# device0_tx_driver_flat

--- config.mk ---
export PLATFORM = sky130hd
export DESIGN_NAME = device0_tx_driver_flat
export DESIGN_NICKNAME = d
export VERILOG_FILES = /design/src/rtl/uart_tx_pkg.sv /design/src/rtl/device0_tx_driver_if.sv /design/src/rtl/uart_tx_fifo.sv /design/src/rtl/device0_tx_driver.sv /design/src/flat_wrapper.sv
export SDC_FILE = /design/constraint.sdc
export NUM_CORES = 1
export LEC_CHECK = 0
export CELL_PAD_IN_SITES_DETAIL_PLACEMENT = 1
export CELL_PAD_IN_SITES_GLOBAL_PLACEMENT = 2
export CORE_UTILIZATION = 35
export CTS_CLUSTER_SIZE = 24
export DETAILED_ROUTE_END_ITERATION = 8
export PLACE_DENSITY = 0.79
export SLEW_MARGIN = 10
export SYNTH_ARGS = -nofsm -noshare
export SYNTH_HDL_FRONTEND = slang
export SYNTH_HIERARCHICAL = 1
export SYNTH_SLANG_ARGS = --single-unit
--- constraint.sdc ---
create_clock -name clk -period 2.9 [get_ports clk]
set_input_delay 0.58 -clock clk [delete_from_list [all_inputs] [get_ports clk]]
set_output_delay 0.58 -clock clk [all_outputs]
set_load 0.1 [all_outputs]
--- src/rtl/uart_tx_pkg.sv ---
// uart_tx_pkg: shared frame-format types and helpers for the UART transmit path.
package uart_tx_pkg;
  typedef enum logic [2:0] {IDLE, START, DATA, PARITY, STOP} tx_state_e;
  typedef enum logic [1:0] {LEN5, LEN6, LEN7, LEN8} data_len_e;
  typedef enum logic [1:0] {NONE, EVEN, ODD} parity_e;
  function automatic logic [3:0] data_bits(input data_len_e len);
    return 4'(len) + 4'd5;
  endfunction
endpackage

--- src/rtl/device0_tx_driver_if.sv ---
// device0_tx_driver_if: valid/ready byte write port into the transmitter.
interface device0_tx_driver_if #(parameter int DATA_WIDTH_MAX = 8);
  logic                      wr_valid;
  logic [DATA_WIDTH_MAX-1:0] wr_data;
  logic                      wr_ready;
  modport master (output wr_valid, output wr_data, input wr_ready);
  modport slave (input wr_valid, input wr_data, output wr_ready);
endinterface

--- src/rtl/uart_tx_fifo.sv ---
// uart_tx_fifo: synchronous FIFO with occupancy level; no push bypass when full.
module uart_tx_fifo #(
  parameter int WIDTH = 8,
  parameter int DEPTH = 4,
  localparam int AW = $clog2(DEPTH),
  localparam int LW = $clog2(DEPTH + 1)
) (
  input  logic             clk,
  input  logic             reset_n,
  input  logic             push,
  input  logic             pop,
  input  logic [WIDTH-1:0] din,
  output logic [WIDTH-1:0] dout,
  output logic             full,
  output logic             empty,
  output logic [LW-1:0]    level
);
  logic [WIDTH-1:0] mem_q [DEPTH];
  logic [AW-1:0] wr_ptr_q, rd_ptr_q;
  logic [LW-1:0] level_q;
  logic do_push, do_pop;
  assign full = level_q == LW'(DEPTH);
  assign empty = level_q == '0;
  assign do_push = push && !full;
  assign do_pop = pop && !empty;
  assign dout = mem_q[rd_ptr_q];
  assign level = level_q;
  always_ff @(posedge clk or negedge reset_n) begin
    if (!reset_n) begin
      wr_ptr_q <= '0;
      rd_ptr_q <= '0;
      level_q <= '0;
    end else begin
      if (do_push) wr_ptr_q <= wr_ptr_q + AW'(1);
      if (do_pop) rd_ptr_q <= rd_ptr_q + AW'(1);
      level_q <= level_q + LW'(do_push) - LW'(do_pop);
    end
  end
  always_ff @(posedge clk) begin
    if (do_push) mem_q[wr_ptr_q] <= din;
  end
endmodule

--- src/rtl/device0_tx_driver.sv ---
// device0_tx_driver: FIFO-buffered UART transmitter with per-frame latched format and baud divider.
module device0_tx_driver
  import uart_tx_pkg::*;
#(
  parameter int DATA_WIDTH_MAX = 8,
  parameter int FIFO_DEPTH = 4,
  parameter int DIV_WIDTH = 16
) (
  input  logic                               clk,
  input  logic                               reset_n,
  input  logic [DIV_WIDTH-1:0]               cfg_baud_div,
  input  logic [1:0]                         cfg_data_len,
  input  logic                               cfg_parity_en,
  input  logic                               cfg_parity_odd,
  input  logic                               cfg_stop2,
  device0_tx_driver_if.slave                 wr,
  output logic                               tx,
  output logic                               busy,
  output logic                               tx_done,
  output logic [$clog2(FIFO_DEPTH+1)-1:0]    fifo_level
);
  logic [DATA_WIDTH_MAX-1:0] fifo_dout, shift_q, mask;
  logic [DIV_WIDTH-1:0] reload, cnt_q, div_q;
  logic [2:0] bit_q;
  logic fifo_full, fifo_empty, start, bit_end, frame_end, last_data;
  logic stop2_q, stop_q, par_bit_q, tx_q;
  tx_state_e state_q;
  data_len_e len_q;
  parity_e par_q;
  uart_tx_fifo #(.WIDTH(DATA_WIDTH_MAX), .DEPTH(FIFO_DEPTH)) u_fifo (
    .clk(clk),
    .reset_n(reset_n),
    .push(wr.wr_valid),
    .pop(start),
    .din(wr.wr_data),
    .dout(fifo_dout),
    .full(fifo_full),
    .empty(fifo_empty),
    .level(fifo_level)
  );
  assign wr.wr_ready = !fifo_full;
  assign reload = cfg_baud_div == '0 ? '0 : cfg_baud_div - DIV_WIDTH'(1);
  assign mask = ~({DATA_WIDTH_MAX{1'b1}} << data_bits(data_len_e'(cfg_data_len)));
  assign bit_end = cnt_q == '0;
  assign last_data = {1'b0, bit_q} == data_bits(len_q) - 4'd1;
  // second stop bit is tracked by stop_q so frame_end fires only on the very last stop clock
  assign frame_end = state_q == STOP && bit_end && (!stop2_q || stop_q);
  assign start = (state_q == IDLE || frame_end) && !fifo_empty;
  assign tx = tx_q;
  assign tx_done = frame_end;
  assign busy = state_q != IDLE || !fifo_empty;
  always_ff @(posedge clk or negedge reset_n) begin
    if (!reset_n) begin
      state_q <= IDLE;
      cnt_q <= '0;
      div_q <= '0;
      bit_q <= '0;
      shift_q <= '0;
      len_q <= LEN8;
      par_q <= NONE;
      stop2_q <= 1'b0;
      stop_q <= 1'b0;
      par_bit_q <= 1'b0;
      tx_q <= 1'b1;
    end else if (start) begin
      state_q <= START;
      tx_q <= 1'b0;
      cnt_q <= reload;
      div_q <= reload;
      bit_q <= '0;
      shift_q <= fifo_dout & mask;
      len_q <= data_len_e'(cfg_data_len);
      par_q <= cfg_parity_en ? (cfg_parity_odd ? ODD : EVEN) : NONE;
      par_bit_q <= ^(fifo_dout & mask) ^ cfg_parity_odd;
      stop2_q <= cfg_stop2;
      stop_q <= 1'b0;
    end else if (state_q != IDLE) begin
      cnt_q <= bit_end ? div_q : cnt_q - DIV_WIDTH'(1);
      if (bit_end) begin
        case (state_q)
          START: begin
            state_q <= DATA;
            tx_q <= shift_q[0];
            shift_q <= shift_q >> 1;
          end
          DATA: begin
            if (last_data) begin
              state_q <= par_q == NONE ? STOP : PARITY;
              tx_q <= par_q == NONE ? 1'b1 : par_bit_q;
            end else begin
              bit_q <= bit_q + 3'd1;
              tx_q <= shift_q[0];
              shift_q <= shift_q >> 1;
            end
          end
          PARITY: begin
            state_q <= STOP;
            tx_q <= 1'b1;
          end
          default: begin
            if (frame_end) state_q <= IDLE;
            else stop_q <= 1'b1;
          end
        endcase
      end
    end
  end
endmodule

--- src/flat_wrapper.sv ---
// flat-port wrapper written by rule: the top's interface ports become plain ports
module device0_tx_driver_flat import uart_tx_pkg::*;
#(
  parameter int DATA_WIDTH_MAX = 8,
  parameter int FIFO_DEPTH = 4,
  parameter int DIV_WIDTH = 16
)
  (clk, reset_n, cfg_baud_div, cfg_data_len, cfg_parity_en, cfg_parity_odd, cfg_stop2, tx, busy, tx_done, fifo_level, wr_wr_valid, wr_wr_data, wr_wr_ready);
  device0_tx_driver_if #(.DATA_WIDTH_MAX(DATA_WIDTH_MAX)) wr_i ();
  input  logic clk;
  input  logic reset_n;
  input  logic [DIV_WIDTH-1:0] cfg_baud_div;
  input  logic [1:0] cfg_data_len;
  input  logic cfg_parity_en;
  input  logic cfg_parity_odd;
  input  logic cfg_stop2;
  output logic tx;
  output logic busy;
  output logic tx_done;
  output logic [$clog2(FIFO_DEPTH+1)-1:0] fifo_level;
  input wire logic [$bits(wr_i.wr_valid)-1:0] wr_wr_valid;
  input wire logic [$bits(wr_i.wr_data)-1:0] wr_wr_data;
  output wire logic [$bits(wr_i.wr_ready)-1:0] wr_wr_ready;
  assign wr_i.wr_valid = wr_wr_valid;
  assign wr_i.wr_data = wr_wr_data;
  assign wr_wr_ready = wr_i.wr_ready;
  device0_tx_driver #(.DATA_WIDTH_MAX(DATA_WIDTH_MAX), .FIFO_DEPTH(FIFO_DEPTH), .DIV_WIDTH(DIV_WIDTH)) u_core (.clk(clk), .reset_n(reset_n), .cfg_baud_div(cfg_baud_div), .cfg_data_len(cfg_data_len), .cfg_parity_en(cfg_parity_en), .cfg_parity_odd(cfg_parity_odd), .cfg_stop2(cfg_stop2), .wr(wr_i), .tx(tx), .busy(busy), .tx_done(tx_done), .fifo_level(fifo_level));
endmodule
# ram_dump_tx

File: src/rtl/ram_dump_tx.sv
// ram_dump_tx
//
// Purpose:
//   Walks an inclusive, wrapping range of addresses in a 64x8 asynchronous-read
//   RAM and sends each byte as an 8N1 frame (start bit, 8 data bits LSB first,
//   stop bit) on a serial line. Bytes go out back to back. The only gap between
//   frames is the one LOAD cycle that fetches the next byte.
//
// Parameters:
//   BAUD_DIV    clk_out cycles per serial bit (2..65535)
//
// Ports:
//   clk_out     clock; all state changes on its rising edge
//   rst         synchronous, active-low reset; overrides start and abort
//   start       one-cycle request to begin a dump; ignored while busy
//   abort       cancels the dump in progress; the next state is IDLE
//   first_addr  first RAM address to send (latched when start is accepted)
//   last_addr   final RAM address to send (latched when start is accepted)
//   rd_addr     RAM read address; always the current address register
//   rd_data     RAM read data for rd_addr, valid in the same cycle
//   tx          serial output, idle high (registered)
//   busy        high whenever the FSM is not IDLE (registered)
//   done        one-cycle pulse when the final byte's stop bit completes
//
// Timing notes:
//   tx is registered from the current state, so it trails the state by one
//   cycle. The frame therefore starts on the second edge after the edge that
//   samples start. The stop bit of one byte and the LOAD cycle of the next
//   together keep the line high. busy is registered from the next state, so it
//   matches the state exactly. This makes a byte slot 10*BAUD_DIV+1 cycles long.
`timescale 1ns/1ps
module ram_dump_tx #(
    parameter int BAUD_DIV = 16
) (
    input  logic       clk_out,
    input  logic       rst,
    input  logic       start,
    input  logic       abort,
    input  logic [5:0] first_addr,
    input  logic [5:0] last_addr,
    output logic [5:0] rd_addr,
    input  logic [7:0] rd_data,
    output logic       tx,
    output logic       busy,
    output logic       done
);

    typedef enum logic [2:0] {
        IDLE  = 3'd0,
        LOAD  = 3'd1,
        START = 3'd2,
        DATA  = 3'd3,
        STOP  = 3'd4
    } state_t;

    localparam logic [15:0] BAUD_LAST = 16'(BAUD_DIV - 1);

    state_t      state_reg, state_next;
    logic [15:0] baud_cnt_reg, baud_cnt_next;
    logic [2:0]  bit_cnt_reg, bit_cnt_next;
    logic [5:0]  cur_reg, cur_next;
    logic [5:0]  end_addr_reg, end_addr_next;
    logic [7:0]  shift_reg, shift_next;
    logic        tx_reg, tx_next;
    logic        busy_reg, busy_next;
    logic        done_reg, done_next;

    logic        baud_end;
    logic        last_byte;

    assign baud_end  = (baud_cnt_reg == BAUD_LAST);
    assign last_byte = (cur_reg == end_addr_reg);

    assign rd_addr = cur_reg;
    assign tx      = tx_reg;
    assign busy    = busy_reg;
    assign done    = done_reg;

    // ------------------------------------------------------------------
    // State register (and all datapath/output registers)
    // ------------------------------------------------------------------
    always_ff @(posedge clk_out) begin
        if (!rst) begin
            state_reg    <= IDLE;
            baud_cnt_reg <= '0;
            bit_cnt_reg  <= '0;
            cur_reg      <= '0;
            end_addr_reg <= '0;
            shift_reg    <= '0;
            tx_reg       <= 1'b1;
            busy_reg     <= 1'b0;
            done_reg     <= 1'b0;
        end else begin
            state_reg    <= state_next;
            baud_cnt_reg <= baud_cnt_next;
            bit_cnt_reg  <= bit_cnt_next;
            cur_reg      <= cur_next;
            end_addr_reg <= end_addr_next;
            shift_reg    <= shift_next;
            tx_reg       <= tx_next;
            busy_reg     <= busy_next;
            done_reg     <= done_next;
        end
    end

    // ------------------------------------------------------------------
    // Next-state and datapath logic
    // ------------------------------------------------------------------
    always_comb begin
        state_next    = state_reg;
        cur_next      = cur_reg;
        end_addr_next = end_addr_reg;
        shift_next    = shift_reg;

        case (state_reg)
            IDLE: begin
                if (start && !abort) begin
                    state_next    = LOAD;
                    cur_next      = first_addr;
                    end_addr_next = last_addr;
                end
            end
            LOAD: begin
                state_next = START;
                shift_next = rd_data;
            end
            START: begin
                if (baud_end) begin
                    state_next = DATA;
                end
            end
            DATA: begin
                if (baud_end) begin
                    shift_next = {1'b0, shift_reg[7:1]};
                    if (bit_cnt_reg == 3'd7) begin
                        state_next = STOP;
                    end
                end
            end
            STOP: begin
                if (baud_end) begin
                    if (last_byte) begin
                        state_next = IDLE;
                    end else begin
                        state_next = LOAD;
                        // 6-bit add wraps 63 -> 0 on its own.
                        cur_next   = cur_reg + 6'd1;
                    end
                end
            end
            default: state_next = IDLE;
        endcase

        // Abort cancels everything, including a pending address advance.
        if (abort) begin
            state_next = IDLE;
            cur_next   = cur_reg;
            if (state_reg == IDLE) begin
                end_addr_next = end_addr_reg;
            end
        end

        // Counters restart on every state entry. The baud counter wraps at
        // each bit boundary, and the bit counter only advances in DATA.
        if (state_next != state_reg) begin
            baud_cnt_next = '0;
            bit_cnt_next  = '0;
        end else begin
            baud_cnt_next = baud_end ? 16'd0 : baud_cnt_reg + 16'd1;
            bit_cnt_next  = bit_cnt_reg;
            if (state_reg == DATA && baud_end) begin
                bit_cnt_next = bit_cnt_reg + 3'd1;
            end
            if (state_reg == IDLE) begin
                baud_cnt_next = '0;
            end
        end
    end

    // ------------------------------------------------------------------
    // Output logic (registered through tx/busy/done _reg)
    // ------------------------------------------------------------------
    always_comb begin
        tx_next   = 1'b1;
        busy_next = (state_next != IDLE);
        done_next = 1'b0;

        case (state_reg)
            START:   tx_next = 1'b0;
            DATA:    tx_next = shift_reg[0];
            STOP:    done_next = baud_end && last_byte;
            default: tx_next = 1'b1;
        endcase

        if (abort) begin
            tx_next   = 1'b1;
            done_next = 1'b0;
        end
    end

endmodule

File: config.mk
export PLATFORM = sky130hd
export DESIGN_NAME = ram_dump_tx
export DESIGN_NICKNAME = d
export VERILOG_FILES = /design/src/rtl/ram_dump_tx.sv
export SDC_FILE = /design/constraint.sdc
export NUM_CORES = 1
export LEC_CHECK = 0
export CORE_ASPECT_RATIO = 1.75
export CORE_UTILIZATION = 44
export DETAILED_ROUTE_END_ITERATION = 16
export PLACE_DENSITY = 0.7
export SYNTH_ARGS = -nofsm -noshare
export SYNTH_HDL_FRONTEND = slang
export SYNTH_SLANG_ARGS = --single-unit
File: constraint.sdc
create_clock -name clk_out -period 2 [get_ports clk_out]
set_input_delay 0.4 -clock clk_out [delete_from_list [all_inputs] [get_ports clk_out]]
set_output_delay 0.4 -clock clk_out [all_outputs]
set_load 0.02 [all_outputs]
# nnrv_mem_arb

**config.mk**
```make
export PLATFORM = sky130hd
export DESIGN_NAME = nnrv_mem_arb
export DESIGN_NICKNAME = d
export VERILOG_FILES = /design/src/rtl/nnrv_pkg.sv /design/src/rtl/nnrv_rsp_pipe.sv /design/src/rtl/nnrv_mem_arb.sv
export SDC_FILE = /design/constraint.sdc
export NUM_CORES = 1
export LEC_CHECK = 0
export CAP_MARGIN = 10
export CORE_AREA = 2 2 186 188
export CTS_CLUSTER_DIAMETER = 30
export CTS_CLUSTER_SIZE = 12
export DETAILED_ROUTE_END_ITERATION = 7
export DIE_AREA = 0 0 188 190
export GPL_ROUTABILITY_DRIVEN = 0
export GPL_TIMING_DRIVEN = 0
export HOLD_SLACK_MARGIN = 0.12
export MAX_ROUTING_LAYER = met4
export PLACE_DENSITY = 0.35
export SYNTH_ARGS = -nofsm -noshare
export SYNTH_HDL_FRONTEND = slang
export SYNTH_HIERARCHICAL = 1
export SYNTH_SLANG_ARGS = --single-unit
```
**constraint.sdc**
```tcl
create_clock -name i_clk -period 3.9 [get_ports i_clk]
set_input_delay 0.78 -clock i_clk [delete_from_list [all_inputs] [get_ports i_clk]]
set_output_delay 0.78 -clock i_clk [all_outputs]
set_load 0.02 [all_outputs]
```
**src/rtl/nnrv_pkg.sv**
```systemverilog
// Shared types and constants for the nnrv memory arbiter.
package nnrv_pkg;

    localparam logic TAG_IF = 1'b0;
    localparam logic TAG_D  = 1'b1;

    typedef enum logic {
        PRI_D  = 1'b0,
        PRI_IF = 1'b1
    } arb_state_e;

endpackage

```
**src/rtl/nnrv_rsp_pipe.sv**
```systemverilog
// Read-response delay line: carries {valid, tag} for RD_LAT cycles to line up with RAM read data.
module nnrv_rsp_pipe #(
    parameter int unsigned RD_LAT = 1
) (
    input  logic clk,
    input  logic rst_n,
    input  logic in_valid,
    input  logic in_tag,
    output logic out_valid,
    output logic out_tag
);

    logic [RD_LAT-1:0] valid_q;
    logic [RD_LAT-1:0] tag_q;

    always_ff @(posedge clk or negedge rst_n) begin
        if (!rst_n) begin
            valid_q <= '0;
            tag_q   <= '0;
        end else begin
            valid_q[0] <= in_valid;
            tag_q[0]   <= in_tag;
            for (int i = 1; i < RD_LAT; i++) begin
                valid_q[i] <= valid_q[i-1];
                tag_q[i]   <= tag_q[i-1];
            end
        end
    end

    assign out_valid = valid_q[RD_LAT-1];
    assign out_tag   = tag_q[RD_LAT-1];

endmodule

```
**src/rtl/nnrv_mem_arb.sv**
```systemverilog
// Single-port RAM arbiter between fetch (read-only) and data (read/write) requesters,
// data-priority with a bounded-starvation guarantee for fetch.
module nnrv_mem_arb
    import nnrv_pkg::*;
#(
    parameter int unsigned XLEN         = 64,
    parameter int unsigned ADDR_WIDTH   = 10,
    parameter int unsigned MASK_WIDTH   = 8,
    parameter int unsigned RD_LAT       = 1,
    parameter int unsigned STARVE_LIMIT = 4
) (
    input  logic                  i_clk,
    input  logic                  i_rst_n,
    input  logic                  i_if_req,
    input  logic [XLEN-1:0]       i_if_addr,
    output logic                  o_if_gnt,
    output logic                  o_if_rvalid,
    output logic [XLEN-1:0]       o_if_rdata,
    input  logic                  i_d_req,
    input  logic                  i_d_we,
    input  logic [XLEN-1:0]       i_d_addr,
    input  logic [XLEN-1:0]       i_d_wdata,
    input  logic [MASK_WIDTH-1:0] i_d_mask,
    output logic                  o_d_gnt,
    output logic                  o_d_rvalid,
    output logic [XLEN-1:0]       o_d_rdata,
    output logic                  o_ram_en,
    output logic                  o_ram_we,
    output logic [ADDR_WIDTH-1:0] o_ram_addr,
    output logic [MASK_WIDTH-1:0] o_ram_mask,
    output logic [XLEN-1:0]       o_ram_wdata,
    input  logic [XLEN-1:0]       i_ram_rdata
);

    localparam logic [MASK_WIDTH-1:0] MASK_ALL = {MASK_WIDTH{1'b1}};
    localparam logic [3:0]            LIMIT_M1 = 4'(STARVE_LIMIT - 1);

    arb_state_e state_q;
    logic [3:0] cnt_q;
    logic       if_gnt;
    logic       d_gnt;
    logic       rsp_valid;
    logic       rsp_tag;
    logic       unused_addr;

    // Grants are forced low during reset so every output reads zero.
    always_comb begin
        if_gnt = 1'b0;
        d_gnt  = 1'b0;
        if (i_rst_n) begin
            if (state_q == PRI_IF) begin
                if (i_if_req) if_gnt = 1'b1;
                else if (i_d_req) d_gnt = 1'b1;
            end else begin
                if (i_d_req) d_gnt = 1'b1;
                else if (i_if_req) if_gnt = 1'b1;
            end
        end
    end

    always_ff @(posedge i_clk or negedge i_rst_n) begin
        if (!i_rst_n) begin
            state_q <= PRI_D;
            cnt_q   <= '0;
        end else begin
            if (!i_if_req || if_gnt) cnt_q <= '0;
            else if (d_gnt) cnt_q <= cnt_q + 4'd1;

            if (if_gnt) begin
                state_q <= PRI_D;
            end else if (state_q == PRI_D && d_gnt && i_if_req && cnt_q == LIMIT_M1) begin
                state_q <= PRI_IF;
            end
        end
    end

    always_comb begin
        o_ram_en    = if_gnt | d_gnt;
        o_ram_we    = d_gnt & i_d_we;
        o_ram_addr  = '0;
        o_ram_mask  = '0;
        o_ram_wdata = '0;
        if (if_gnt) begin
            o_ram_addr = i_if_addr[ADDR_WIDTH-1:0];
            o_ram_mask = MASK_ALL;
        end else if (d_gnt) begin
            o_ram_addr  = i_d_addr[ADDR_WIDTH-1:0];
            o_ram_mask  = i_d_mask;
            o_ram_wdata = i_d_wdata;
        end
    end

    assign unused_addr = ^{i_if_addr[XLEN-1:ADDR_WIDTH], i_d_addr[XLEN-1:ADDR_WIDTH]};

    nnrv_rsp_pipe #(
        .RD_LAT (RD_LAT)
    ) u_rsp_pipe (
        .clk       (i_clk),
        .rst_n     (i_rst_n),
        .in_valid  (o_ram_en & ~o_ram_we),
        .in_tag    (d_gnt ? TAG_D : TAG_IF),
        .out_valid (rsp_valid),
        .out_tag   (rsp_tag)
    );

    assign o_if_gnt    = if_gnt;
    assign o_d_gnt     = d_gnt;
    assign o_if_rvalid = rsp_valid & (rsp_tag == TAG_IF);
    assign o_d_rvalid  = rsp_valid & (rsp_tag == TAG_D);
    assign o_if_rdata  = o_if_rvalid ? i_ram_rdata : '0;
    assign o_d_rdata   = o_d_rvalid ? i_ram_rdata : '0;

endmodule

```
Figure 1. Signal wires on met3 (ram_dump_tx).
Scale: 4 px per um.
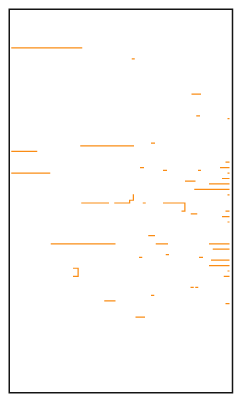
longest straight run: 17.5 um
wire length on this layer: 149 um
share of all routed wire: 2.7%
M3 GR Usage: 0.03528
aggregate routed wire length: 5556 um
routed via count: 2106

==> results.sh, ram_dump_tx <==
# flow metrics
export IMPL_largest_register_ffs=16
export IMPL_tapCellCount=52
export IMPL_root_buffer="sky130_fd_sc_hd__clkbuf_8"
export IMPL_run_status="finished with violations"
export IMPL_initial_utilization=0.4630
export IMPL_whs_path_depth=2
export IMPL_sh_comb_area=0.4301
export IMPL_synth_yosys_num_cells=258
export IMPL_enable_flop_cells=0
export IMPL_setup_worst_path_end_class="flop"
export IMPL_cts_buffer_count=5
export IMPL_skew_ps=4.371
export IMPL_design_final_nets=353
export IMPL_detailroute_wirelength_met3_um=148
export IMPL_post_cts_resized=2
export IMPL_violations_in_the_final_reports="setup timing"
export IMPL_worst_ir_drop_vdd_mv=0.4514
export IMPL_buffer_ports_inserted=32
export IMPL_clock_h_tree_levels=2
export IMPL_slew_limit_headroom=0.6614
export IMPL_worstSetupPathType="reg -> reg"
export IMPL_clockNetworkAreaShare=0.03379
export IMPL_multi_input_comb_cells=196
export IMPL_cts_clk_slew_worst_paths_ps=80
export IMPL_grt_ovfl_total=0
export IMPL_r2r_start="baud_cnt_reg[11]"
export IMPL_gr_usage_met2=0.4237
export IMPL_area_delta_synth_final_pct=36.43
export IMPL_finalWorstSetupSlack_ps=-11.42
export IMPL_yosysChipArea_sq_um=2198
export IMPL_finalCriticalPeriod_ps=2011
export IMPL_crit_start="baud_cnt_reg[11]"
export IMPL_final_antenna_net_count=0
export IMPL_cap_violations=0
export IMPL_final_cell_mix="43 x sky130_fd_sc_hd__dfxtp_1, 40 x sky130_fd_sc_hd__buf_4, 37 x sky130_fd_sc_hd__nor2_1"
export IMPL_post_place_cells=369
export IMPL_setup_viol_count_final=2
export IMPL_ys_warnings_count=0
export IMPL_grt_total_usage=0.2219
export IMPL_worst_slack_placed_ps=-103.7
export IMPL_holdCritPathClass="reg -> reg"
export IMPL_critical_path_startpoint_type="flop"
[ram_dump_tx: report_power, final]
group	internal (mW)	switching, mW
combinational	0.109	0.0987
sequential	0.915	0.0180
clock	0.313	0.311
total	1.34	0.428
[ram_dump_tx: cells by family after synthesis]
| family | after synthesis | share of synthesized area |
|---|---|---|
| fa+ha+maj | 4 | 0.02277 |
| mux | 10 | 0.04553 |
| xor+xnor | 22 | 0.08765 |
| compound gates | 40 | 0.1252 |
| simple gates | 120 | 0.2766 |
| buf+inv | 17 | 0.03244 |
| flops | 45 | 0.4098 |
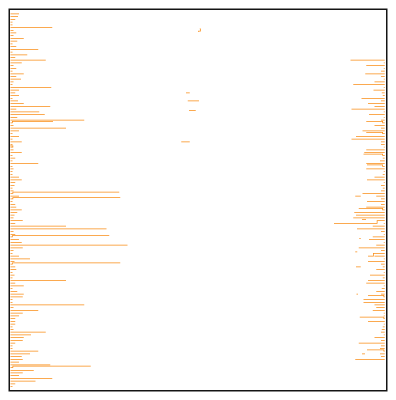
Figure 2: nnrv_mem_arb, signal wires on met3.
Scale: 2 px per um.
longest straight run: 58.2 um
nets with wire on the layer: 254
aggregate routed wire length: 16550 um
routed via count: 3547
M3 GR Usage: 0.02970

Figure 3. I/O pins on the die edge (nnrv_mem_arb).
Scale: 2 px per um. Pins as bars across the die edge, other pins in grey.
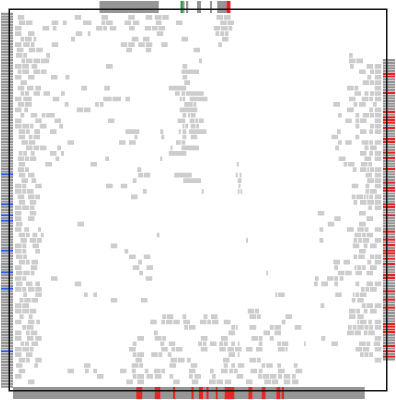
legend:
  blue:
    port: o_ram_mask
    pins: 8
    direction: output
    edge: left
  red:
    port: o_if_rdata
    pins: 64
    direction: output
    edge: 38 right, 24 bottom, 2 top
  green:
    port: i_d_req
    pins: 1
    direction: input
    edge: top
all pins by edge: 191 bottom, 138 left, 111 right, 45 top
die span in x: 188 um
die y size: 190 um

==> results.sh, nnrv_mem_arb <==
# flow metrics
export IMPL_run_status="completed"
export IMPL_min_period_over_period=0.9628
export IMPL_clkSinkCount=7
export IMPL_design_final_nets=931
export IMPL_post_cts_resized=8
export IMPL_cts_hold_buffers_added=0
export IMPL_clock_group_mw=0.176
export IMPL_skew_ps=0.9453
export IMPL_worstSetupPathType="in -> out"
export IMPL_groute_layer_met1_usage=0.08203
export IMPL_post_cts_repair_setup_buffers=1
export IMPL_number_of_global_route_vias_before_repair=3652
export IMPL_dp_hpwl_um=14690
export IMPL_multiplexer_area_fraction_after_synthesis=0
export IMPL_setup_viol_count_final=0
export IMPL_avgRoutedWirePerCell_um=14.78
export IMPL_grt_pass1_wl_um=23480
export IMPL_worst_pin_slew_ps=687.6
export IMPL_crit_family="buffers and inverters"
export IMPL_postLayoutCellArea_sq_um=6311
export IMPL_crit_start="i_if_req"
export IMPL_pg_seq_mw=0.0770
export IMPL_grt_busiest_layer="met2"
export IMPL_synth_area_per_cell_sq_um=6.633
export IMPL_power_density_nw_per_um2=135.9
export IMPL_post_place_cells=1110
export IMPL_grt_start_max_net_pins=16
export IMPL_report_power_total_mw=0.8579
export IMPL_critical_path_max_stage_delay_ps=640
export IMPL_wl_met1_um=5559
export IMPL_utilization=0.1859
export IMPL_clock_h_tree_levels=1
export IMPL_placed_cell_area_sq_um=6183
export IMPL_tool_warnings=134
export IMPL_syn_cell_area_sq_um=1851
export IMPL_route_top_layer_used="met4"
export IMPL_final_cells=1120
export IMPL_chip_area_sq_um=35720
export IMPL_synthFlopType="sky130_fd_sc_hd__dfrtp_1"
export IMPL_crit_path_cell_trace="clkdlybuf4s50_1 -> and2_1 -> nor2_4 -> buf_12 -> clkbuf_2 -> and2_1 -> clkdlybuf4s50_1"
export IMPL_critical_path_peak_fanout=10
export IMPL_grt_ovfl_total=0
export IMPL_r2r_start="state_q"
export IMPL_worstRegToRegCells=4
export IMPL_worst_ir_drop_vdd_mv=0.09187
export IMPL_cp_data_arrival_time_ps=2980
export IMPL_endpoint="o_ram_wdata[11]"
-- nnrv_mem_arb: registers in the layout, indices dropped and copies added (netlist names) --
register,flops
u_rsp_pipe/out_tag,1
state_q,1
cnt_q,4
u_rsp_pipe/out_valid,1
-- nnrv_mem_arb: layout make-up --
class | instances | area [sq um]
antenna | 5 | 12.51
buffer | 32 | 135.1
clock buffer | 4 | 78.83
fill | 3765 | 27640
inverter | 1 | 3.754
multi-input combinational | 239 | 1545
sequential | 7 | 175.2
tap | 455 | 569.3
timing repair buffer | 377 | 3791
Figure 4. Signal wires on met3 (device0_tx_driver_flat).
Scale: 3 px per um.
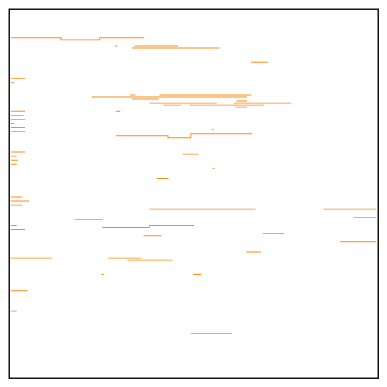
share of all routed wire: 4.2%
nets with wire on the layer: 45
wire length on this layer: 567 um
main direction: horizontal
routed via count: 3956
aggregate routed wire length: 13410 um
M3 GR Usage: 0.03346

==> results.sh, device0_tx_driver_flat <==
# flow metrics
export IMPL_cts_hold_buffers_added=0
export IMPL_mostFrequentLayoutCell="sky130_fd_sc_hd__nand2_1"
export IMPL_synth_cells=478
export IMPL_run_status="completed"
export IMPL_mean_number_of_vias_per_cell=5.464
export IMPL_pin_count=39
export IMPL_worstSetupPathType="reg -> reg"
export IMPL_cellInternalPower_mw=3.259
export IMPL_pg_comb_mw=1.87
export IMPL_seq_share=0.4028
export IMPL_hold_ws_ps=382.6
export IMPL_fmax_mhz=360.0
export IMPL_grt_busiest_layer="met2"
export IMPL_multi_input_comb_cells=343
export IMPL_ys_async_sr_fraction=0.6559
export IMPL_post_cts_resized=0
==> device0_tx_driver_flat: state kept, by name, indices dropped and copies added, names as in the netlist, 3 cells and up <==
register / count
u_core/cnt_q: 16
u_core/u_fifo/mem_q: 32
u_core/shift_q: 8
u_core/state_q: 3
u_core/u_fifo/level: 3
u_core/div_q: 16
u_core/bit_q: 3
==> device0_tx_driver_flat: worst max-delay path, delay by kind of cell (launching register included) <==
kind,cells,cell delay [ps]
adder cells (fa/ha/maj),3,850
AND/OR/NAND/NOR,3,590
flip-flops,1,540
XOR/XNOR,2,280
AND-OR/OR-AND,2,250
buffers and inverters,3,160

==> layout pictures side by side <==
Metal 1.
(a)
Scale: 2 px per um. Supply wires on this layer in grey.
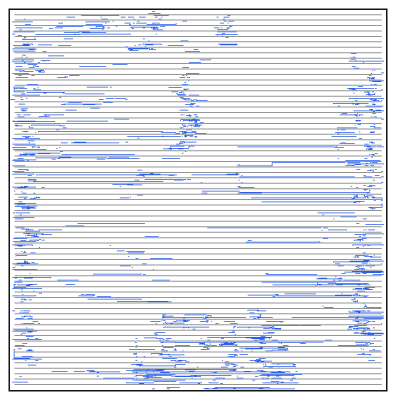
(b)
Scale: 3 px per um. Supply wires on this layer in grey.
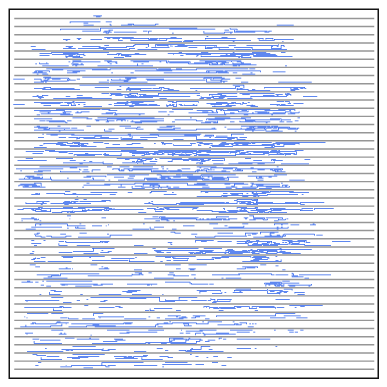
(c)
Scale: 4 px per um. Supply wires on this layer in grey.
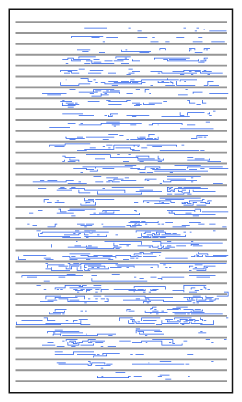
| picture | from |
|---|---|
| (a) | nnrv_mem_arb |
| (b) | device0_tx_driver_flat |
| (c) | ram_dump_tx |
Of these, smallest die: (c)

Key to (a):
share of all routed wire: 34%
main direction: horizontal
longest straight run: 65.3 um
wire length on this layer: 5560 um


# boot_loader_writer_flat

Figure 5. Signal wires on met2 (boot_loader_writer_flat).
Scale: 2 px per um. Cells faint in the background.
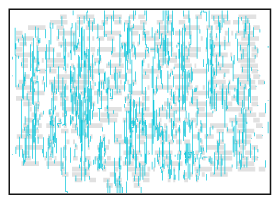

--- config.mk ---
export PLATFORM = sky130hd
export DESIGN_NAME = boot_loader_writer_flat
export DESIGN_NICKNAME = d
export VERILOG_FILES = /design/src/rtl/boot_loader_writer_if.sv /design/src/rtl/boot_loader_writer.sv /design/src/flat_wrapper.sv
export SDC_FILE = /design/constraint.sdc
export NUM_CORES = 1
export LEC_CHECK = 0
export CAP_MARGIN = 20
export CELL_PAD_IN_SITES_DETAIL_PLACEMENT = 1
export CELL_PAD_IN_SITES_GLOBAL_PLACEMENT = 2
export CORE_ASPECT_RATIO = 0.7
export CORE_MARGIN = 1.5
export CORE_UTILIZATION = 39
export CTS_BUF_LIST = sky130_fd_sc_hd__clkbuf_8 sky130_fd_sc_hd__clkbuf_16
export CTS_CLUSTER_DIAMETER = 150
export DETAILED_ROUTE_END_ITERATION = 10
export PLACE_DENSITY_LB_ADDON = 0.1
export SLEW_MARGIN = 15
export SYNTH_ARGS = -nofsm -noshare
export SYNTH_HDL_FRONTEND = slang
export SYNTH_SLANG_ARGS = --single-unit
--- constraint.sdc ---
create_clock -name clk -period 6.29 [get_ports clk]
set_clock_uncertainty 0.05 [all_clocks]
set_input_delay 1.258 -clock clk [delete_from_list [all_inputs] [get_ports clk]]
set_output_delay 1.258 -clock clk [all_outputs]
set_load 0.005 [all_outputs]
--- src/rtl/boot_loader_writer_if.sv ---
// Byte-stream input, RAM write port and status flags of the boot loader writer.
// The slave modport is the writer itself; the master side feeds bytes and observes the RAM port.
interface boot_loader_writer_if;
    logic        in_valid;
    logic [7:0]  in_data;
    logic        in_ready;
    logic        wen;
    logic [7:0]  waddr;
    logic [31:0] wdata;
    logic        busy;
    logic        done;
    logic        error;

    modport master (
        output in_valid,
        output in_data,
        input  in_ready,
        input  wen,
        input  waddr,
        input  wdata,
        input  busy,
        input  done,
        input  error
    );

    modport slave (
        input  in_valid,
        input  in_data,
        output in_ready,
        output wen,
        output waddr,
        output wdata,
        output busy,
        output done,
        output error
    );
endinterface

--- src/rtl/boot_loader_writer.sv ---
// Loads the 256 x 32-bit boot RAM from a framed byte stream: MAGIC, length, payload, checksum.
// Payload bytes are packed little-endian into words and written one word per WRITE cycle.
module boot_loader_writer #(
    parameter logic [7:0] MAGIC     = 8'hB0,
    parameter logic [7:0] BASE_ADDR = 8'd0
) (
    input  logic                  clk,
    input  logic                  rst,
    boot_loader_writer_if.slave   bus
);

    localparam logic [2:0] StIdle  = 3'd0;
    localparam logic [2:0] StLen   = 3'd1;
    localparam logic [2:0] StData  = 3'd2;
    localparam logic [2:0] StWrite = 3'd3;
    localparam logic [2:0] StCsum  = 3'd4;

    logic [2:0]  state_q, state_d;
    logic [7:0]  cnt_q, cnt_d;
    logic [7:0]  word_idx_q, word_idx_d;
    logic [1:0]  byte_idx_q, byte_idx_d;
    logic [7:0]  csum_q, csum_d;
    logic [23:0] asm_q, asm_d;
    logic [7:0]  waddr_q, waddr_d;
    logic [31:0] wdata_q, wdata_d;
    logic        done_q, done_d;
    logic        error_q, error_d;
    logic        accept;

    // WRITE is the only state that stalls the upstream.
    assign bus.in_ready = !rst && (state_q != StWrite);
    assign accept       = bus.in_valid && bus.in_ready;

    assign bus.wen   = (state_q == StWrite);
    assign bus.waddr = waddr_q;
    assign bus.wdata = wdata_q;
    assign bus.busy  = (state_q != StIdle);
    assign bus.done  = done_q;
    assign bus.error = error_q;

    always_comb begin
        state_d    = state_q;
        cnt_d      = cnt_q;
        word_idx_d = word_idx_q;
        byte_idx_d = byte_idx_q;
        csum_d     = csum_q;
        asm_d      = asm_q;
        waddr_d    = waddr_q;
        wdata_d    = wdata_q;
        done_d     = done_q;
        error_d    = error_q;

        case (state_q)
            StIdle: begin
                if (accept && bus.in_data == MAGIC) begin
                    done_d  = 1'b0;
                    error_d = 1'b0;
                    state_d = StLen;
                end
            end

            StLen: begin
                if (accept) begin
                    // A length of zero wraps to 256 words via cnt_q - 1 == 255 below.
                    cnt_d      = bus.in_data;
                    csum_d     = 8'd0;
                    byte_idx_d = 2'd0;
                    word_idx_d = 8'd0;
                    state_d    = StData;
                end
            end

            StData: begin
                if (accept) begin
                    csum_d     = csum_q + bus.in_data;
                    byte_idx_d = byte_idx_q + 2'd1;
                    if (byte_idx_q == 2'd3) begin
                        wdata_d = {bus.in_data, asm_q};
                        waddr_d = BASE_ADDR + word_idx_q;
                        state_d = StWrite;
                    end else begin
                        asm_d[{byte_idx_q, 3'b000} +: 8] = bus.in_data;
                    end
                end
            end

            StWrite: begin
                word_idx_d = word_idx_q + 8'd1;
                state_d    = (word_idx_q == cnt_q - 8'd1) ? StCsum : StData;
            end

            StCsum: begin
                if (accept) begin
                    if (bus.in_data == csum_q) begin
                        done_d = 1'b1;
                    end else begin
                        error_d = 1'b1;
                    end
                    state_d = StIdle;
                end
            end

            default: state_d = StIdle;
        endcase
    end

    always_ff @(posedge clk or posedge rst) begin
        if (rst) begin
            state_q    <= StIdle;
            cnt_q      <= 8'd0;
            word_idx_q <= 8'd0;
            byte_idx_q <= 2'd0;
            csum_q     <= 8'd0;
            asm_q      <= 24'd0;
            waddr_q    <= 8'd0;
            wdata_q    <= 32'd0;
            done_q     <= 1'b0;
            error_q    <= 1'b0;
        end else begin
            state_q    <= state_d;
            cnt_q      <= cnt_d;
            word_idx_q <= word_idx_d;
            byte_idx_q <= byte_idx_d;
            csum_q     <= csum_d;
            asm_q      <= asm_d;
            waddr_q    <= waddr_d;
            wdata_q    <= wdata_d;
            done_q     <= done_d;
            error_q    <= error_d;
        end
    end

endmodule

--- src/flat_wrapper.sv ---
// flat-port wrapper written by rule: the top's interface ports become plain ports
module boot_loader_writer_flat 
#(
    parameter logic [7:0] MAGIC     = 8'hB0,
    parameter logic [7:0] BASE_ADDR = 8'd0
)
  (clk, rst, bus_in_valid, bus_in_data, bus_in_ready, bus_wen, bus_waddr, bus_wdata, bus_busy, bus_done, bus_error);
  boot_loader_writer_if bus_i ();
  input  logic clk;
  input  logic rst;
  input wire logic [$bits(bus_i.in_valid)-1:0] bus_in_valid;
  input wire logic [$bits(bus_i.in_data)-1:0] bus_in_data;
  output wire logic [$bits(bus_i.in_ready)-1:0] bus_in_ready;
  output wire logic [$bits(bus_i.wen)-1:0] bus_wen;
  output wire logic [$bits(bus_i.waddr)-1:0] bus_waddr;
  output wire logic [$bits(bus_i.wdata)-1:0] bus_wdata;
  output wire logic [$bits(bus_i.busy)-1:0] bus_busy;
  output wire logic [$bits(bus_i.done)-1:0] bus_done;
  output wire logic [$bits(bus_i.error)-1:0] bus_error;
  assign bus_i.in_valid = bus_in_valid;
  assign bus_i.in_data = bus_in_data;
  assign bus_in_ready = bus_i.in_ready;
  assign bus_wen = bus_i.wen;
  assign bus_waddr = bus_i.waddr;
  assign bus_wdata = bus_i.wdata;
  assign bus_busy = bus_i.busy;
  assign bus_done = bus_i.done;
  assign bus_error = bus_i.error;
  boot_loader_writer #(.MAGIC(MAGIC), .BASE_ADDR(BASE_ADDR)) u_core (.clk(clk), .rst(rst), .bus(bus_i));
endmodule
# posit_display_arbiter

### config.mk
export PLATFORM = sky130hd
export DESIGN_NAME = posit_display_arbiter
export DESIGN_NICKNAME = d
export VERILOG_FILES = /design/src/rtl/posit_display_arbiter.sv
export SDC_FILE = /design/constraint.sdc
export NUM_CORES = 1
export LEC_CHECK = 0
export ABC_AREA = 1
export CELL_PAD_IN_SITES_DETAIL_PLACEMENT = 1
export CELL_PAD_IN_SITES_GLOBAL_PLACEMENT = 1
export CORE_UTILIZATION = 28
export DETAILED_ROUTE_END_ITERATION = 12
export GPL_TIMING_DRIVEN = 0
export HOLD_SLACK_MARGIN = 0.08
export PLACE_DENSITY = 0.86
export SLEW_MARGIN = 20
export SYNTH_ARGS = -nofsm -noshare
export SYNTH_HDL_FRONTEND = slang
export SYNTH_SLANG_ARGS = --single-unit
### constraint.sdc
create_clock -name clock -period 3.6 [get_ports clock]
set_input_delay 0.9 -clock clock [delete_from_list [all_inputs] [get_ports clock]]
set_output_delay 0.9 -clock clock [all_outputs]
set_load 0.05 [all_outputs]
### src/rtl/posit_display_arbiter.sv
// Round-robin sequencer sharing one posit-to-BCD converter among NREQ requesters.
// Zero and NaR are answered directly; other posits wait out a fixed conversion window.
module posit_display_arbiter #(
  parameter int NREQ        = 4,
  parameter int NBITS       = 16,
  parameter int CONV_CYCLES = 72
) (
  input  logic                     clock,
  input  logic                     reset,
  input  logic [NREQ-1:0]          req_valid,
  input  logic [NREQ*NBITS-1:0]    req_posit,
  output logic [NREQ-1:0]          req_ready,
  output logic                     resp_valid,
  input  logic                     resp_ready,
  output logic [$clog2(NREQ)-1:0]  resp_id,
  output logic                     resp_sign,
  output logic                     resp_nar,
  output logic [39:0]              resp_whole_bcd,
  output logic [39:0]              resp_frac_bcd,
  output logic [NBITS-1:0]         conv_posit,
  output logic                     conv_reset,
  input  logic [39:0]              conv_whole_bcd,
  input  logic [39:0]              conv_frac_bcd
);

  localparam int IDW = $clog2(NREQ);
  localparam int CW  = $clog2(CONV_CYCLES) + 1;

  typedef enum logic [1:0] {S_IDLE, S_LOAD, S_RUN, S_HOLD} state_t;

  state_t           r_state;
  logic [IDW-1:0]   r_rr_ptr;
  logic [CW-1:0]    r_cnt;
  logic [NBITS-1:0] r_posit;
  logic [IDW-1:0]   r_id;
  logic             r_sign;
  logic             r_nar;
  logic [39:0]      r_whole;
  logic [39:0]      r_frac;

  logic             w_any;
  logic [IDW-1:0]   w_grant;
  logic [IDW-1:0]   w_gidx;
  int unsigned      w_idx;
  logic [IDW-1:0]   w_next_ptr;
  logic [NBITS-1:0] w_req_posit;

  // Scan requesters in circular order starting at r_rr_ptr; first valid wins.
  always_comb begin
    w_any   = 1'b0;
    w_grant = '0;
    w_idx   = 0;
    w_gidx  = '0;
    for (int unsigned k = 0; k < NREQ; k++) begin
      w_idx = 32'(r_rr_ptr) + k;
      if (w_idx >= NREQ) w_idx = w_idx - NREQ;
      w_gidx = IDW'(w_idx);
      if (!w_any && req_valid[w_gidx]) begin
        w_any   = 1'b1;
        w_grant = w_gidx;
      end
    end
  end

  assign w_req_posit = req_posit[w_grant*NBITS +: NBITS];
  assign w_next_ptr  = (r_id == IDW'(NREQ-1)) ? '0 : r_id + 1'b1;

  always_comb begin
    req_ready = '0;
    if (r_state == S_IDLE && !reset && w_any) req_ready[w_grant] = 1'b1;
  end

  always_ff @(posedge clock) begin
    if (reset) begin
      r_state  <= S_IDLE;
      r_rr_ptr <= '0;
      r_cnt    <= '0;
      r_posit  <= '0;
      r_id     <= '0;
      r_sign   <= 1'b0;
      r_nar    <= 1'b0;
      r_whole  <= '0;
      r_frac   <= '0;
    end else begin
      case (r_state)
        S_IDLE: begin
          if (w_any) begin
            r_posit <= w_req_posit;
            r_id    <= w_grant;
            r_sign  <= w_req_posit[NBITS-1];
            r_nar   <= 1'b0;
            if (w_req_posit == '0) begin
              r_whole <= '0;
              r_frac  <= '0;
              r_state <= S_HOLD;
            end else if (w_req_posit == {1'b1, {(NBITS-1){1'b0}}}) begin
              r_whole <= '0;
              r_frac  <= '0;
              r_nar   <= 1'b1;
              r_state <= S_HOLD;
            end else begin
              r_state <= S_LOAD;
            end
          end
        end
        S_LOAD: begin
          r_cnt   <= '0;
          r_state <= S_RUN;
        end
        S_RUN: begin
          r_cnt <= r_cnt + 1'b1;
          if (r_cnt == CW'(CONV_CYCLES-1)) begin
            r_whole <= conv_whole_bcd;
            r_frac  <= conv_frac_bcd;
            r_state <= S_HOLD;
          end
        end
        S_HOLD: begin
          if (resp_ready) begin
            r_rr_ptr <= w_next_ptr;
            r_state  <= S_IDLE;
          end
        end
        default: r_state <= S_IDLE;
      endcase
    end
  end

  assign resp_valid     = (r_state == S_HOLD);
  assign resp_id        = r_id;
  assign resp_sign      = r_sign;
  assign resp_nar       = r_nar;
  assign resp_whole_bcd = r_whole;
  assign resp_frac_bcd  = r_frac;
  assign conv_posit     = r_posit;
  assign conv_reset     = reset | (r_state == S_LOAD);

endmodule

Figure 6. Signal wires on met3 (posit_display_arbiter).
Scale: 2 px per um.
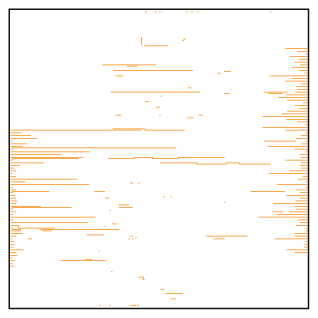
nets with wire on the layer: 170
main direction: horizontal
longest straight run: 81.9 um
share of all routed wire: 6.6%
M3 GR Usage: 0.04862
routed via count: 7507
aggregate routed wire length: 25810 um

==> results.sh, posit_display_arbiter <==
# flow metrics
export IMPL_run_status="completed"
export IMPL_holdCritPathClass="reg -> reg"
export IMPL_synth_cells=980
export IMPL_detailroute_wirelength_met3_um=1711
export IMPL_worstSkewPairLatency_ps=370
export IMPL_finalCriticalPeriod_ps=3493
export IMPL_power_sequential_fraction=0.192
export IMPL_cap_violations=0
export IMPL_grt_pass1_wl_um=38070
export IMPL_skew_ps=12.02
export IMPL_pg_seq_mw=1.79
export IMPL_ys_async_sr_fraction=0
export IMPL_clkSinkCount=111
export IMPL_enable_flop_cells=0
export IMPL_ys_warnings_count=0
export IMPL_min_delay_worst_endpoint="resp_nar"
export IMPL_placed_cell_area_sq_um=8991
export IMPL_fmax_mhz=286.3
export IMPL_number_of_synthesized_register_bits=111
export IMPL_yosysChipArea_sq_um=6036
export IMPL_maximum_root_to_sink_buffer_count=2
export IMPL_cts_hold_buffers_added=0
export IMPL_crit_path_top_delay_cell="sky130_fd_sc_hd__dlygate4sd2_1"
export IMPL_worst_pin_slew_ps=793.2
export IMPL_synth_xor_xnor_area_share=0
export IMPL_crit_required_ps=2700
export IMPL_critical_path_max_stage_delay_ps=250
[posit_display_arbiter: final cells by class]
class	instances	area share
clock buffer	9	0.02292
sequential	111	0.2261
inverter	67	0.02750
multi-input combinational	735	0.3444
antenna	2	0.0005093
clock inverter	7	0.006239
tap	275	0.03501
timing repair buffer	284	0.2899
buffer	67	0.04736
[posit_display_arbiter: flip-flops by register name, indices dropped and copies added, names as in the netlist]
| name | flops |
|---|---|
| resp_id | 2 |
| r_state | 2 |
| resp_nar | 1 |
| r_cnt | 8 |
| r_rr_ptr | 2 |
| resp_whole_bcd | 40 |
| resp_frac_bcd | 40 |
| conv_posit | 16 |
Figure 7. Signal wires on met3 (boot_loader_writer_flat).
Scale: 3 px per um.
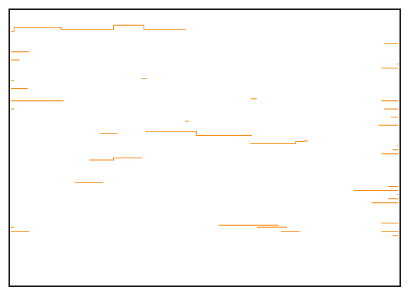
wire length on this layer: 306 um
main direction: horizontal
aggregate routed wire length: 10550 um
routed via count: 3149
M3 GR Usage: 0.03617

About Figure 5:
main direction: vertical
nets with wire on the layer: 415
met2 Track Usage GR: 0.2787

==> results.sh, boot_loader_writer_flat <==
# flow metrics
export IMPL_finalCriticalPeriod_ps=3682
export IMPL_number_of_global_route_vias_before_repair=3219
export IMPL_post_place_cells=591
export IMPL_dominant_cell_class="flip-flops and latches"
export IMPL_die_size_y_um=91.80
export IMPL_min_delay_worst_endpoint="u_core.asm_q[2]"
export IMPL_run_status="completed"
export IMPL_cts_hold_buffers_added=0
export IMPL_clockNetworkAreaShare=0.05390
export IMPL_floorplan_nets=424
export IMPL_netlist_cell_type_count=44
export IMPL_placeableCoreArea_sq_um=11010
export IMPL_fillerInstances=1198
export IMPL_rsz0062_at_grt="no"
export IMPL_setup_viol_count_final=0
export IMPL_final_cells=608
export IMPL_hold_viol=0
export IMPL_grt_start_max_net_pins=55
export IMPL_nonClockInverterCount=8
export IMPL_synth_yosys_num_cells=398
export IMPL_critical_path_startpoint_type="input pin"
export IMPL_grt_pass1_wl_um=17400
export IMPL_min_period_over_period=0.5854
export IMPL_mostFrequentLayoutCell="sky130_fd_sc_hd__dfrtp_1"
export IMPL_crit_path_cell_trace="clkdlybuf4s50_1 -> nor2_1 -> clkdlybuf4s50_1"
export IMPL_pin_count=56
export IMPL_initial_utilization=0.3990
export IMPL_clkSinkCount=95
export IMPL_synth_xor_xnor_area_share=0.03560
export IMPL_sequential_cell_area_sq_um=2377
export IMPL_synthTopCellsByCount="95 x sky130_fd_sc_hd__dfrtp_1, 67 x sky130_fd_sc_hd__nand2_1, 48 x sky130_fd_sc_hd__mux2_2"
export IMPL_worstSkewPairLatency_ps=330
export IMPL_area_delta_synth_final_pct=22.59
export IMPL_final_cell_mix="95 x sky130_fd_sc_hd__dfrtp_1, 67 x sky130_fd_sc_hd__nand2_1, 55 x sky130_fd_sc_hd__clkdlybuf4s50_1"
export IMPL_worstHoldStart="u_core.asm_q[2]"
export IMPL_nNonClkBuffers=59
export IMPL_holdCritPathClass="reg -> reg"
[boot_loader_writer_flat: metal layers]
| metal | vias up | GRT usage | share of wire |
|---|---|---|---|
| met3 | 9 | 0.03617 | 0.029 |
| li1 | 1503 | - | - |
| met2 | 45 | 0.2787 | 0.44 |
| met1 | 1592 | 0.2883 | 0.52 |
| met5 | - | 0 | 0 |
| met4 | 0 | 0.05000 | 0.0075 |
[boot_loader_writer_flat: report_power, final]
group	internal [mW]	switching, mW	total [mW]
Sequential	0.775	0.167	0.942
Combinational	0.382	0.365	0.747
Clock	0.284	0.240	0.524
Total	1.44	0.771	2.21

## Gallery

Metal 1.
picture 1
Scale: 2 px per um. Supply wires on this layer in grey.
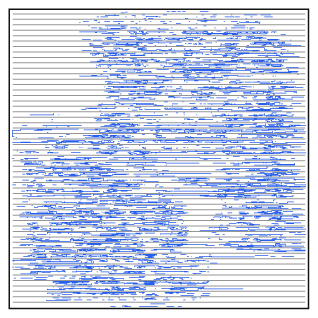
picture 2
Scale: 3 px per um. Supply wires on this layer in grey.
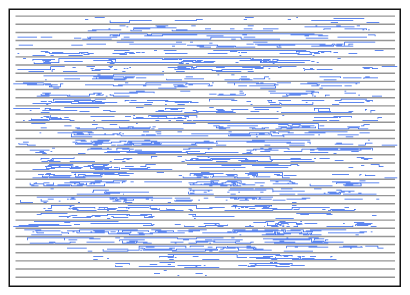
boot_loader_writer_flat -> picture 2
posit_display_arbiter -> picture 1
- largest die: picture 1

Key to picture 1:
wire length on this layer: 10300 um
nets with wire on the layer: 1279
longest straight run: 48.8 um
share of all routed wire: 40%


# fc_layer_seq_flat

Figure 8. Metal 4 (fc_layer_seq_flat).
Scale: 3 px per um. Supply wires on this layer in grey.
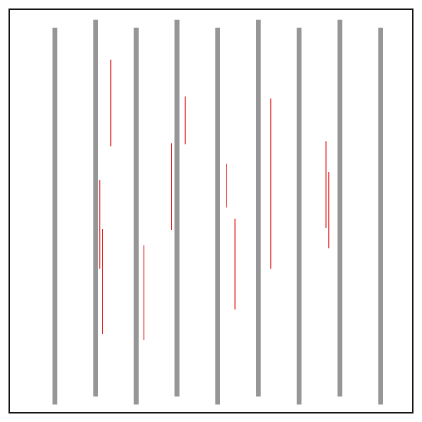

### config.mk
export PLATFORM = sky130hd
export DESIGN_NAME = fc_layer_seq_flat
export DESIGN_NICKNAME = d
export VERILOG_FILES = /design/src/rtl/fc_pkg.sv /design/src/rtl/fc_layer_seq_if.sv /design/src/rtl/xnor_pop_pe.sv /design/src/rtl/fc_layer_seq.sv /design/src/flat_wrapper.sv
export SDC_FILE = /design/constraint.sdc
export NUM_CORES = 1
export LEC_CHECK = 0
export CORE_UTILIZATION = 50
export CTS_CLUSTER_DIAMETER = 120
export CTS_CLUSTER_SIZE = 25
export DETAILED_ROUTE_END_ITERATION = 10
export PLACE_DENSITY = 0.81
export SLEW_MARGIN = 40
export SYNTH_ARGS = -nofsm -noshare
export SYNTH_HDL_FRONTEND = slang
export SYNTH_SLANG_ARGS = --single-unit
### constraint.sdc
create_clock -name clk -period 4.45 [get_ports clk]
set_clock_uncertainty 0.15 [all_clocks]
set_input_delay 0.89 -clock clk [delete_from_list [all_inputs] [get_ports clk]]
set_output_delay 0.89 -clock clk [all_outputs]
set_load 0.02 [all_outputs]
### src/rtl/fc_pkg.sv
// Shared types and width helpers for the folded binary fully-connected layer.
//   state_e  : sequencer states
//   fold_w   : fold address width, at least 1 bit
//   pop_n    : largest popcount a neuron can produce
//   result_w : bits needed to hold a popcount or threshold
package fc_pkg;

  typedef enum logic [1:0] {IDLE, RUN, DRAIN, DONE} state_e;

  function automatic int unsigned fold_w(int unsigned fold);
    return (fold > 1) ? $clog2(fold) : 1;
  endfunction

  function automatic int unsigned pop_n(int unsigned majority, int unsigned ch_in);
    return (majority != 0) ? ch_in / 3 : ch_in;
  endfunction

  function automatic int unsigned result_w(int unsigned pop_max);
    return $clog2(pop_max + 1);
  endfunction

endpackage

### src/rtl/fc_layer_seq_if.sv
// Bus bundle for fc_layer_seq: weight/threshold loader ports, activation input
// handshake, result output handshake and busy flag.
//   master : loader/producer/consumer side (testbench or upstream logic)
//   slave  : the layer itself
interface fc_layer_seq_if #(
  parameter int unsigned MAJORITY = 0,
  parameter int unsigned FOLD     = 4,
  parameter int unsigned CH_IN    = 12,
  parameter int unsigned CH_OUT   = 8
);
  import fc_pkg::*;

  localparam int unsigned CH_OUT_FOLD = CH_OUT / FOLD;
  localparam int unsigned FOLD_W      = fold_w(FOLD);
  localparam int unsigned RESULT_W    = result_w(pop_n(MAJORITY, CH_IN));

  logic                            wt_we;
  logic [FOLD_W-1:0]               wt_addr;
  logic [CH_IN*CH_OUT_FOLD-1:0]    wt_data;
  logic                            th_we;
  logic [FOLD_W-1:0]               th_addr;
  logic [RESULT_W*CH_OUT_FOLD-1:0] th_data;
  logic                            in_valid;
  logic                            in_ready;
  logic [CH_IN-1:0]                in_data;
  logic                            out_valid;
  logic                            out_ready;
  logic [CH_OUT-1:0]               out_data;
  logic [RESULT_W*CH_OUT-1:0]      out_pop;
  logic                            busy;

  modport master (
    output wt_we, wt_addr, wt_data, th_we, th_addr, th_data,
    output in_valid, in_data, out_ready,
    input  in_ready, out_valid, out_data, out_pop, busy
  );

  modport slave (
    input  wt_we, wt_addr, wt_data, th_we, th_addr, th_data,
    input  in_valid, in_data, out_ready,
    output in_ready, out_valid, out_data, out_pop, busy
  );

endinterface

### src/rtl/xnor_pop_pe.sv
// Binary neuron datapath: XNOR activation against weights, then popcount.
// With MAJORITY set, each group of three XNOR bits is first reduced by a
// 3-input majority vote and the group votes are counted instead.
//   a   : activation vector
//   w   : weight vector for this neuron
//   pop : unsigned popcount
module xnor_pop_pe
  import fc_pkg::*;
#(
  parameter int unsigned MAJORITY = 0,
  parameter int unsigned CH_IN    = 12,
  localparam int unsigned RESULT_W = result_w(pop_n(MAJORITY, CH_IN))
) (
  input  logic [CH_IN-1:0]    a,
  input  logic [CH_IN-1:0]    w,
  output logic [RESULT_W-1:0] pop
);

  logic [CH_IN-1:0] x;
  assign x = ~(a ^ w);

  if (MAJORITY != 0) begin : g_maj
    localparam int unsigned GROUPS = CH_IN / 3;
    always_comb begin
      pop = '0;
      for (int g = 0; g < GROUPS; g++) begin
        pop = pop + RESULT_W'((x[3*g] & x[3*g+1]) | (x[3*g] & x[3*g+2]) |
                              (x[3*g+1] & x[3*g+2]));
      end
    end
  end else begin : g_pop
    always_comb begin
      pop = '0;
      for (int i = 0; i < CH_IN; i++) begin
        pop = pop + RESULT_W'(x[i]);
      end
    end
  end

endmodule

### src/rtl/fc_layer_seq.sv
// Self-sequencing folded binary fully-connected layer. Latches one activation
// vector, sweeps all FOLD weight/threshold rows (CH_OUT/FOLD neurons per row),
// and presents CH_OUT thresholded bits plus raw popcounts until accepted.
//   clk   : rising-edge clock
//   reset : asynchronous, active-high
//   bus   : loader, input and output handshakes (fc_layer_seq_if.slave)
module fc_layer_seq
  import fc_pkg::*;
#(
  parameter int unsigned MAJORITY = 0,
  parameter int unsigned FOLD     = 4,
  parameter int unsigned CH_IN    = 12,
  parameter int unsigned CH_OUT   = 8
) (
  input logic           clk,
  input logic           reset,
  fc_layer_seq_if.slave bus
);

  localparam int unsigned CH_OUT_FOLD = CH_OUT / FOLD;
  localparam int unsigned FOLD_W      = fold_w(FOLD);
  localparam int unsigned RESULT_W    = result_w(pop_n(MAJORITY, CH_IN));
  localparam int unsigned WT_W        = CH_IN * CH_OUT_FOLD;
  localparam int unsigned TH_W        = RESULT_W * CH_OUT_FOLD;

  state_e                     state_q, state_d;
  logic [FOLD_W-1:0]          fold_cnt_q, fold_cnt_d;
  logic [CH_IN-1:0]           act_q, act_d;
  logic                       out_valid_q, out_valid_d;
  logic [CH_OUT-1:0]          out_data_q, out_data_d;
  logic [RESULT_W*CH_OUT-1:0] out_pop_q, out_pop_d;
  // Tag travelling with the registered memory read: which fold it belongs to.
  logic                       rd_valid_q;
  logic [FOLD_W-1:0]          rd_fold_q;

  logic [WT_W-1:0] wt_mem [FOLD];
  logic [TH_W-1:0] th_mem [FOLD];
  logic [WT_W-1:0] wt_rd_q;
  logic [TH_W-1:0] th_rd_q;
  logic            wt_addr_ok, th_addr_ok;

  // Drop writes to rows beyond FOLD when FOLD is not a power of two.
  assign wt_addr_ok = {1'b0, bus.wt_addr} < (FOLD_W+1)'(FOLD);
  assign th_addr_ok = {1'b0, bus.th_addr} < (FOLD_W+1)'(FOLD);

  // Storage is not reset; a collision returns the old row.
  always_ff @(posedge clk) begin
    if (bus.wt_we && wt_addr_ok) wt_mem[bus.wt_addr] <= bus.wt_data;
    if (bus.th_we && th_addr_ok) th_mem[bus.th_addr] <= bus.th_data;
    wt_rd_q <= wt_mem[fold_cnt_q];
    th_rd_q <= th_mem[fold_cnt_q];
  end

  logic [RESULT_W-1:0] pe_pop [CH_OUT_FOLD];

  for (genvar j = 0; j < CH_OUT_FOLD; j++) begin : g_pe
    xnor_pop_pe #(
      .MAJORITY(MAJORITY),
      .CH_IN   (CH_IN)
    ) u_pe (
      .a  (act_q),
      .w  (wt_rd_q[j*CH_IN +: CH_IN]),
      .pop(pe_pop[j])
    );
  end

  always_comb begin
    state_d     = state_q;
    fold_cnt_d  = fold_cnt_q;
    act_d       = act_q;
    out_valid_d = out_valid_q;
    out_data_d  = out_data_q;
    out_pop_d   = out_pop_q;

    // Results land one cycle after the row read; only active in RUN/DRAIN.
    if (rd_valid_q) begin
      for (int j = 0; j < CH_OUT_FOLD; j++) begin
        out_data_d[int'(rd_fold_q)*CH_OUT_FOLD + j] =
            pe_pop[j] > th_rd_q[j*RESULT_W +: RESULT_W];
        out_pop_d[(int'(rd_fold_q)*CH_OUT_FOLD + j)*RESULT_W +: RESULT_W] = pe_pop[j];
      end
    end

    unique case (state_q)
      IDLE: begin
        if (bus.in_valid) begin
          state_d    = RUN;
          act_d      = bus.in_data;
          fold_cnt_d = '0;
          out_data_d = '0;
          out_pop_d  = '0;
        end
      end
      RUN: begin
        if (fold_cnt_q == FOLD_W'(FOLD - 1)) begin
          state_d = DRAIN;
        end else begin
          fold_cnt_d = fold_cnt_q + 1'b1;
        end
      end
      DRAIN: begin
        state_d     = DONE;
        out_valid_d = 1'b1;
      end
      DONE: begin
        if (bus.out_ready) begin
          state_d     = IDLE;
          out_valid_d = 1'b0;
        end
      end
      default: state_d = IDLE;
    endcase
  end

  always_ff @(posedge clk or posedge reset) begin
    if (reset) begin
      state_q     <= IDLE;
      fold_cnt_q  <= '0;
      act_q       <= '0;
      out_valid_q <= 1'b0;
      out_data_q  <= '0;
      out_pop_q   <= '0;
      rd_valid_q  <= 1'b0;
      rd_fold_q   <= '0;
    end else begin
      state_q     <= state_d;
      fold_cnt_q  <= fold_cnt_d;
      act_q       <= act_d;
      out_valid_q <= out_valid_d;
      out_data_q  <= out_data_d;
      out_pop_q   <= out_pop_d;
      rd_valid_q  <= (state_q == RUN);
      rd_fold_q   <= fold_cnt_q;
    end
  end

  assign bus.in_ready  = (state_q == IDLE);
  assign bus.busy      = (state_q != IDLE);
  assign bus.out_valid = out_valid_q;
  assign bus.out_data  = out_data_q;
  assign bus.out_pop   = out_pop_q;

endmodule
### src/flat_wrapper.sv
// flat-port wrapper written by rule: the top's interface ports become plain ports
module fc_layer_seq_flat import fc_pkg::*;
#(
  parameter int unsigned MAJORITY = 0,
  parameter int unsigned FOLD     = 4,
  parameter int unsigned CH_IN    = 12,
  parameter int unsigned CH_OUT   = 8
)
  (clk, reset, bus_wt_we, bus_wt_addr, bus_wt_data, bus_th_we, bus_th_addr, bus_th_data, bus_in_valid, bus_in_data, bus_out_ready, bus_in_ready, bus_out_valid, bus_out_data, bus_out_pop, bus_busy);
  fc_layer_seq_if #(.MAJORITY(MAJORITY), .FOLD(FOLD), .CH_IN(CH_IN), .CH_OUT(CH_OUT)) bus_i ();
  input logic clk;
  input logic reset;
  input wire logic [$bits(bus_i.wt_we)-1:0] bus_wt_we;
  input wire logic [$bits(bus_i.wt_addr)-1:0] bus_wt_addr;
  input wire logic [$bits(bus_i.wt_data)-1:0] bus_wt_data;
  input wire logic [$bits(bus_i.th_we)-1:0] bus_th_we;
  input wire logic [$bits(bus_i.th_addr)-1:0] bus_th_addr;
  input wire logic [$bits(bus_i.th_data)-1:0] bus_th_data;
  input wire logic [$bits(bus_i.in_valid)-1:0] bus_in_valid;
  input wire logic [$bits(bus_i.in_data)-1:0] bus_in_data;
  input wire logic [$bits(bus_i.out_ready)-1:0] bus_out_ready;
  output wire logic [$bits(bus_i.in_ready)-1:0] bus_in_ready;
  output wire logic [$bits(bus_i.out_valid)-1:0] bus_out_valid;
  output wire logic [$bits(bus_i.out_data)-1:0] bus_out_data;
  output wire logic [$bits(bus_i.out_pop)-1:0] bus_out_pop;
  output wire logic [$bits(bus_i.busy)-1:0] bus_busy;
  assign bus_i.wt_we = bus_wt_we;
  assign bus_i.wt_addr = bus_wt_addr;
  assign bus_i.wt_data = bus_wt_data;
  assign bus_i.th_we = bus_th_we;
  assign bus_i.th_addr = bus_th_addr;
  assign bus_i.th_data = bus_th_data;
  assign bus_i.in_valid = bus_in_valid;
  assign bus_i.in_data = bus_in_data;
  assign bus_i.out_ready = bus_out_ready;
  assign bus_in_ready = bus_i.in_ready;
  assign bus_out_valid = bus_i.out_valid;
  assign bus_out_data = bus_i.out_data;
  assign bus_out_pop = bus_i.out_pop;
  assign bus_busy = bus_i.busy;
  fc_layer_seq #(.MAJORITY(MAJORITY), .FOLD(FOLD), .CH_IN(CH_IN), .CH_OUT(CH_OUT)) u_core (.clk(clk), .reset(reset), .bus(bus_i));
endmodule
# soc_eoc_requester

File: src/rtl/soc_eoc_requester.sv
// Purpose: initiator side of a soc/eoc handshake; runs N_REQ conversions and streams results out.
// Latency: soc rises the cycle after eoc=1 is seen idle; a result is pushed 1 cycle after eoc rise is seen.
// Backpressure: 4-deep FWFT result FIFO; when full the FSM holds in CAPTURE with soc=0 (no timeout).
//
// Ports:
//   clock, reset        rising-edge clock; asynchronous active-high reset
//   start/busy/done     run control: start pulse (IDLE only), busy while running, 1-cycle done
//   timeout             sticky phase-timeout flag, cleared by the next accepted start
//   soc/eoc/res_in      responder handshake and result bus
//   res_data/res_valid/res_ready  result stream (FIFO head)
//   req_cnt             requests completed in current/last run
module soc_eoc_requester #(
  parameter int N_REQ  = 32,
  parameter int DW     = 16,
  parameter int TO_CYC = 1000
) (
  input  logic          clock,
  input  logic          reset,
  input  logic          start,
  output logic          busy,
  output logic          done,
  output logic          timeout,
  output logic          soc,
  input  logic          eoc,
  input  logic [DW-1:0] res_in,
  output logic [DW-1:0] res_data,
  output logic          res_valid,
  input  logic          res_ready,
  output logic [7:0]    req_cnt
);

  localparam int PW = $clog2(TO_CYC + 1);

  typedef enum logic [2:0] {
    S_IDLE, S_WAIT_RDY, S_SOC_HI, S_SOC_LO, S_CAPTURE, S_DONE
  } state_t;

  state_t          state, state_nxt;
  logic [PW-1:0]   phase_cnt;
  logic            phase_end;
  logic            start_acc;
  logic            to_set;
  logic            last_req;

  logic [DW-1:0]   mem [4];
  logic [1:0]      wr_ptr, rd_ptr;
  logic [2:0]      count;
  logic            fifo_full;
  logic            push, pop;

  // Phase counter saturates at its terminal value; it only matters in the
  // three waiting states, which always leave when it gets there.
  assign phase_end = (phase_cnt == PW'(TO_CYC - 1));
  assign last_req  = ((req_cnt + 8'd1) == 8'(N_REQ));

  assign fifo_full = (count == 3'd4);
  // Full is judged before any pop this cycle: a freed slot is written next cycle.
  assign push      = (state == S_CAPTURE) && !fifo_full;
  assign pop       = res_valid && res_ready;
  assign res_valid = (count != 3'd0);
  assign res_data  = mem[rd_ptr];

  assign busy = (state == S_WAIT_RDY) || (state == S_SOC_HI) ||
                (state == S_SOC_LO)   || (state == S_CAPTURE);
  assign done = (state == S_DONE);

  always_comb begin
    state_nxt = state;
    start_acc = 1'b0;
    to_set    = 1'b0;
    case (state)
      S_IDLE: begin
        if (start) begin
          start_acc = 1'b1;
          state_nxt = S_WAIT_RDY;
        end
      end
      S_WAIT_RDY: begin
        if (eoc)            state_nxt = S_SOC_HI;
        else if (phase_end) begin to_set = 1'b1; state_nxt = S_DONE; end
      end
      S_SOC_HI: begin
        if (!eoc)           state_nxt = S_SOC_LO;
        else if (phase_end) begin to_set = 1'b1; state_nxt = S_DONE; end
      end
      S_SOC_LO: begin
        if (eoc)            state_nxt = S_CAPTURE;
        else if (phase_end) begin to_set = 1'b1; state_nxt = S_DONE; end
      end
      S_CAPTURE: begin
        if (!fifo_full) state_nxt = last_req ? S_DONE : S_WAIT_RDY;
      end
      S_DONE:  state_nxt = S_IDLE;
      default: state_nxt = S_IDLE;
    endcase
  end

  always_ff @(posedge clock or posedge reset) begin
    if (reset) begin
      state     <= S_IDLE;
      phase_cnt <= '0;
      soc       <= 1'b0;
      timeout   <= 1'b0;
      req_cnt   <= 8'd0;
    end else begin
      state <= state_nxt;
      if (state_nxt != state)
        phase_cnt <= '0;
      else if (!phase_end)
        phase_cnt <= phase_cnt + 1'b1;
      // Registered from the next state so soc is high exactly while in SOC_HI.
      soc <= (state_nxt == S_SOC_HI);
      if (start_acc) begin
        req_cnt <= 8'd0;
        timeout <= 1'b0;
      end
      if (to_set) timeout <= 1'b1;
      if (push)   req_cnt <= req_cnt + 8'd1;
    end
  end

  always_ff @(posedge clock or posedge reset) begin
    if (reset) begin
      wr_ptr <= 2'd0;
      rd_ptr <= 2'd0;
      count  <= 3'd0;
      for (int i = 0; i < 4; i++) mem[i] <= '0;
    end else begin
      if (push) begin
        mem[wr_ptr] <= res_in;
        wr_ptr      <= wr_ptr + 2'd1;
      end
      if (pop) rd_ptr <= rd_ptr + 2'd1;
      count <= count + 3'(push) - 3'(pop);
    end
  end

endmodule
File: config.mk
export PLATFORM = sky130hd
export DESIGN_NAME = soc_eoc_requester
export DESIGN_NICKNAME = d
export VERILOG_FILES = /design/src/rtl/soc_eoc_requester.sv
export SDC_FILE = /design/constraint.sdc
export NUM_CORES = 1
export LEC_CHECK = 0
export CAP_MARGIN = 20
export CELL_PAD_IN_SITES_DETAIL_PLACEMENT = 0
export CELL_PAD_IN_SITES_GLOBAL_PLACEMENT = 1
export CORE_UTILIZATION = 50
export DETAILED_ROUTE_END_ITERATION = 16
export PLACE_DENSITY_LB_ADDON = 0.1
export SLEW_MARGIN = 20
export SYNTH_ARGS = -nofsm -noshare
export SYNTH_HDL_FRONTEND = slang
export SYNTH_SLANG_ARGS = --single-unit
File: constraint.sdc
create_clock -name clock -period 9.46 [get_ports clock]
set_clock_uncertainty 0.2 [all_clocks]
set_input_delay 2.365 -clock clock [delete_from_list [all_inputs] [get_ports clock]]
set_output_delay 2.365 -clock clock [all_outputs]
set_load 0.01 [all_outputs]
# pe_dot_sequencer

$ cat src/rtl/pe_dot_sequencer.sv
// pe_dot_sequencer: drives one PE through a dot product and accumulates its products (optional zero-pair skipping via PE_ZERO_SKIP_EN).
module pe_dot_sequencer #(
  parameter int VEC_LEN_W = 8,
  parameter int PE_LAT    = 2
) (
  input  logic                   clk,
  input  logic                   rst,
  input  logic                   i_start,
  input  logic [VEC_LEN_W-1:0]   i_len,
  output logic                   o_busy,
  input  logic                   i_in_valid,
  output logic                   o_in_ready,
  input  logic [3:0]             i_weight,
  input  logic [7:0]             i_activation,
  output logic [3:0]             o_pe_weight,
  output logic [7:0]             o_pe_activation,
  input  logic [14:0]            i_pe_calculated,
  output logic                   o_result_valid,
  input  logic                   i_result_ready,
  output logic [15+VEC_LEN_W-1:0] o_result,
  output logic [VEC_LEN_W-1:0]   o_skip_count
);
  localparam int ACC_W = 15 + VEC_LEN_W;
  typedef enum logic [1:0] {IDLE, FEED, DRAIN, DONE} state_t;
  state_t r_state, w_next;
  logic [VEC_LEN_W-1:0] r_rem;
  logic [PE_LAT-1:0] r_tags;
  logic [ACC_W-1:0] r_acc;
  logic [3:0] r_pe_w;
  logic [7:0] r_pe_a;
  logic w_hs, w_zero, w_issue, w_last, w_start;
  assign w_hs    = i_in_valid && r_state == FEED;
  assign w_start = i_start && r_state == IDLE;
  assign w_issue = w_hs && !w_zero;
  assign w_last  = r_rem == VEC_LEN_W'(1);
  assign o_busy          = r_state != IDLE;
  assign o_in_ready      = r_state == FEED;
  assign o_result_valid  = r_state == DONE;
  assign o_pe_weight     = r_pe_w;
  assign o_pe_activation = r_pe_a;
  assign o_result        = r_acc;
`ifdef PE_ZERO_SKIP_EN
  logic [VEC_LEN_W-1:0] r_skip;
  assign w_zero       = i_weight == 4'd0 || i_activation == 8'd0;
  assign o_skip_count = r_skip;
  always_ff @(posedge clk) begin
    if (rst) r_skip <= '0;
    else if (w_start) r_skip <= '0;
    else if (w_hs && w_zero) r_skip <= r_skip + VEC_LEN_W'(1);
  end
`else
  assign w_zero       = 1'b0;
  assign o_skip_count = '0;
`endif
  always_ff @(posedge clk) begin
    if (rst) r_state <= IDLE;
    else r_state <= w_next;
  end
  // DRAIN waits one edge past the final accumulation so the tags are provably empty
  always_comb begin
    w_next = r_state;
    case (r_state)
      IDLE:    w_next = w_start ? (i_len == '0 ? DONE : FEED) : IDLE;
      FEED:    w_next = w_hs && w_last ? DRAIN : FEED;
      DRAIN:   w_next = r_tags == '0 ? DONE : DRAIN;
      DONE:    w_next = i_result_ready ? IDLE : DONE;
      default: w_next = IDLE;
    endcase
  end
  always_ff @(posedge clk) begin
    if (rst) begin
      r_rem  <= '0;
      r_tags <= '0;
      r_acc  <= '0;
      r_pe_w <= '0;
      r_pe_a <= '0;
    end else begin
      r_pe_w <= w_issue ? i_weight : 4'd0;
      r_pe_a <= w_issue ? i_activation : 8'd0;
      r_tags <= (r_tags << 1) | PE_LAT'(w_issue);
      if (w_start) begin
        r_rem <= i_len;
        r_acc <= '0;
      end else begin
        if (w_hs) r_rem <= r_rem - VEC_LEN_W'(1);
        if (r_tags[PE_LAT-1]) r_acc <= r_acc + ACC_W'(i_pe_calculated);
      end
    end
  end
endmodule

$ cat config.mk
export PLATFORM = sky130hd
export DESIGN_NAME = pe_dot_sequencer
export DESIGN_NICKNAME = d
export VERILOG_FILES = /design/src/rtl/pe_dot_sequencer.sv
export SDC_FILE = /design/constraint.sdc
export NUM_CORES = 1
export LEC_CHECK = 0
export CORE_MARGIN = 4
export CORE_UTILIZATION = 47
export CTS_BUF_LIST = sky130_fd_sc_hd__clkbuf_16
export DETAILED_ROUTE_END_ITERATION = 12
export PLACE_DENSITY_LB_ADDON = 0.08
export SYNTH_ARGS = -nofsm -noshare
export SYNTH_HDL_FRONTEND = slang
export SYNTH_SLANG_ARGS = --single-unit
$ cat constraint.sdc
create_clock -name clk -period 2.8 [get_ports clk]
set_input_delay 0.56 -clock clk [delete_from_list [all_inputs] [get_ports clk]]
set_output_delay 0.56 -clock clk [all_outputs]
set_load 0.01 [all_outputs]
Figure 9. Metal 1 (fc_layer_seq_flat).
Scale: 3 px per um. Supply wires on this layer in grey.
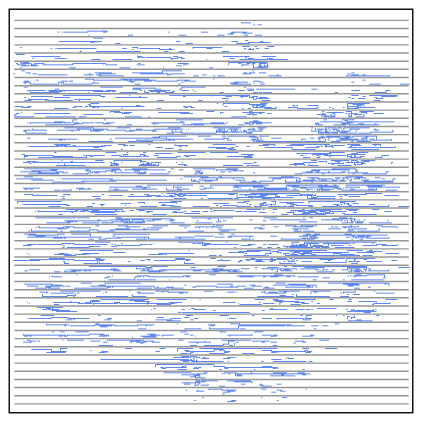
nets with wire on the layer: 653
main direction: horizontal
share of all routed wire: 40%
wire length on this layer: 6750 um
global routing met1 resource utilization: 0.2509
routed via count: 4846
aggregate routed wire length: 16780 um

Notes on Figure 8 above:
main direction: vertical
share of all routed wire: 1.9%

==> results.sh, fc_layer_seq_flat <==
# flow metrics
export IMPL_netlist_cell_type_count=38
export IMPL_layout_buffer_nonclock_area_share=0.1057
export IMPL_violations_in_the_final_reports="setup timing"
export IMPL_critical_path_peak_fanout=4
export IMPL_synthSimpleGateAreaFrac=0.05571
export IMPL_min_period_over_period=1.037
export IMPL_run_status="finished with violations"
export IMPL_setup_viol_count_final=8
export IMPL_design_final_nets=743
export IMPL_detailroute_wirelength_met3_um=956
export IMPL_maximum_root_to_sink_buffer_count=3
export IMPL_grt_total_usage=0.1963
export IMPL_chip_area_sq_um=17960
export IMPL_synth_cells=536
export IMPL_tapCellCount=220
export IMPL_place_congestion=0.8917
export IMPL_final_cells=875
export IMPL_ys_async_sr_fraction=0.2727
export IMPL_tool_warnings=36
export IMPL_cts_buffer_count=12
export IMPL_final_antenna_diode_count=0
export IMPL_synth_yosys_num_cells=536
export IMPL_synth_xor_xnor_area_share=0.02613
export IMPL_post_route_cells_drive_above_1_share=0.1374
export IMPL_worstSetupPathType="reg -> reg"
export IMPL_grt_ovfl_total=0
export IMPL_final_max_slew_viol_count=0
export IMPL_route_top_layer_used="met4"
export IMPL_crit_required_ps=4650
export IMPL_final_antenna_net_count=0
export IMPL_finalWorstSetupSlack_ps=-165.7
export IMPL_route_detailed_drc=0
export IMPL_initial_utilization=0.5182
export IMPL_top_cells_by_area="sky130_fd_sc_hd__edfxtp_1 44%, sky130_fd_sc_hd__dfrtp_1 17%, sky130_fd_sc_hd__mux4_2 8.3%"
export IMPL_sequential_cell_area_sq_um=5989
export IMPL_path_buffers=2
export IMPL_cell_type_with_the_largest_total_area="sky130_fd_sc_hd__edfxtp_1"
export IMPL_placeableCoreArea_sq_um=16820
export IMPL_multi_input_comb_cells=268
export IMPL_largest_register="u_core.wt_mem"
export IMPL_post_place_cells=851
export IMPL_seq_area_frac_synth=0.6869
export IMPL_clock_h_tree_levels=1
export IMPL_mean_number_of_vias_per_cell=5.538
[fc_layer_seq_flat: worst paths after layout]
check / slack [ps] / start / cells after the start / end
max: -170 / u_core.act_q[0] / 14 / u_core.bus.out_data[5]
min in group asynchronous: 690 / reset / 2 / u_core.fold_cnt_q[1]
min reg2reg: 350 / u_core.fold_cnt_q[0] / 0 / u_core.rd_fold_q[0]
min: 350 / u_core.fold_cnt_q[0] / 0 / u_core.rd_fold_q[0]
max in group asynchronous: 2640 / reset / 3 / u_core.bus.out_pop[27]
max reg2reg: -170 / u_core.act_q[0] / 14 / u_core.bus.out_data[5]
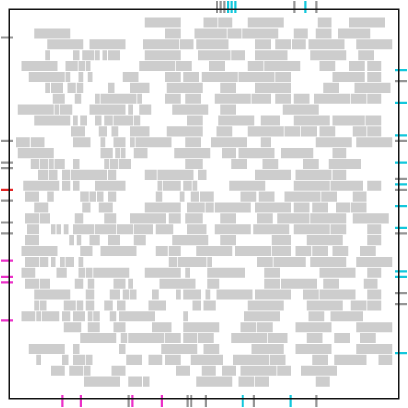
Figure 10: soc_eoc_requester, I/O pins on the die edge.
Scale: 4 px per um. Pins as bars across the die edge, other pins in grey.
legend:
  cyan:
    port: res_data
    pins: 16
    direction: output
    edge: 10 right, 4 top, 2 bottom
  magenta:
    port: req_cnt
    pins: 8
    direction: output
    edge: 4 left, 4 bottom
  red:
    port: timeout
    pins: 1
    direction: output
    edge: left
die span in x: 96.98 um
Port Buffer Count: 49

Figure 11. Metal 1 (soc_eoc_requester).
Scale: 4 px per um. Supply wires on this layer in grey.
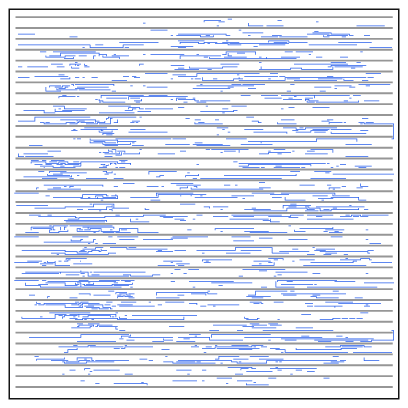
longest straight run: 23.0 um
wire length on this layer: 3930 um
share of all routed wire: 47%
main direction: horizontal
routed via count: 2779
aggregate routed wire length: 8335 um
global routing met1 resource utilization: 0.2590

==> results.sh, soc_eoc_requester <==
# flow metrics
export IMPL_run_status="completed"
export IMPL_path_buffers=1
export IMPL_critical_path_reg2reg_endpoint="count[2]"
export IMPL_min_period_over_period=0.5211
export IMPL_chip_area_sq_um=9405
export IMPL_avgRoutedWirePerCell_um=16.77
export IMPL_seq_share=0.4480
export IMPL_critical_path_peak_fanout=17
export IMPL_grt_ovfl_total=0
export IMPL_critical_path_startpoint_type="flop"
export IMPL_fillerInstances=718
export IMPL_finalCriticalPeriod_ps=4930
export IMPL_tapCellCount=108
export IMPL_grt_antenna_before_repair=0
export IMPL_rsz0062_at_grt="no"
export IMPL_worst_slack_placed_ps=4697
export IMPL_post_cts_resized=0
export IMPL_worstSetupPathType="reg -> out"
export IMPL_syn_cell_area_sq_um=4511
export IMPL_crit_start="rd_ptr[1]"
export IMPL_synth_adder_area_share=0.02940
export IMPL_sequential_cell_area_sq_um=2354
export IMPL_synth_area_per_cell_sq_um=13.27
export IMPL_ys_async_sr_fraction=1.000
export IMPL_grt_total_usage=0.1962
export IMPL_final_max_slew_viol_count=0
export IMPL_clock_h_tree_levels=3
export IMPL_synthSimpleGateAreaFrac=0.09404
export IMPL_final_antenna_diode_count=0
export IMPL_cell_type_with_the_largest_total_area="sky130_fd_sc_hd__dfrtp_1"
export IMPL_cp_depth=2
export IMPL_setup_viol_count_final=0
export IMPL_wl_met1_um=3931
export IMPL_route_detailed_drc=0
export IMPL_sh_comb_area=0.3882
export IMPL_worstRegToRegCells=10
export IMPL_ys_warnings_count=0
export IMPL_hold_viol=0
[soc_eoc_requester: flip-flops by register name, indices dropped and copies added, names as in the netlist]
signal,count
mem,64
timeout,1
phase_cnt,10
soc,1
wr_ptr,2
rd_ptr,2
count,3
req_cnt,8
state,3
[soc_eoc_requester: routing by layer]
metal	vias to the layer above	track usage
met4	0	0.06889
li1	1325	-
met5	-	0
met1	1399	0.2590
met3	8	0.04697
met2	47	0.3180
Figure 12. Metal 1 (pe_dot_sequencer).
Scale: 4 px per um. Supply wires on this layer in grey.
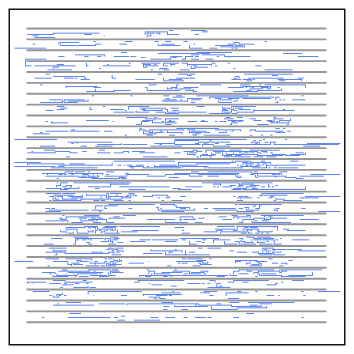
wire length on this layer: 2950 um
longest straight run: 22.1 um
routed via count: 2634
global routing met1 resource utilization: 0.2442
aggregate routed wire length: 6739 um

==> results.sh, pe_dot_sequencer <==
# flow metrics
export IMPL_run_status="completed"
export IMPL_synthFlopType="sky130_fd_sc_hd__dfxtp_1"
export IMPL_post_place_cells=474
export IMPL_grt_ovfl_total=0
export IMPL_most_common_cell_in_the_synthesized_netlist="sky130_fd_sc_hd__dfxtp_1"
export IMPL_crit_path_cell_trace="clkdlybuf4s50_1 -> inv_1 -> fa_2 -> and2b_2 -> o211ai_4 -> a311oi_4 -> nor4_4 -> or4_1 -> a21oi_1"
export IMPL_chip_area_sq_um=6971
export IMPL_slew_limit_headroom=0.5493
export IMPL_maximum_root_to_sink_buffer_count=2
export IMPL_cts_hold_buffers_added=0
export IMPL_postLayoutCellArea_sq_um=3784
export IMPL_crit_family="simple AND/OR/NAND/NOR gates"
export IMPL_finalWorstSetupSlack_ps=76.78
export IMPL_crit_path_top_delay_cell="sky130_fd_sc_hd__clkdlybuf4s50_1"
export IMPL_path_buffers=2
export IMPL_buffer_ports_inserted=77
export IMPL_crit_required_ps=3020
export IMPL_enable_flop_cells=0
export IMPL_final_max_slew_viol_count=0
export IMPL_die_size_y_um=83.50
export IMPL_placed_cell_area_sq_um=3585
==> pe_dot_sequencer: worst paths after layout <==
path | from | endpoint | cells after the start
setup reg to reg | o_result[0] | o_result[20] | 9
setup / recovery | i_pe_calculated[1] | o_result[20] | 9
hold / removal | r_tags[0] | r_tags[1] | 1
hold reg to reg | r_tags[0] | r_tags[1] | 1
==> pe_dot_sequencer: area by class of cell <==
cell class,instances,share of cell area
Multi-Input combinational cell,252,0.4365
Sequential cell,47,0.2487
Timing Repair Buffer,96,0.2421
Clock buffer,5,0.03307
Tap cell,72,0.02381
Inverter,9,0.008929
Clock inverter,3,0.006944

==> screenshots <==
Placement view.
image #1
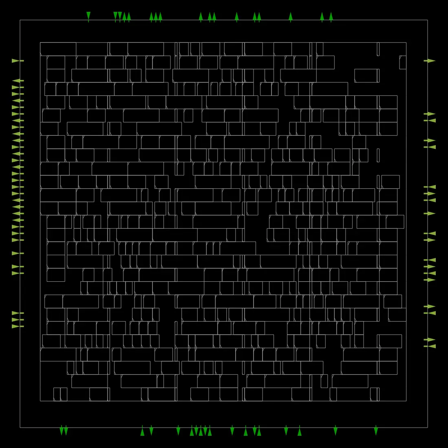
image #2
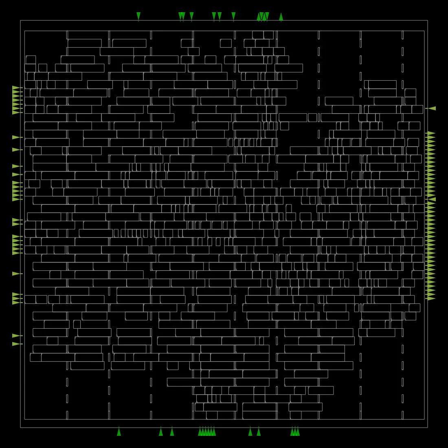
image #3
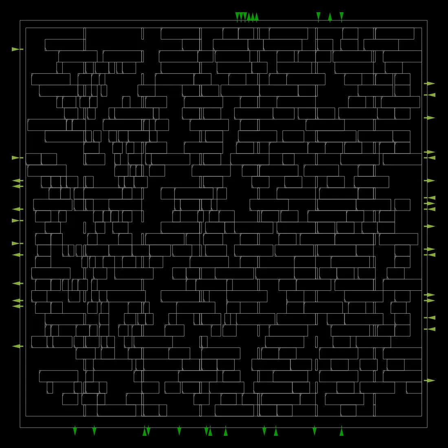
| from | picture |
|---|---|
| pe_dot_sequencer | image #1 |
| fc_layer_seq_flat | image #2 |
| soc_eoc_requester | image #3 |


# regfile_mp

==> src/rtl/regfile_mp.sv <==
// Multi-port register file for the 8-bit CPU datapath: two write ports
// (ALU, load), RD_PORTS combinational read ports, optional hardwired zero
// register, optional write-to-read bypass and a per-register busy scoreboard.
module regfile_mp #(
    parameter int unsigned REG_WIDTH = 8,
    parameter int unsigned REG_COUNT = 8,
    parameter int unsigned RD_PORTS  = 2,
    parameter int unsigned ZERO_REG  = 0,
    parameter int unsigned BYPASS    = 1,
    localparam int unsigned AW       = $clog2(REG_COUNT)
) (
    input  logic                          clk,
    input  logic                          rst,
    input  logic [1:0]                    we,
    input  logic [2*AW-1:0]               wr_addr,
    input  logic [2*REG_WIDTH-1:0]        wr_data,
    input  logic [RD_PORTS*AW-1:0]        rd_addr,
    output logic [RD_PORTS*REG_WIDTH-1:0] rd_data,
    output logic [RD_PORTS-1:0]           rd_busy,
    input  logic                          rsv_en,
    input  logic [AW-1:0]                 rsv_addr,
    output logic [REG_COUNT-1:0]          busy,
    output logic                          wr_collide
);

    localparam bit ZR = (ZERO_REG != 0);
    localparam bit BP = (BYPASS != 0);

    logic [AW-1:0]        w_wa [2];
    logic [REG_WIDTH-1:0] w_wd [2];
    logic [1:0]           w_wv;
    logic                 w_rv;
    logic                 w_collide;
    logic [REG_COUNT-1:0] w_busy_nxt;

    logic [REG_WIDTH-1:0] r_regs [REG_COUNT];
    logic [REG_COUNT-1:0] r_busy;
    logic                 r_collide;

    // Unpack write ports; a write is accepted unless reset is active or it
    // targets the hardwired zero register.
    for (genvar p = 0; p < 2; p++) begin : g_wr
        assign w_wa[p] = wr_addr[p*AW +: AW];
        assign w_wd[p] = wr_data[p*REG_WIDTH +: REG_WIDTH];
        assign w_wv[p] = !rst && we[p] && !(ZR && (w_wa[p] == '0));
    end

    assign w_rv      = !rst && rsv_en && !(ZR && (rsv_addr == '0));
    assign w_collide = w_wv[0] && w_wv[1] && (w_wa[0] == w_wa[1]);

    // Scoreboard next state: writes retire, a same-cycle reserve is newer and wins.
    always_comb begin
        w_busy_nxt = r_busy;
        if (w_wv[0]) w_busy_nxt[w_wa[0]] = 1'b0;
        if (w_wv[1]) w_busy_nxt[w_wa[1]] = 1'b0;
        if (w_rv)    w_busy_nxt[rsv_addr] = 1'b1;
        if (ZR)      w_busy_nxt[0] = 1'b0;
    end

    // Register array; load port is written last so it wins a collision.
    always_ff @(posedge clk) begin
        if (rst) begin
            for (int i = 0; i < int'(REG_COUNT); i++) begin
                r_regs[i] <= '0;
            end
        end else begin
            if (w_wv[0]) r_regs[w_wa[0]] <= w_wd[0];
            if (w_wv[1]) r_regs[w_wa[1]] <= w_wd[1];
        end
    end

    // Scoreboard and collision pulse registers.
    always_ff @(posedge clk) begin
        if (rst) begin
            r_busy    <= '0;
            r_collide <= 1'b0;
        end else begin
            r_busy    <= w_busy_nxt;
            r_collide <= w_collide;
        end
    end

    assign busy       = r_busy;
    assign wr_collide = r_collide;

    // Read ports: zero register, then bypass (load over ALU), then storage.
    for (genvar k = 0; k < int'(RD_PORTS); k++) begin : g_rd
        logic [AW-1:0]        w_ra;
        logic                 w_hit0;
        logic                 w_hit1;
        logic                 w_rsv_hit;
        logic [REG_WIDTH-1:0] w_rd;

        assign w_ra      = rd_addr[k*AW +: AW];
        assign w_hit0    = BP && w_wv[0] && (w_wa[0] == w_ra);
        assign w_hit1    = BP && w_wv[1] && (w_wa[1] == w_ra);
        assign w_rsv_hit = w_rv && (rsv_addr == w_ra);

        assign w_rd = (ZR && (w_ra == '0)) ? '0 :
                      w_hit1               ? w_wd[1] :
                      w_hit0               ? w_wd[0] :
                                             r_regs[w_ra];

        assign rd_data[k*REG_WIDTH +: REG_WIDTH] = w_rd;
        assign rd_busy[k] = r_busy[w_ra] && !((w_hit0 || w_hit1) && !w_rsv_hit);
    end

endmodule

==> config.mk <==
export PLATFORM = sky130hd
export DESIGN_NAME = regfile_mp
export DESIGN_NICKNAME = d
export VERILOG_FILES = /design/src/rtl/regfile_mp.sv
export SDC_FILE = /design/constraint.sdc
export NUM_CORES = 1
export LEC_CHECK = 0
export CAP_MARGIN = 20
export CORE_MARGIN = 2
export CORE_UTILIZATION = 61
export DETAILED_ROUTE_END_ITERATION = 12
export PLACE_DENSITY_LB_ADDON = 0.15
export SLEW_MARGIN = 20
export SYNTH_ARGS = -nofsm -noshare
export SYNTH_HDL_FRONTEND = slang
export SYNTH_SLANG_ARGS = --single-unit
==> constraint.sdc <==
create_clock -name clk -period 7.14 [get_ports clk]
set_clock_uncertainty 0.15 [all_clocks]
set_input_delay 1.428 -clock clk [delete_from_list [all_inputs] [get_ports clk]]
set_output_delay 1.428 -clock clk [all_outputs]
set_load 0.05 [all_outputs]
# eeprom_bus_master

--- src/rtl/eeprom_bus_master.sv ---
// eeprom_bus_master: Arduino-side initiator on the shared disk-emulator EEPROM bus.
// Takes one read/write command at a time, requests the bus, runs the strobe
// sequence, DATA-polls bit 7 after writes, releases the bus and returns a response.

module eeprom_bus_master #(
  parameter int GRANT_TIMEOUT = 255,
  parameter int SETUP_CYC     = 2,
  parameter int WE_CYC        = 4,
  parameter int OE_CYC        = 3,
  parameter int POLL_LIMIT    = 16383
) (
  input  logic        clk,
  input  logic        rst,
  input  logic        cmd_valid,
  output logic        cmd_ready,
  input  logic        cmd_write,
  input  logic [1:0]  cmd_bank,
  input  logic [12:0] cmd_addr,
  input  logic [7:0]  cmd_wdata,
  output logic        rsp_valid,
  output logic [7:0]  rsp_rdata,
  output logic        rsp_err,
  output logic        busreq_n,
  input  logic        grant_n,
  output logic [1:0]  bank,
  output logic [12:0] ea,
  output logic [7:0]  ed_out,
  output logic        ed_oe,
  input  logic [7:0]  ed_in,
  output logic        een_n,
  output logic        rw_n
);

  // Terminal counts; every phase counter runs from 0 up to these values.
  localparam logic [15:0] GRANT_LAST = 16'(GRANT_TIMEOUT - 1);
  localparam logic [15:0] SETUP_LAST = 16'(SETUP_CYC - 1);
  localparam logic [15:0] WE_LAST    = 16'(WE_CYC - 1);
  localparam logic [15:0] OE_LAST    = 16'(OE_CYC - 1);
  localparam logic [15:0] POLL_MAX   = 16'(POLL_LIMIT);

  typedef enum logic [3:0] {
    S_IDLE,
    S_REQ,
    S_SETUP,
    S_WE,
    S_HOLD,
    S_POLL_OE,
    S_POLL_CHK,
    S_RD,
    S_RELEASE,
    S_RESP
  } state_t;

  state_t      state;
  logic [15:0] phase_cnt;
  logic [15:0] poll_cnt;
  logic        write_q;
  logic [1:0]  bank_q;
  logic [12:0] addr_q;
  logic [7:0]  wdata_q;
  logic [7:0]  data_q;
  logic        err_q;
  logic        granted_q;
  logic        grant_s1;
  logic        grant_s2;
  logic        grant_phase;

  // States in which we own the bus and must react to the grant being withdrawn.
  assign grant_phase = (state == S_SETUP)   || (state == S_WE)         ||
                       (state == S_HOLD)    || (state == S_POLL_OE)    ||
                       (state == S_POLL_CHK) || (state == S_RD);

  // Two-flop synchroniser for the asynchronous active-low grant from the arbiter.
  always_ff @(posedge clk or posedge rst) begin
    if (rst) begin
      grant_s1 <= 1'b1;
      grant_s2 <= 1'b1;
    end else begin
      grant_s1 <= grant_n;
      grant_s2 <= grant_s1;
    end
  end

  // Main sequencer. All bus-facing outputs are registered here; a grant loss is
  // detected from the first synchroniser stage so the strobes drop on the same
  // edge where the synchronised grant goes high.
  always_ff @(posedge clk or posedge rst) begin
    if (rst) begin
      state     <= S_IDLE;
      phase_cnt <= '0;
      poll_cnt  <= '0;
      write_q   <= 1'b0;
      bank_q    <= '0;
      addr_q    <= '0;
      wdata_q   <= '0;
      data_q    <= '0;
      err_q     <= 1'b0;
      granted_q <= 1'b0;
      cmd_ready <= 1'b1;
      rsp_valid <= 1'b0;
      rsp_rdata <= '0;
      rsp_err   <= 1'b0;
      busreq_n  <= 1'b1;
      bank      <= '0;
      ea        <= '0;
      ed_out    <= '0;
      ed_oe     <= 1'b0;
      een_n     <= 1'b1;
      rw_n      <= 1'b1;
    end else begin
      rsp_valid <= 1'b0;
      if (grant_phase && grant_s1) begin
        rw_n     <= 1'b1;
        een_n    <= 1'b1;
        ed_oe    <= 1'b0;
        busreq_n <= 1'b1;
        err_q    <= 1'b1;
        state    <= S_RELEASE;
      end else begin
        case (state)
          S_IDLE: begin
            if (cmd_valid) begin
              write_q   <= cmd_write;
              bank_q    <= cmd_bank;
              addr_q    <= cmd_addr;
              wdata_q   <= cmd_wdata;
              data_q    <= '0;
              err_q     <= 1'b0;
              granted_q <= 1'b0;
              phase_cnt <= '0;
              poll_cnt  <= '0;
              cmd_ready <= 1'b0;
              busreq_n  <= 1'b0;
              state     <= S_REQ;
            end
          end

          S_REQ: begin
            if (!grant_s2) begin
              granted_q <= 1'b1;
              bank      <= bank_q;
              ea        <= addr_q;
              ed_out    <= wdata_q;
              ed_oe     <= write_q;
              phase_cnt <= '0;
              state     <= S_SETUP;
            end else if (phase_cnt >= GRANT_LAST) begin
              busreq_n <= 1'b1;
              err_q    <= 1'b1;
              state    <= S_RELEASE;
            end else begin
              phase_cnt <= phase_cnt + 16'd1;
            end
          end

          S_SETUP: begin
            if (phase_cnt >= SETUP_LAST) begin
              phase_cnt <= '0;
              if (write_q) begin
                rw_n  <= 1'b0;
                state <= S_WE;
              end else begin
                een_n <= 1'b0;
                state <= S_RD;
              end
            end else begin
              phase_cnt <= phase_cnt + 16'd1;
            end
          end

          S_WE: begin
            if (phase_cnt >= WE_LAST) begin
              rw_n      <= 1'b1;
              phase_cnt <= '0;
              state     <= S_HOLD;
            end else begin
              phase_cnt <= phase_cnt + 16'd1;
            end
          end

          S_HOLD: begin
            if (phase_cnt >= SETUP_LAST) begin
              ed_oe     <= 1'b0;
              een_n     <= 1'b0;
              phase_cnt <= '0;
              state     <= S_POLL_OE;
            end else begin
              phase_cnt <= phase_cnt + 16'd1;
            end
          end

          S_POLL_OE: begin
            if (phase_cnt >= OE_LAST) begin
              data_q    <= ed_in;
              een_n     <= 1'b1;
              phase_cnt <= '0;
              if (poll_cnt < POLL_MAX) begin
                poll_cnt <= poll_cnt + 16'd1;
              end
              state <= S_POLL_CHK;
            end else begin
              phase_cnt <= phase_cnt + 16'd1;
            end
          end

          S_POLL_CHK: begin
            if (data_q[7] == wdata_q[7]) begin
              busreq_n <= 1'b1;
              state    <= S_RELEASE;
            end else if (poll_cnt >= POLL_MAX) begin
              err_q    <= 1'b1;
              busreq_n <= 1'b1;
              state    <= S_RELEASE;
            end else begin
              een_n <= 1'b0;
              state <= S_POLL_OE;
            end
          end

          S_RD: begin
            if (phase_cnt >= OE_LAST) begin
              data_q    <= ed_in;
              een_n     <= 1'b1;
              busreq_n  <= 1'b1;
              phase_cnt <= '0;
              state     <= S_RELEASE;
            end else begin
              phase_cnt <= phase_cnt + 16'd1;
            end
          end

          S_RELEASE: begin
            ed_oe    <= 1'b0;
            een_n    <= 1'b1;
            rw_n     <= 1'b1;
            busreq_n <= 1'b1;
            if (!granted_q || grant_s2) begin
              rsp_valid <= 1'b1;
              rsp_rdata <= data_q;
              rsp_err   <= err_q;
              state     <= S_RESP;
            end
          end

          S_RESP: begin
            cmd_ready <= 1'b1;
            state     <= S_IDLE;
          end

          default: begin
            ed_oe     <= 1'b0;
            een_n     <= 1'b1;
            rw_n      <= 1'b1;
            busreq_n  <= 1'b1;
            cmd_ready <= 1'b1;
            state     <= S_IDLE;
          end
        endcase
      end
    end
  end

endmodule

--- config.mk ---
export PLATFORM = sky130hd
export DESIGN_NAME = eeprom_bus_master
export DESIGN_NICKNAME = d
export VERILOG_FILES = /design/src/rtl/eeprom_bus_master.sv
export SDC_FILE = /design/constraint.sdc
export NUM_CORES = 1
export LEC_CHECK = 0
export ABC_AREA = 1
export ABC_CLOCK_PERIOD_IN_PS = 3420
export CORE_ASPECT_RATIO = 0.9
export CORE_MARGIN = 10
export CORE_UTILIZATION = 30
export DETAILED_ROUTE_END_ITERATION = 12
export GPL_ROUTABILITY_DRIVEN = 0
export PLACE_DENSITY = 0.47
export SYNTH_ARGS = -nofsm -noshare
export SYNTH_HDL_FRONTEND = slang
export SYNTH_SLANG_ARGS = --single-unit
--- constraint.sdc ---
create_clock -name clk -period 3.42 [get_ports clk]
set_input_delay 0.684 -clock clk [delete_from_list [all_inputs] [get_ports clk]]
set_output_delay 0.684 -clock clk [all_outputs]
set_load 0.02 [all_outputs]
# hpd_link_ctrl

===== src/rtl/hpd_link_ctrl.sv =====
// HPD debounce and link bring-up controller: debounces the hot-plug pin, drives the tick timer,
// requests sink init, supervises it with a tick timeout and reports link state.
module hpd_link_ctrl #(
   parameter int unsigned TICKS_ON     = 4,
   parameter int unsigned TICKS_OFF    = 2,
   parameter int unsigned INIT_TIMEOUT = 16
) (
   input  logic       clk,
   input  logic       rst,
   input  logic       hpd_in,
   input  logic       timer_tick,
   input  logic       init_done,
   output logic       timer_ena,
   output logic       timer_rst,
   output logic       init_start,
   output logic       link_up,
   output logic       link_down,
   output logic       init_fail,
   output logic [3:0] fail_cnt,
   output logic [2:0] state
);

   typedef enum logic [2:0] {
      StIdle   = 3'd0,
      StDebOn  = 3'd1,
      StInit   = 3'd2,
      StUp     = 3'd3,
      StDebOff = 3'd4
   } state_e;

   localparam logic [7:0] OnLast   = 8'(TICKS_ON - 1);
   localparam logic [7:0] OffLast  = 8'(TICKS_OFF - 1);
   localparam logic [7:0] InitLast = 8'(INIT_TIMEOUT - 1);

   state_e     st, st_nxt;
   logic [7:0] tick_cnt;
   logic       hpd_m, hpd_s;
   logic       start_evt, fail_evt, down_evt;

   // An HPD drop is tested first in every state so it beats init_done and tick expiry.
   always_comb begin
      st_nxt    = st;
      start_evt = 1'b0;
      fail_evt  = 1'b0;
      down_evt  = 1'b0;
      unique case (st)
         StIdle: begin
            if (hpd_s) st_nxt = StDebOn;
         end
         StDebOn: begin
            if (!hpd_s) begin
               st_nxt = StIdle;
            end else if (timer_tick && tick_cnt == OnLast) begin
               st_nxt    = StInit;
               start_evt = 1'b1;
            end
         end
         StInit: begin
            if (!hpd_s) begin
               st_nxt = StIdle;
            end else if (init_done) begin
               st_nxt = StUp;
            end else if (timer_tick && tick_cnt == InitLast) begin
               st_nxt   = StIdle;
               fail_evt = 1'b1;
            end
         end
         StUp: begin
            if (!hpd_s) st_nxt = StDebOff;
         end
         StDebOff: begin
            if (hpd_s) begin
               st_nxt = StUp;
            end else if (timer_tick && tick_cnt == OffLast) begin
               st_nxt   = StIdle;
               down_evt = 1'b1;
            end
         end
         default: st_nxt = StIdle;
      endcase
   end

   always_ff @(posedge clk) begin
      if (rst) begin
         hpd_m      <= 1'b0;
         hpd_s      <= 1'b0;
         st         <= StIdle;
         tick_cnt   <= 8'd0;
         fail_cnt   <= 4'd0;
         timer_ena  <= 1'b0;
         timer_rst  <= 1'b1;
         init_start <= 1'b0;
         init_fail  <= 1'b0;
         link_down  <= 1'b0;
         link_up    <= 1'b0;
      end else begin
         hpd_m <= hpd_in;
         hpd_s <= hpd_m;
         st    <= st_nxt;
         if (st_nxt != st) begin
            tick_cnt <= 8'd0;
         end else if (timer_tick) begin
            tick_cnt <= tick_cnt + 8'd1;
         end
         timer_rst  <= (st_nxt != st);
         timer_ena  <= (st_nxt == StDebOn) || (st_nxt == StInit) || (st_nxt == StDebOff);
         link_up    <= (st_nxt == StUp) || (st_nxt == StDebOff);
         init_start <= start_evt;
         init_fail  <= fail_evt;
         link_down  <= down_evt;
         if (fail_evt && fail_cnt != 4'hf) begin
            fail_cnt <= fail_cnt + 4'd1;
         end
      end
   end

   assign state = st;

endmodule


===== config.mk =====
export PLATFORM = sky130hd
export DESIGN_NAME = hpd_link_ctrl
export DESIGN_NICKNAME = d
export VERILOG_FILES = /design/src/rtl/hpd_link_ctrl.sv
export SDC_FILE = /design/constraint.sdc
export NUM_CORES = 1
export LEC_CHECK = 0
export CAP_MARGIN = 40
export CORE_AREA = 2 2 51 53
export CTS_BUF_LIST = sky130_fd_sc_hd__clkbuf_4 sky130_fd_sc_hd__clkbuf_8
export DETAILED_ROUTE_END_ITERATION = 10
export DIE_AREA = 0 0 53 55
export PLACE_DENSITY = 0.73
export SYNTH_ARGS = -nofsm -noshare
export SYNTH_HDL_FRONTEND = slang
export SYNTH_SLANG_ARGS = --single-unit

===== constraint.sdc =====
create_clock -name clk -period 2.1 [get_ports clk]
set_clock_uncertainty 0.15 [all_clocks]
set_input_delay 0.315 -clock clk [delete_from_list [all_inputs] [get_ports clk]]
set_output_delay 0.315 -clock clk [all_outputs]
set_load 0.01 [all_outputs]

Figure 13. Signal wires on met3 (regfile_mp).
Scale: 4 px per um.
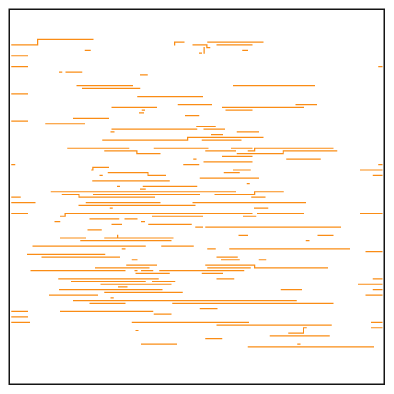
share of all routed wire: 11%
nets with wire on the layer: 89
wire length on this layer: 1600 um
longest straight run: 55.7 um
main direction: horizontal
routed via count: 3800
M3 GR Usage: 0.05963
aggregate routed wire length: 14000 um

Figure 14. Metal 4 (regfile_mp).
Scale: 4 px per um. Supply wires on this layer in grey.
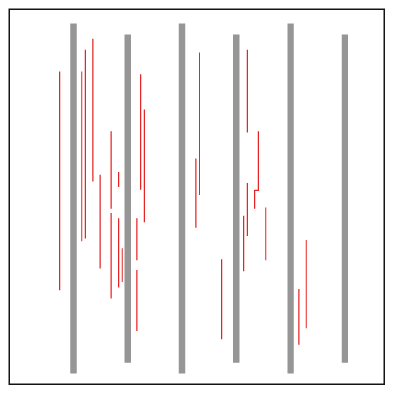
nets with wire on the layer: 19
longest straight run: 54.4 um
main direction: vertical
wire length on this layer: 540 um

==> results.sh, regfile_mp <==
# flow metrics
export IMPL_worst_slack_placed_ps=1304
export IMPL_grt_pass1_wl_um=21010
export IMPL_nonClockInverterCount=10
export IMPL_power_density_nw_per_um2=206.3
export IMPL_layout_buffer_nonclock_area_share=0.1231
export IMPL_synth_cells=385
export IMPL_worstHoldStart="busy[1]"
export IMPL_multiInputGateArea_sq_um=2517
export IMPL_tritoncts="done"
export IMPL_setup_worst_path_end_class="output pin"
export IMPL_nFlopsAndLatches=73
export IMPL_die_size_y_um=93.38
export IMPL_crit_path_top_delay_cell="sky130_fd_sc_hd__clkdlybuf4s50_1"
export IMPL_route_top_layer_used="met4"
export IMPL_dr_wl_met2_um=6617
export IMPL_worst_ir_drop_vdd_mv=0.1243
export IMPL_yosys_area_top_type_share=0.3944
export IMPL_clock_group_mw=0.375
export IMPL_report_power_total_mw=1.179
export IMPL_worst_pin_slew_ps=1131
export IMPL_final_antenna_net_count=0
export IMPL_yosysChipArea_sq_um=4873
export IMPL_final_antenna_diode_count=0
export IMPL_place_congestion=0.8736
export IMPL_seq_area_frac_synth=0.4313
export IMPL_run_status="completed"
export IMPL_finalCriticalPeriod_ps=5881
export IMPL_netlist_cell_type_count=35
export IMPL_final_clkbuf_count=9
export IMPL_sequential_cell_area_sq_um=2102
export IMPL_groute_layer_met1_usage=0.4645
export IMPL_critical_path_max_stage_delay_ps=820
export IMPL_grt_antenna_before_repair=0
export IMPL_worstRegToRegCells=2
export IMPL_seq_share=0.3679
export IMPL_tool_warnings=26
export IMPL_pin_count=63
export IMPL_crit_start="wr_addr[0]"
export IMPL_final_max_slew_viol_count=0
export IMPL_slew_limit_headroom=0.2445
export IMPL_placeableCoreArea_sq_um=7727
export IMPL_cellInternalPower_mw=0.8190
export IMPL_number_of_global_route_vias_before_repair=3698
export IMPL_post_place_cells=514
export IMPL_clockNetworkAreaShare=0.03963
export IMPL_floorplan_nets=421
export IMPL_design_final_nets=459
export IMPL_grt_ovfl_total=0
export IMPL_worstSkewPairLatency_ps=350
export IMPL_number_of_placement_rows=32
export IMPL_sh_comb_area=0.4406
[regfile_mp: cell families after synthesis]
logic type / synth area share
buffers and inverters: 0.05417
AOI/OAI and AO/OA: 0.1469
DFF: 0.4313
and+or+nand+nor: 0.08960
xor gates and xnor gates: 0.03774
muxes: 0.2403
[regfile_mp: critical path, delay by kind of cell]
kind	cells	cell delay (ps)
AOI/OAI and AO/OA	1	160
muxes	1	130
xor gates and xnor gates	1	410
buffers and inverters	3	1780
and+or+nand+nor	1	380
[regfile_mp: state kept, by name, indices dropped and copies added (netlist names)]
| name | count |
|---|---|
| r_regs | 64 |
| wr_collide | 1 |
| busy | 8 |
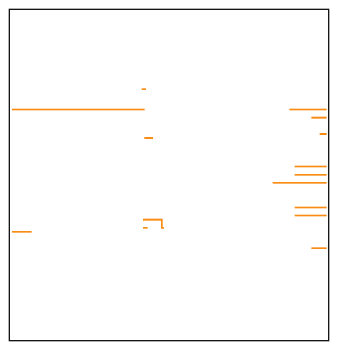
Figure 15: hpd_link_ctrl, signal wires on met3.
Scale: 6 px per um.
share of all routed wire: 3.4%
main direction: horizontal
M3 GR Usage: 0.02419
aggregate routed wire length: 2087 um
routed via count: 910

==> results.sh, hpd_link_ctrl <==
# flow metrics
export IMPL_run_status="completed"
export IMPL_sequential_cell_area_sq_um=460.4
export IMPL_largest_register="tick_cnt"
export IMPL_worstRegToRegCells=4
export IMPL_hold_viol=0
export IMPL_total_iterations_of_the_first_detailed_routing_run=4
export IMPL_syn_cell_area_sq_um=1069
export IMPL_die_width_um=53
export IMPL_nonClockInverterCount=4
export IMPL_mostFrequentLayoutCell="sky130_fd_sc_hd__dfxtp_1"
export IMPL_synthTopCellsByCount="23 x sky130_fd_sc_hd__dfxtp_1, 16 x sky130_fd_sc_hd__nor2_1, 10 x sky130_fd_sc_hd__nand2_1"
export IMPL_report_power_total_mw=0.7154
export IMPL_nNonClkBuffers=27
export IMPL_final_antenna_diode_count=0
export IMPL_dr_wl_met2_um=1033
export IMPL_die_size_y_um=55
export IMPL_seq_area_frac_synth=0.4309
export IMPL_route_top_layer_used="met4"
## hpd_link_ctrl: through the flow
step / hold WS (ps) / setup TNS (ps) / instance area, sq um
floorplan: 236.6 / 0 / 1069
global placement: 269.6 / -100.9 / 1321
detailed placement: 298.4 / -673.4 / 1321
CTS: 333.7 / 0 / 1349
global route: 338.5 / 0 / 1356
finish: 328.2 / 0 / 1356
## hpd_link_ctrl: critical path, delay by kind of cell, from the launching register on
kind               cells  cell delay, ps
and+or+nand+nor        2            1080
DFF                    1             350
AOI/OAI and AO/OA      2             370
Figure 16. I/O pins on the die edge (eeprom_bus_master).
Scale: 2 px per um. Pins as bars across the die edge, other pins in grey.
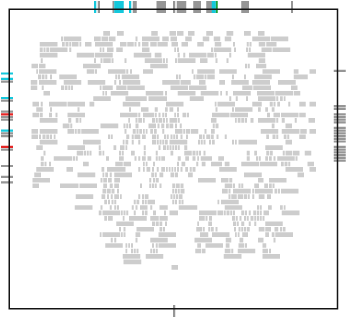
legend:
  green:
    port: rsp_valid
    pins: 1
    direction: output
    edge: top
  red:
    port: cmd_bank
    pins: 2
    direction: input
    edge: left
  cyan:
    port: cmd_addr
    pins: 13
    direction: input
    edge: 9 top, 4 left
all pins by edge: 37 top, 19 right, 17 left, 1 bottom
die span in x: 163.4 um
Port Buffer Count: 73
die y size: 149.1 um

Figure 17. Signal wires on met2 (eeprom_bus_master).
Scale: 1.5 px per um. Cells faint in the background.
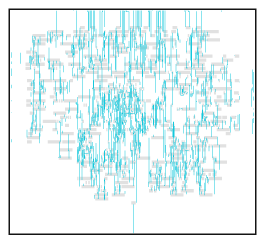
share of all routed wire: 44%
longest straight run: 37.7 um
main direction: vertical
wire length on this layer: 6040 um
nets with wire on the layer: 613
routed via count: 4435
aggregate routed wire length: 13620 um

==> results.sh, eeprom_bus_master <==
# flow metrics
export IMPL_enable_flop_cells=0
export IMPL_aoi_share=0.08609
export IMPL_crit_start="state[2]"
export IMPL_design_final_nets=763
export IMPL_cap_violations=0
export IMPL_grt_start_max_net_pins=41
export IMPL_power_share_clock=0.202
export IMPL_clock_group_mw=1.12
export IMPL_critical_path_max_stage_delay_ps=630
export IMPL_skew_ps=10.55
export IMPL_cts_buffer_count=9
export IMPL_synth_adder_area_share=0.01127
export IMPL_tritoncts="done"
export IMPL_ys_async_sr_fraction=1.000
export IMPL_detailroute_wirelength_met3_um=686
export IMPL_utilization=0.3728
export IMPL_floorplan_nets=694
export IMPL_run_status="completed"
export IMPL_final_antenna_diode_count=0
export IMPL_cts_clk_slew_worst_paths_ps=80
export IMPL_mostFrequentLayoutCell="sky130_fd_sc_hd__nand2_1"
export IMPL_worstRegToRegCells=6
export IMPL_groute_layer_met1_usage=0.1582
export IMPL_cp_data_arrival_time_ps=2530
export IMPL_grt_antenna_before_repair=0
export IMPL_hold_ws_ps=425.6
export IMPL_power_density_nw_per_um2=810.1
export IMPL_pin_count=74
export IMPL_critical_path_peak_fanout=16
export IMPL_report_power_total_mw=5.523
export IMPL_synthFlopType="sky130_fd_sc_hd__dfrtp_1"
export IMPL_critical_path_reg2reg_endpoint="data_q[6]"
export IMPL_fillerInstances=1867
==> eeprom_bus_master: sequential cells by signal (all words and copies together), names as in the netlist, 2 cells and up <==
name,cells
wdata_q,8
bank,2
bank_q,2
poll_cnt,16
addr_q,13
rsp_rdata,8
ea,13
data_q,8
state,4
ed_out,8
phase_cnt,16
==> eeprom_bus_master: area by class of cell <==
class | count | share of cell area
sequential | 110 | 0.4048
clock buffer | 10 | 0.03505
clock inverter | 6 | 0.01101
timing repair buffer | 77 | 0.1153
multi-input combinational | 458 | 0.3514
inverter | 66 | 0.03744
tap | 245 | 0.04496


==> layout pictures side by side <==
Metal 4.
Plate I
Scale: 2 px per um. Supply wires on this layer in grey.
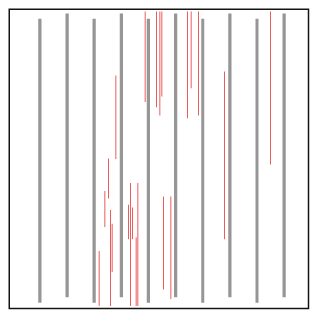
Plate II
Scale: 4 px per um. Supply wires on this layer in grey.
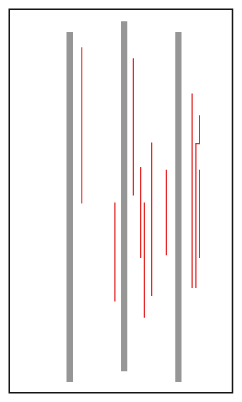
Plate III
Scale: 3 px per um. Supply wires on this layer in grey.
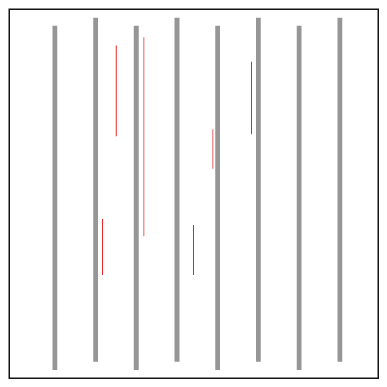
Of these, largest die: Plate I
For ram_dump_tx, see Plate II.
For posit_display_arbiter, see Plate I.
For device0_tx_driver_flat, see Plate III.


==> layout pictures side by side <==
Signal wires on met3.
shot_01.png
Scale: 2 px per um.
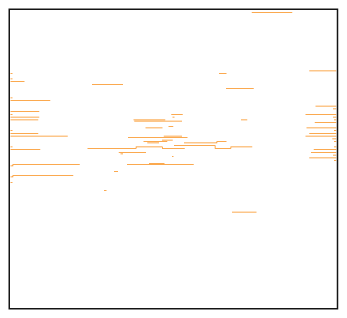
shot_02.png
Scale: 4 px per um.
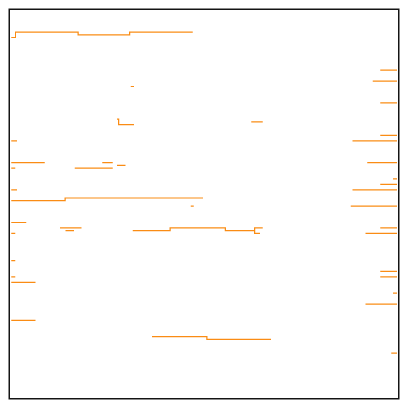
shot_03.png
Scale: 3 px per um.
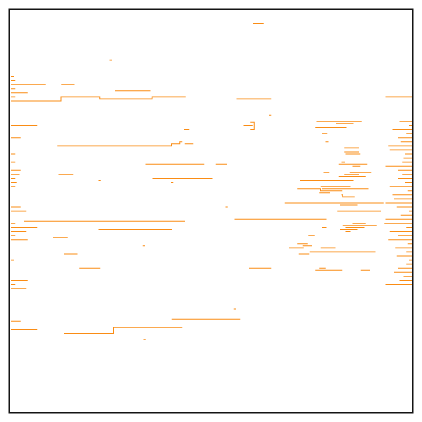
shot_04.png
Scale: 4 px per um.
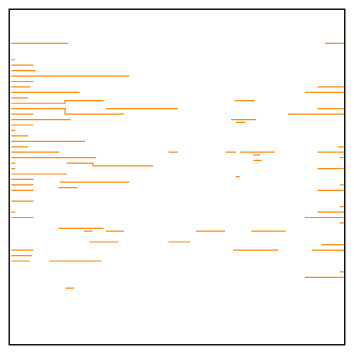
shot_03.png: fc_layer_seq_flat
shot_04.png: pe_dot_sequencer
shot_01.png: eeprom_bus_master
shot_02.png: soc_eoc_requester
Of these, smallest die: shot_04.png
Of these, largest die: shot_01.png

Key to shot_03.png:
share of all routed wire: 5.7%
nets with wire on the layer: 117
main direction: horizontal
wire length on this layer: 957 um

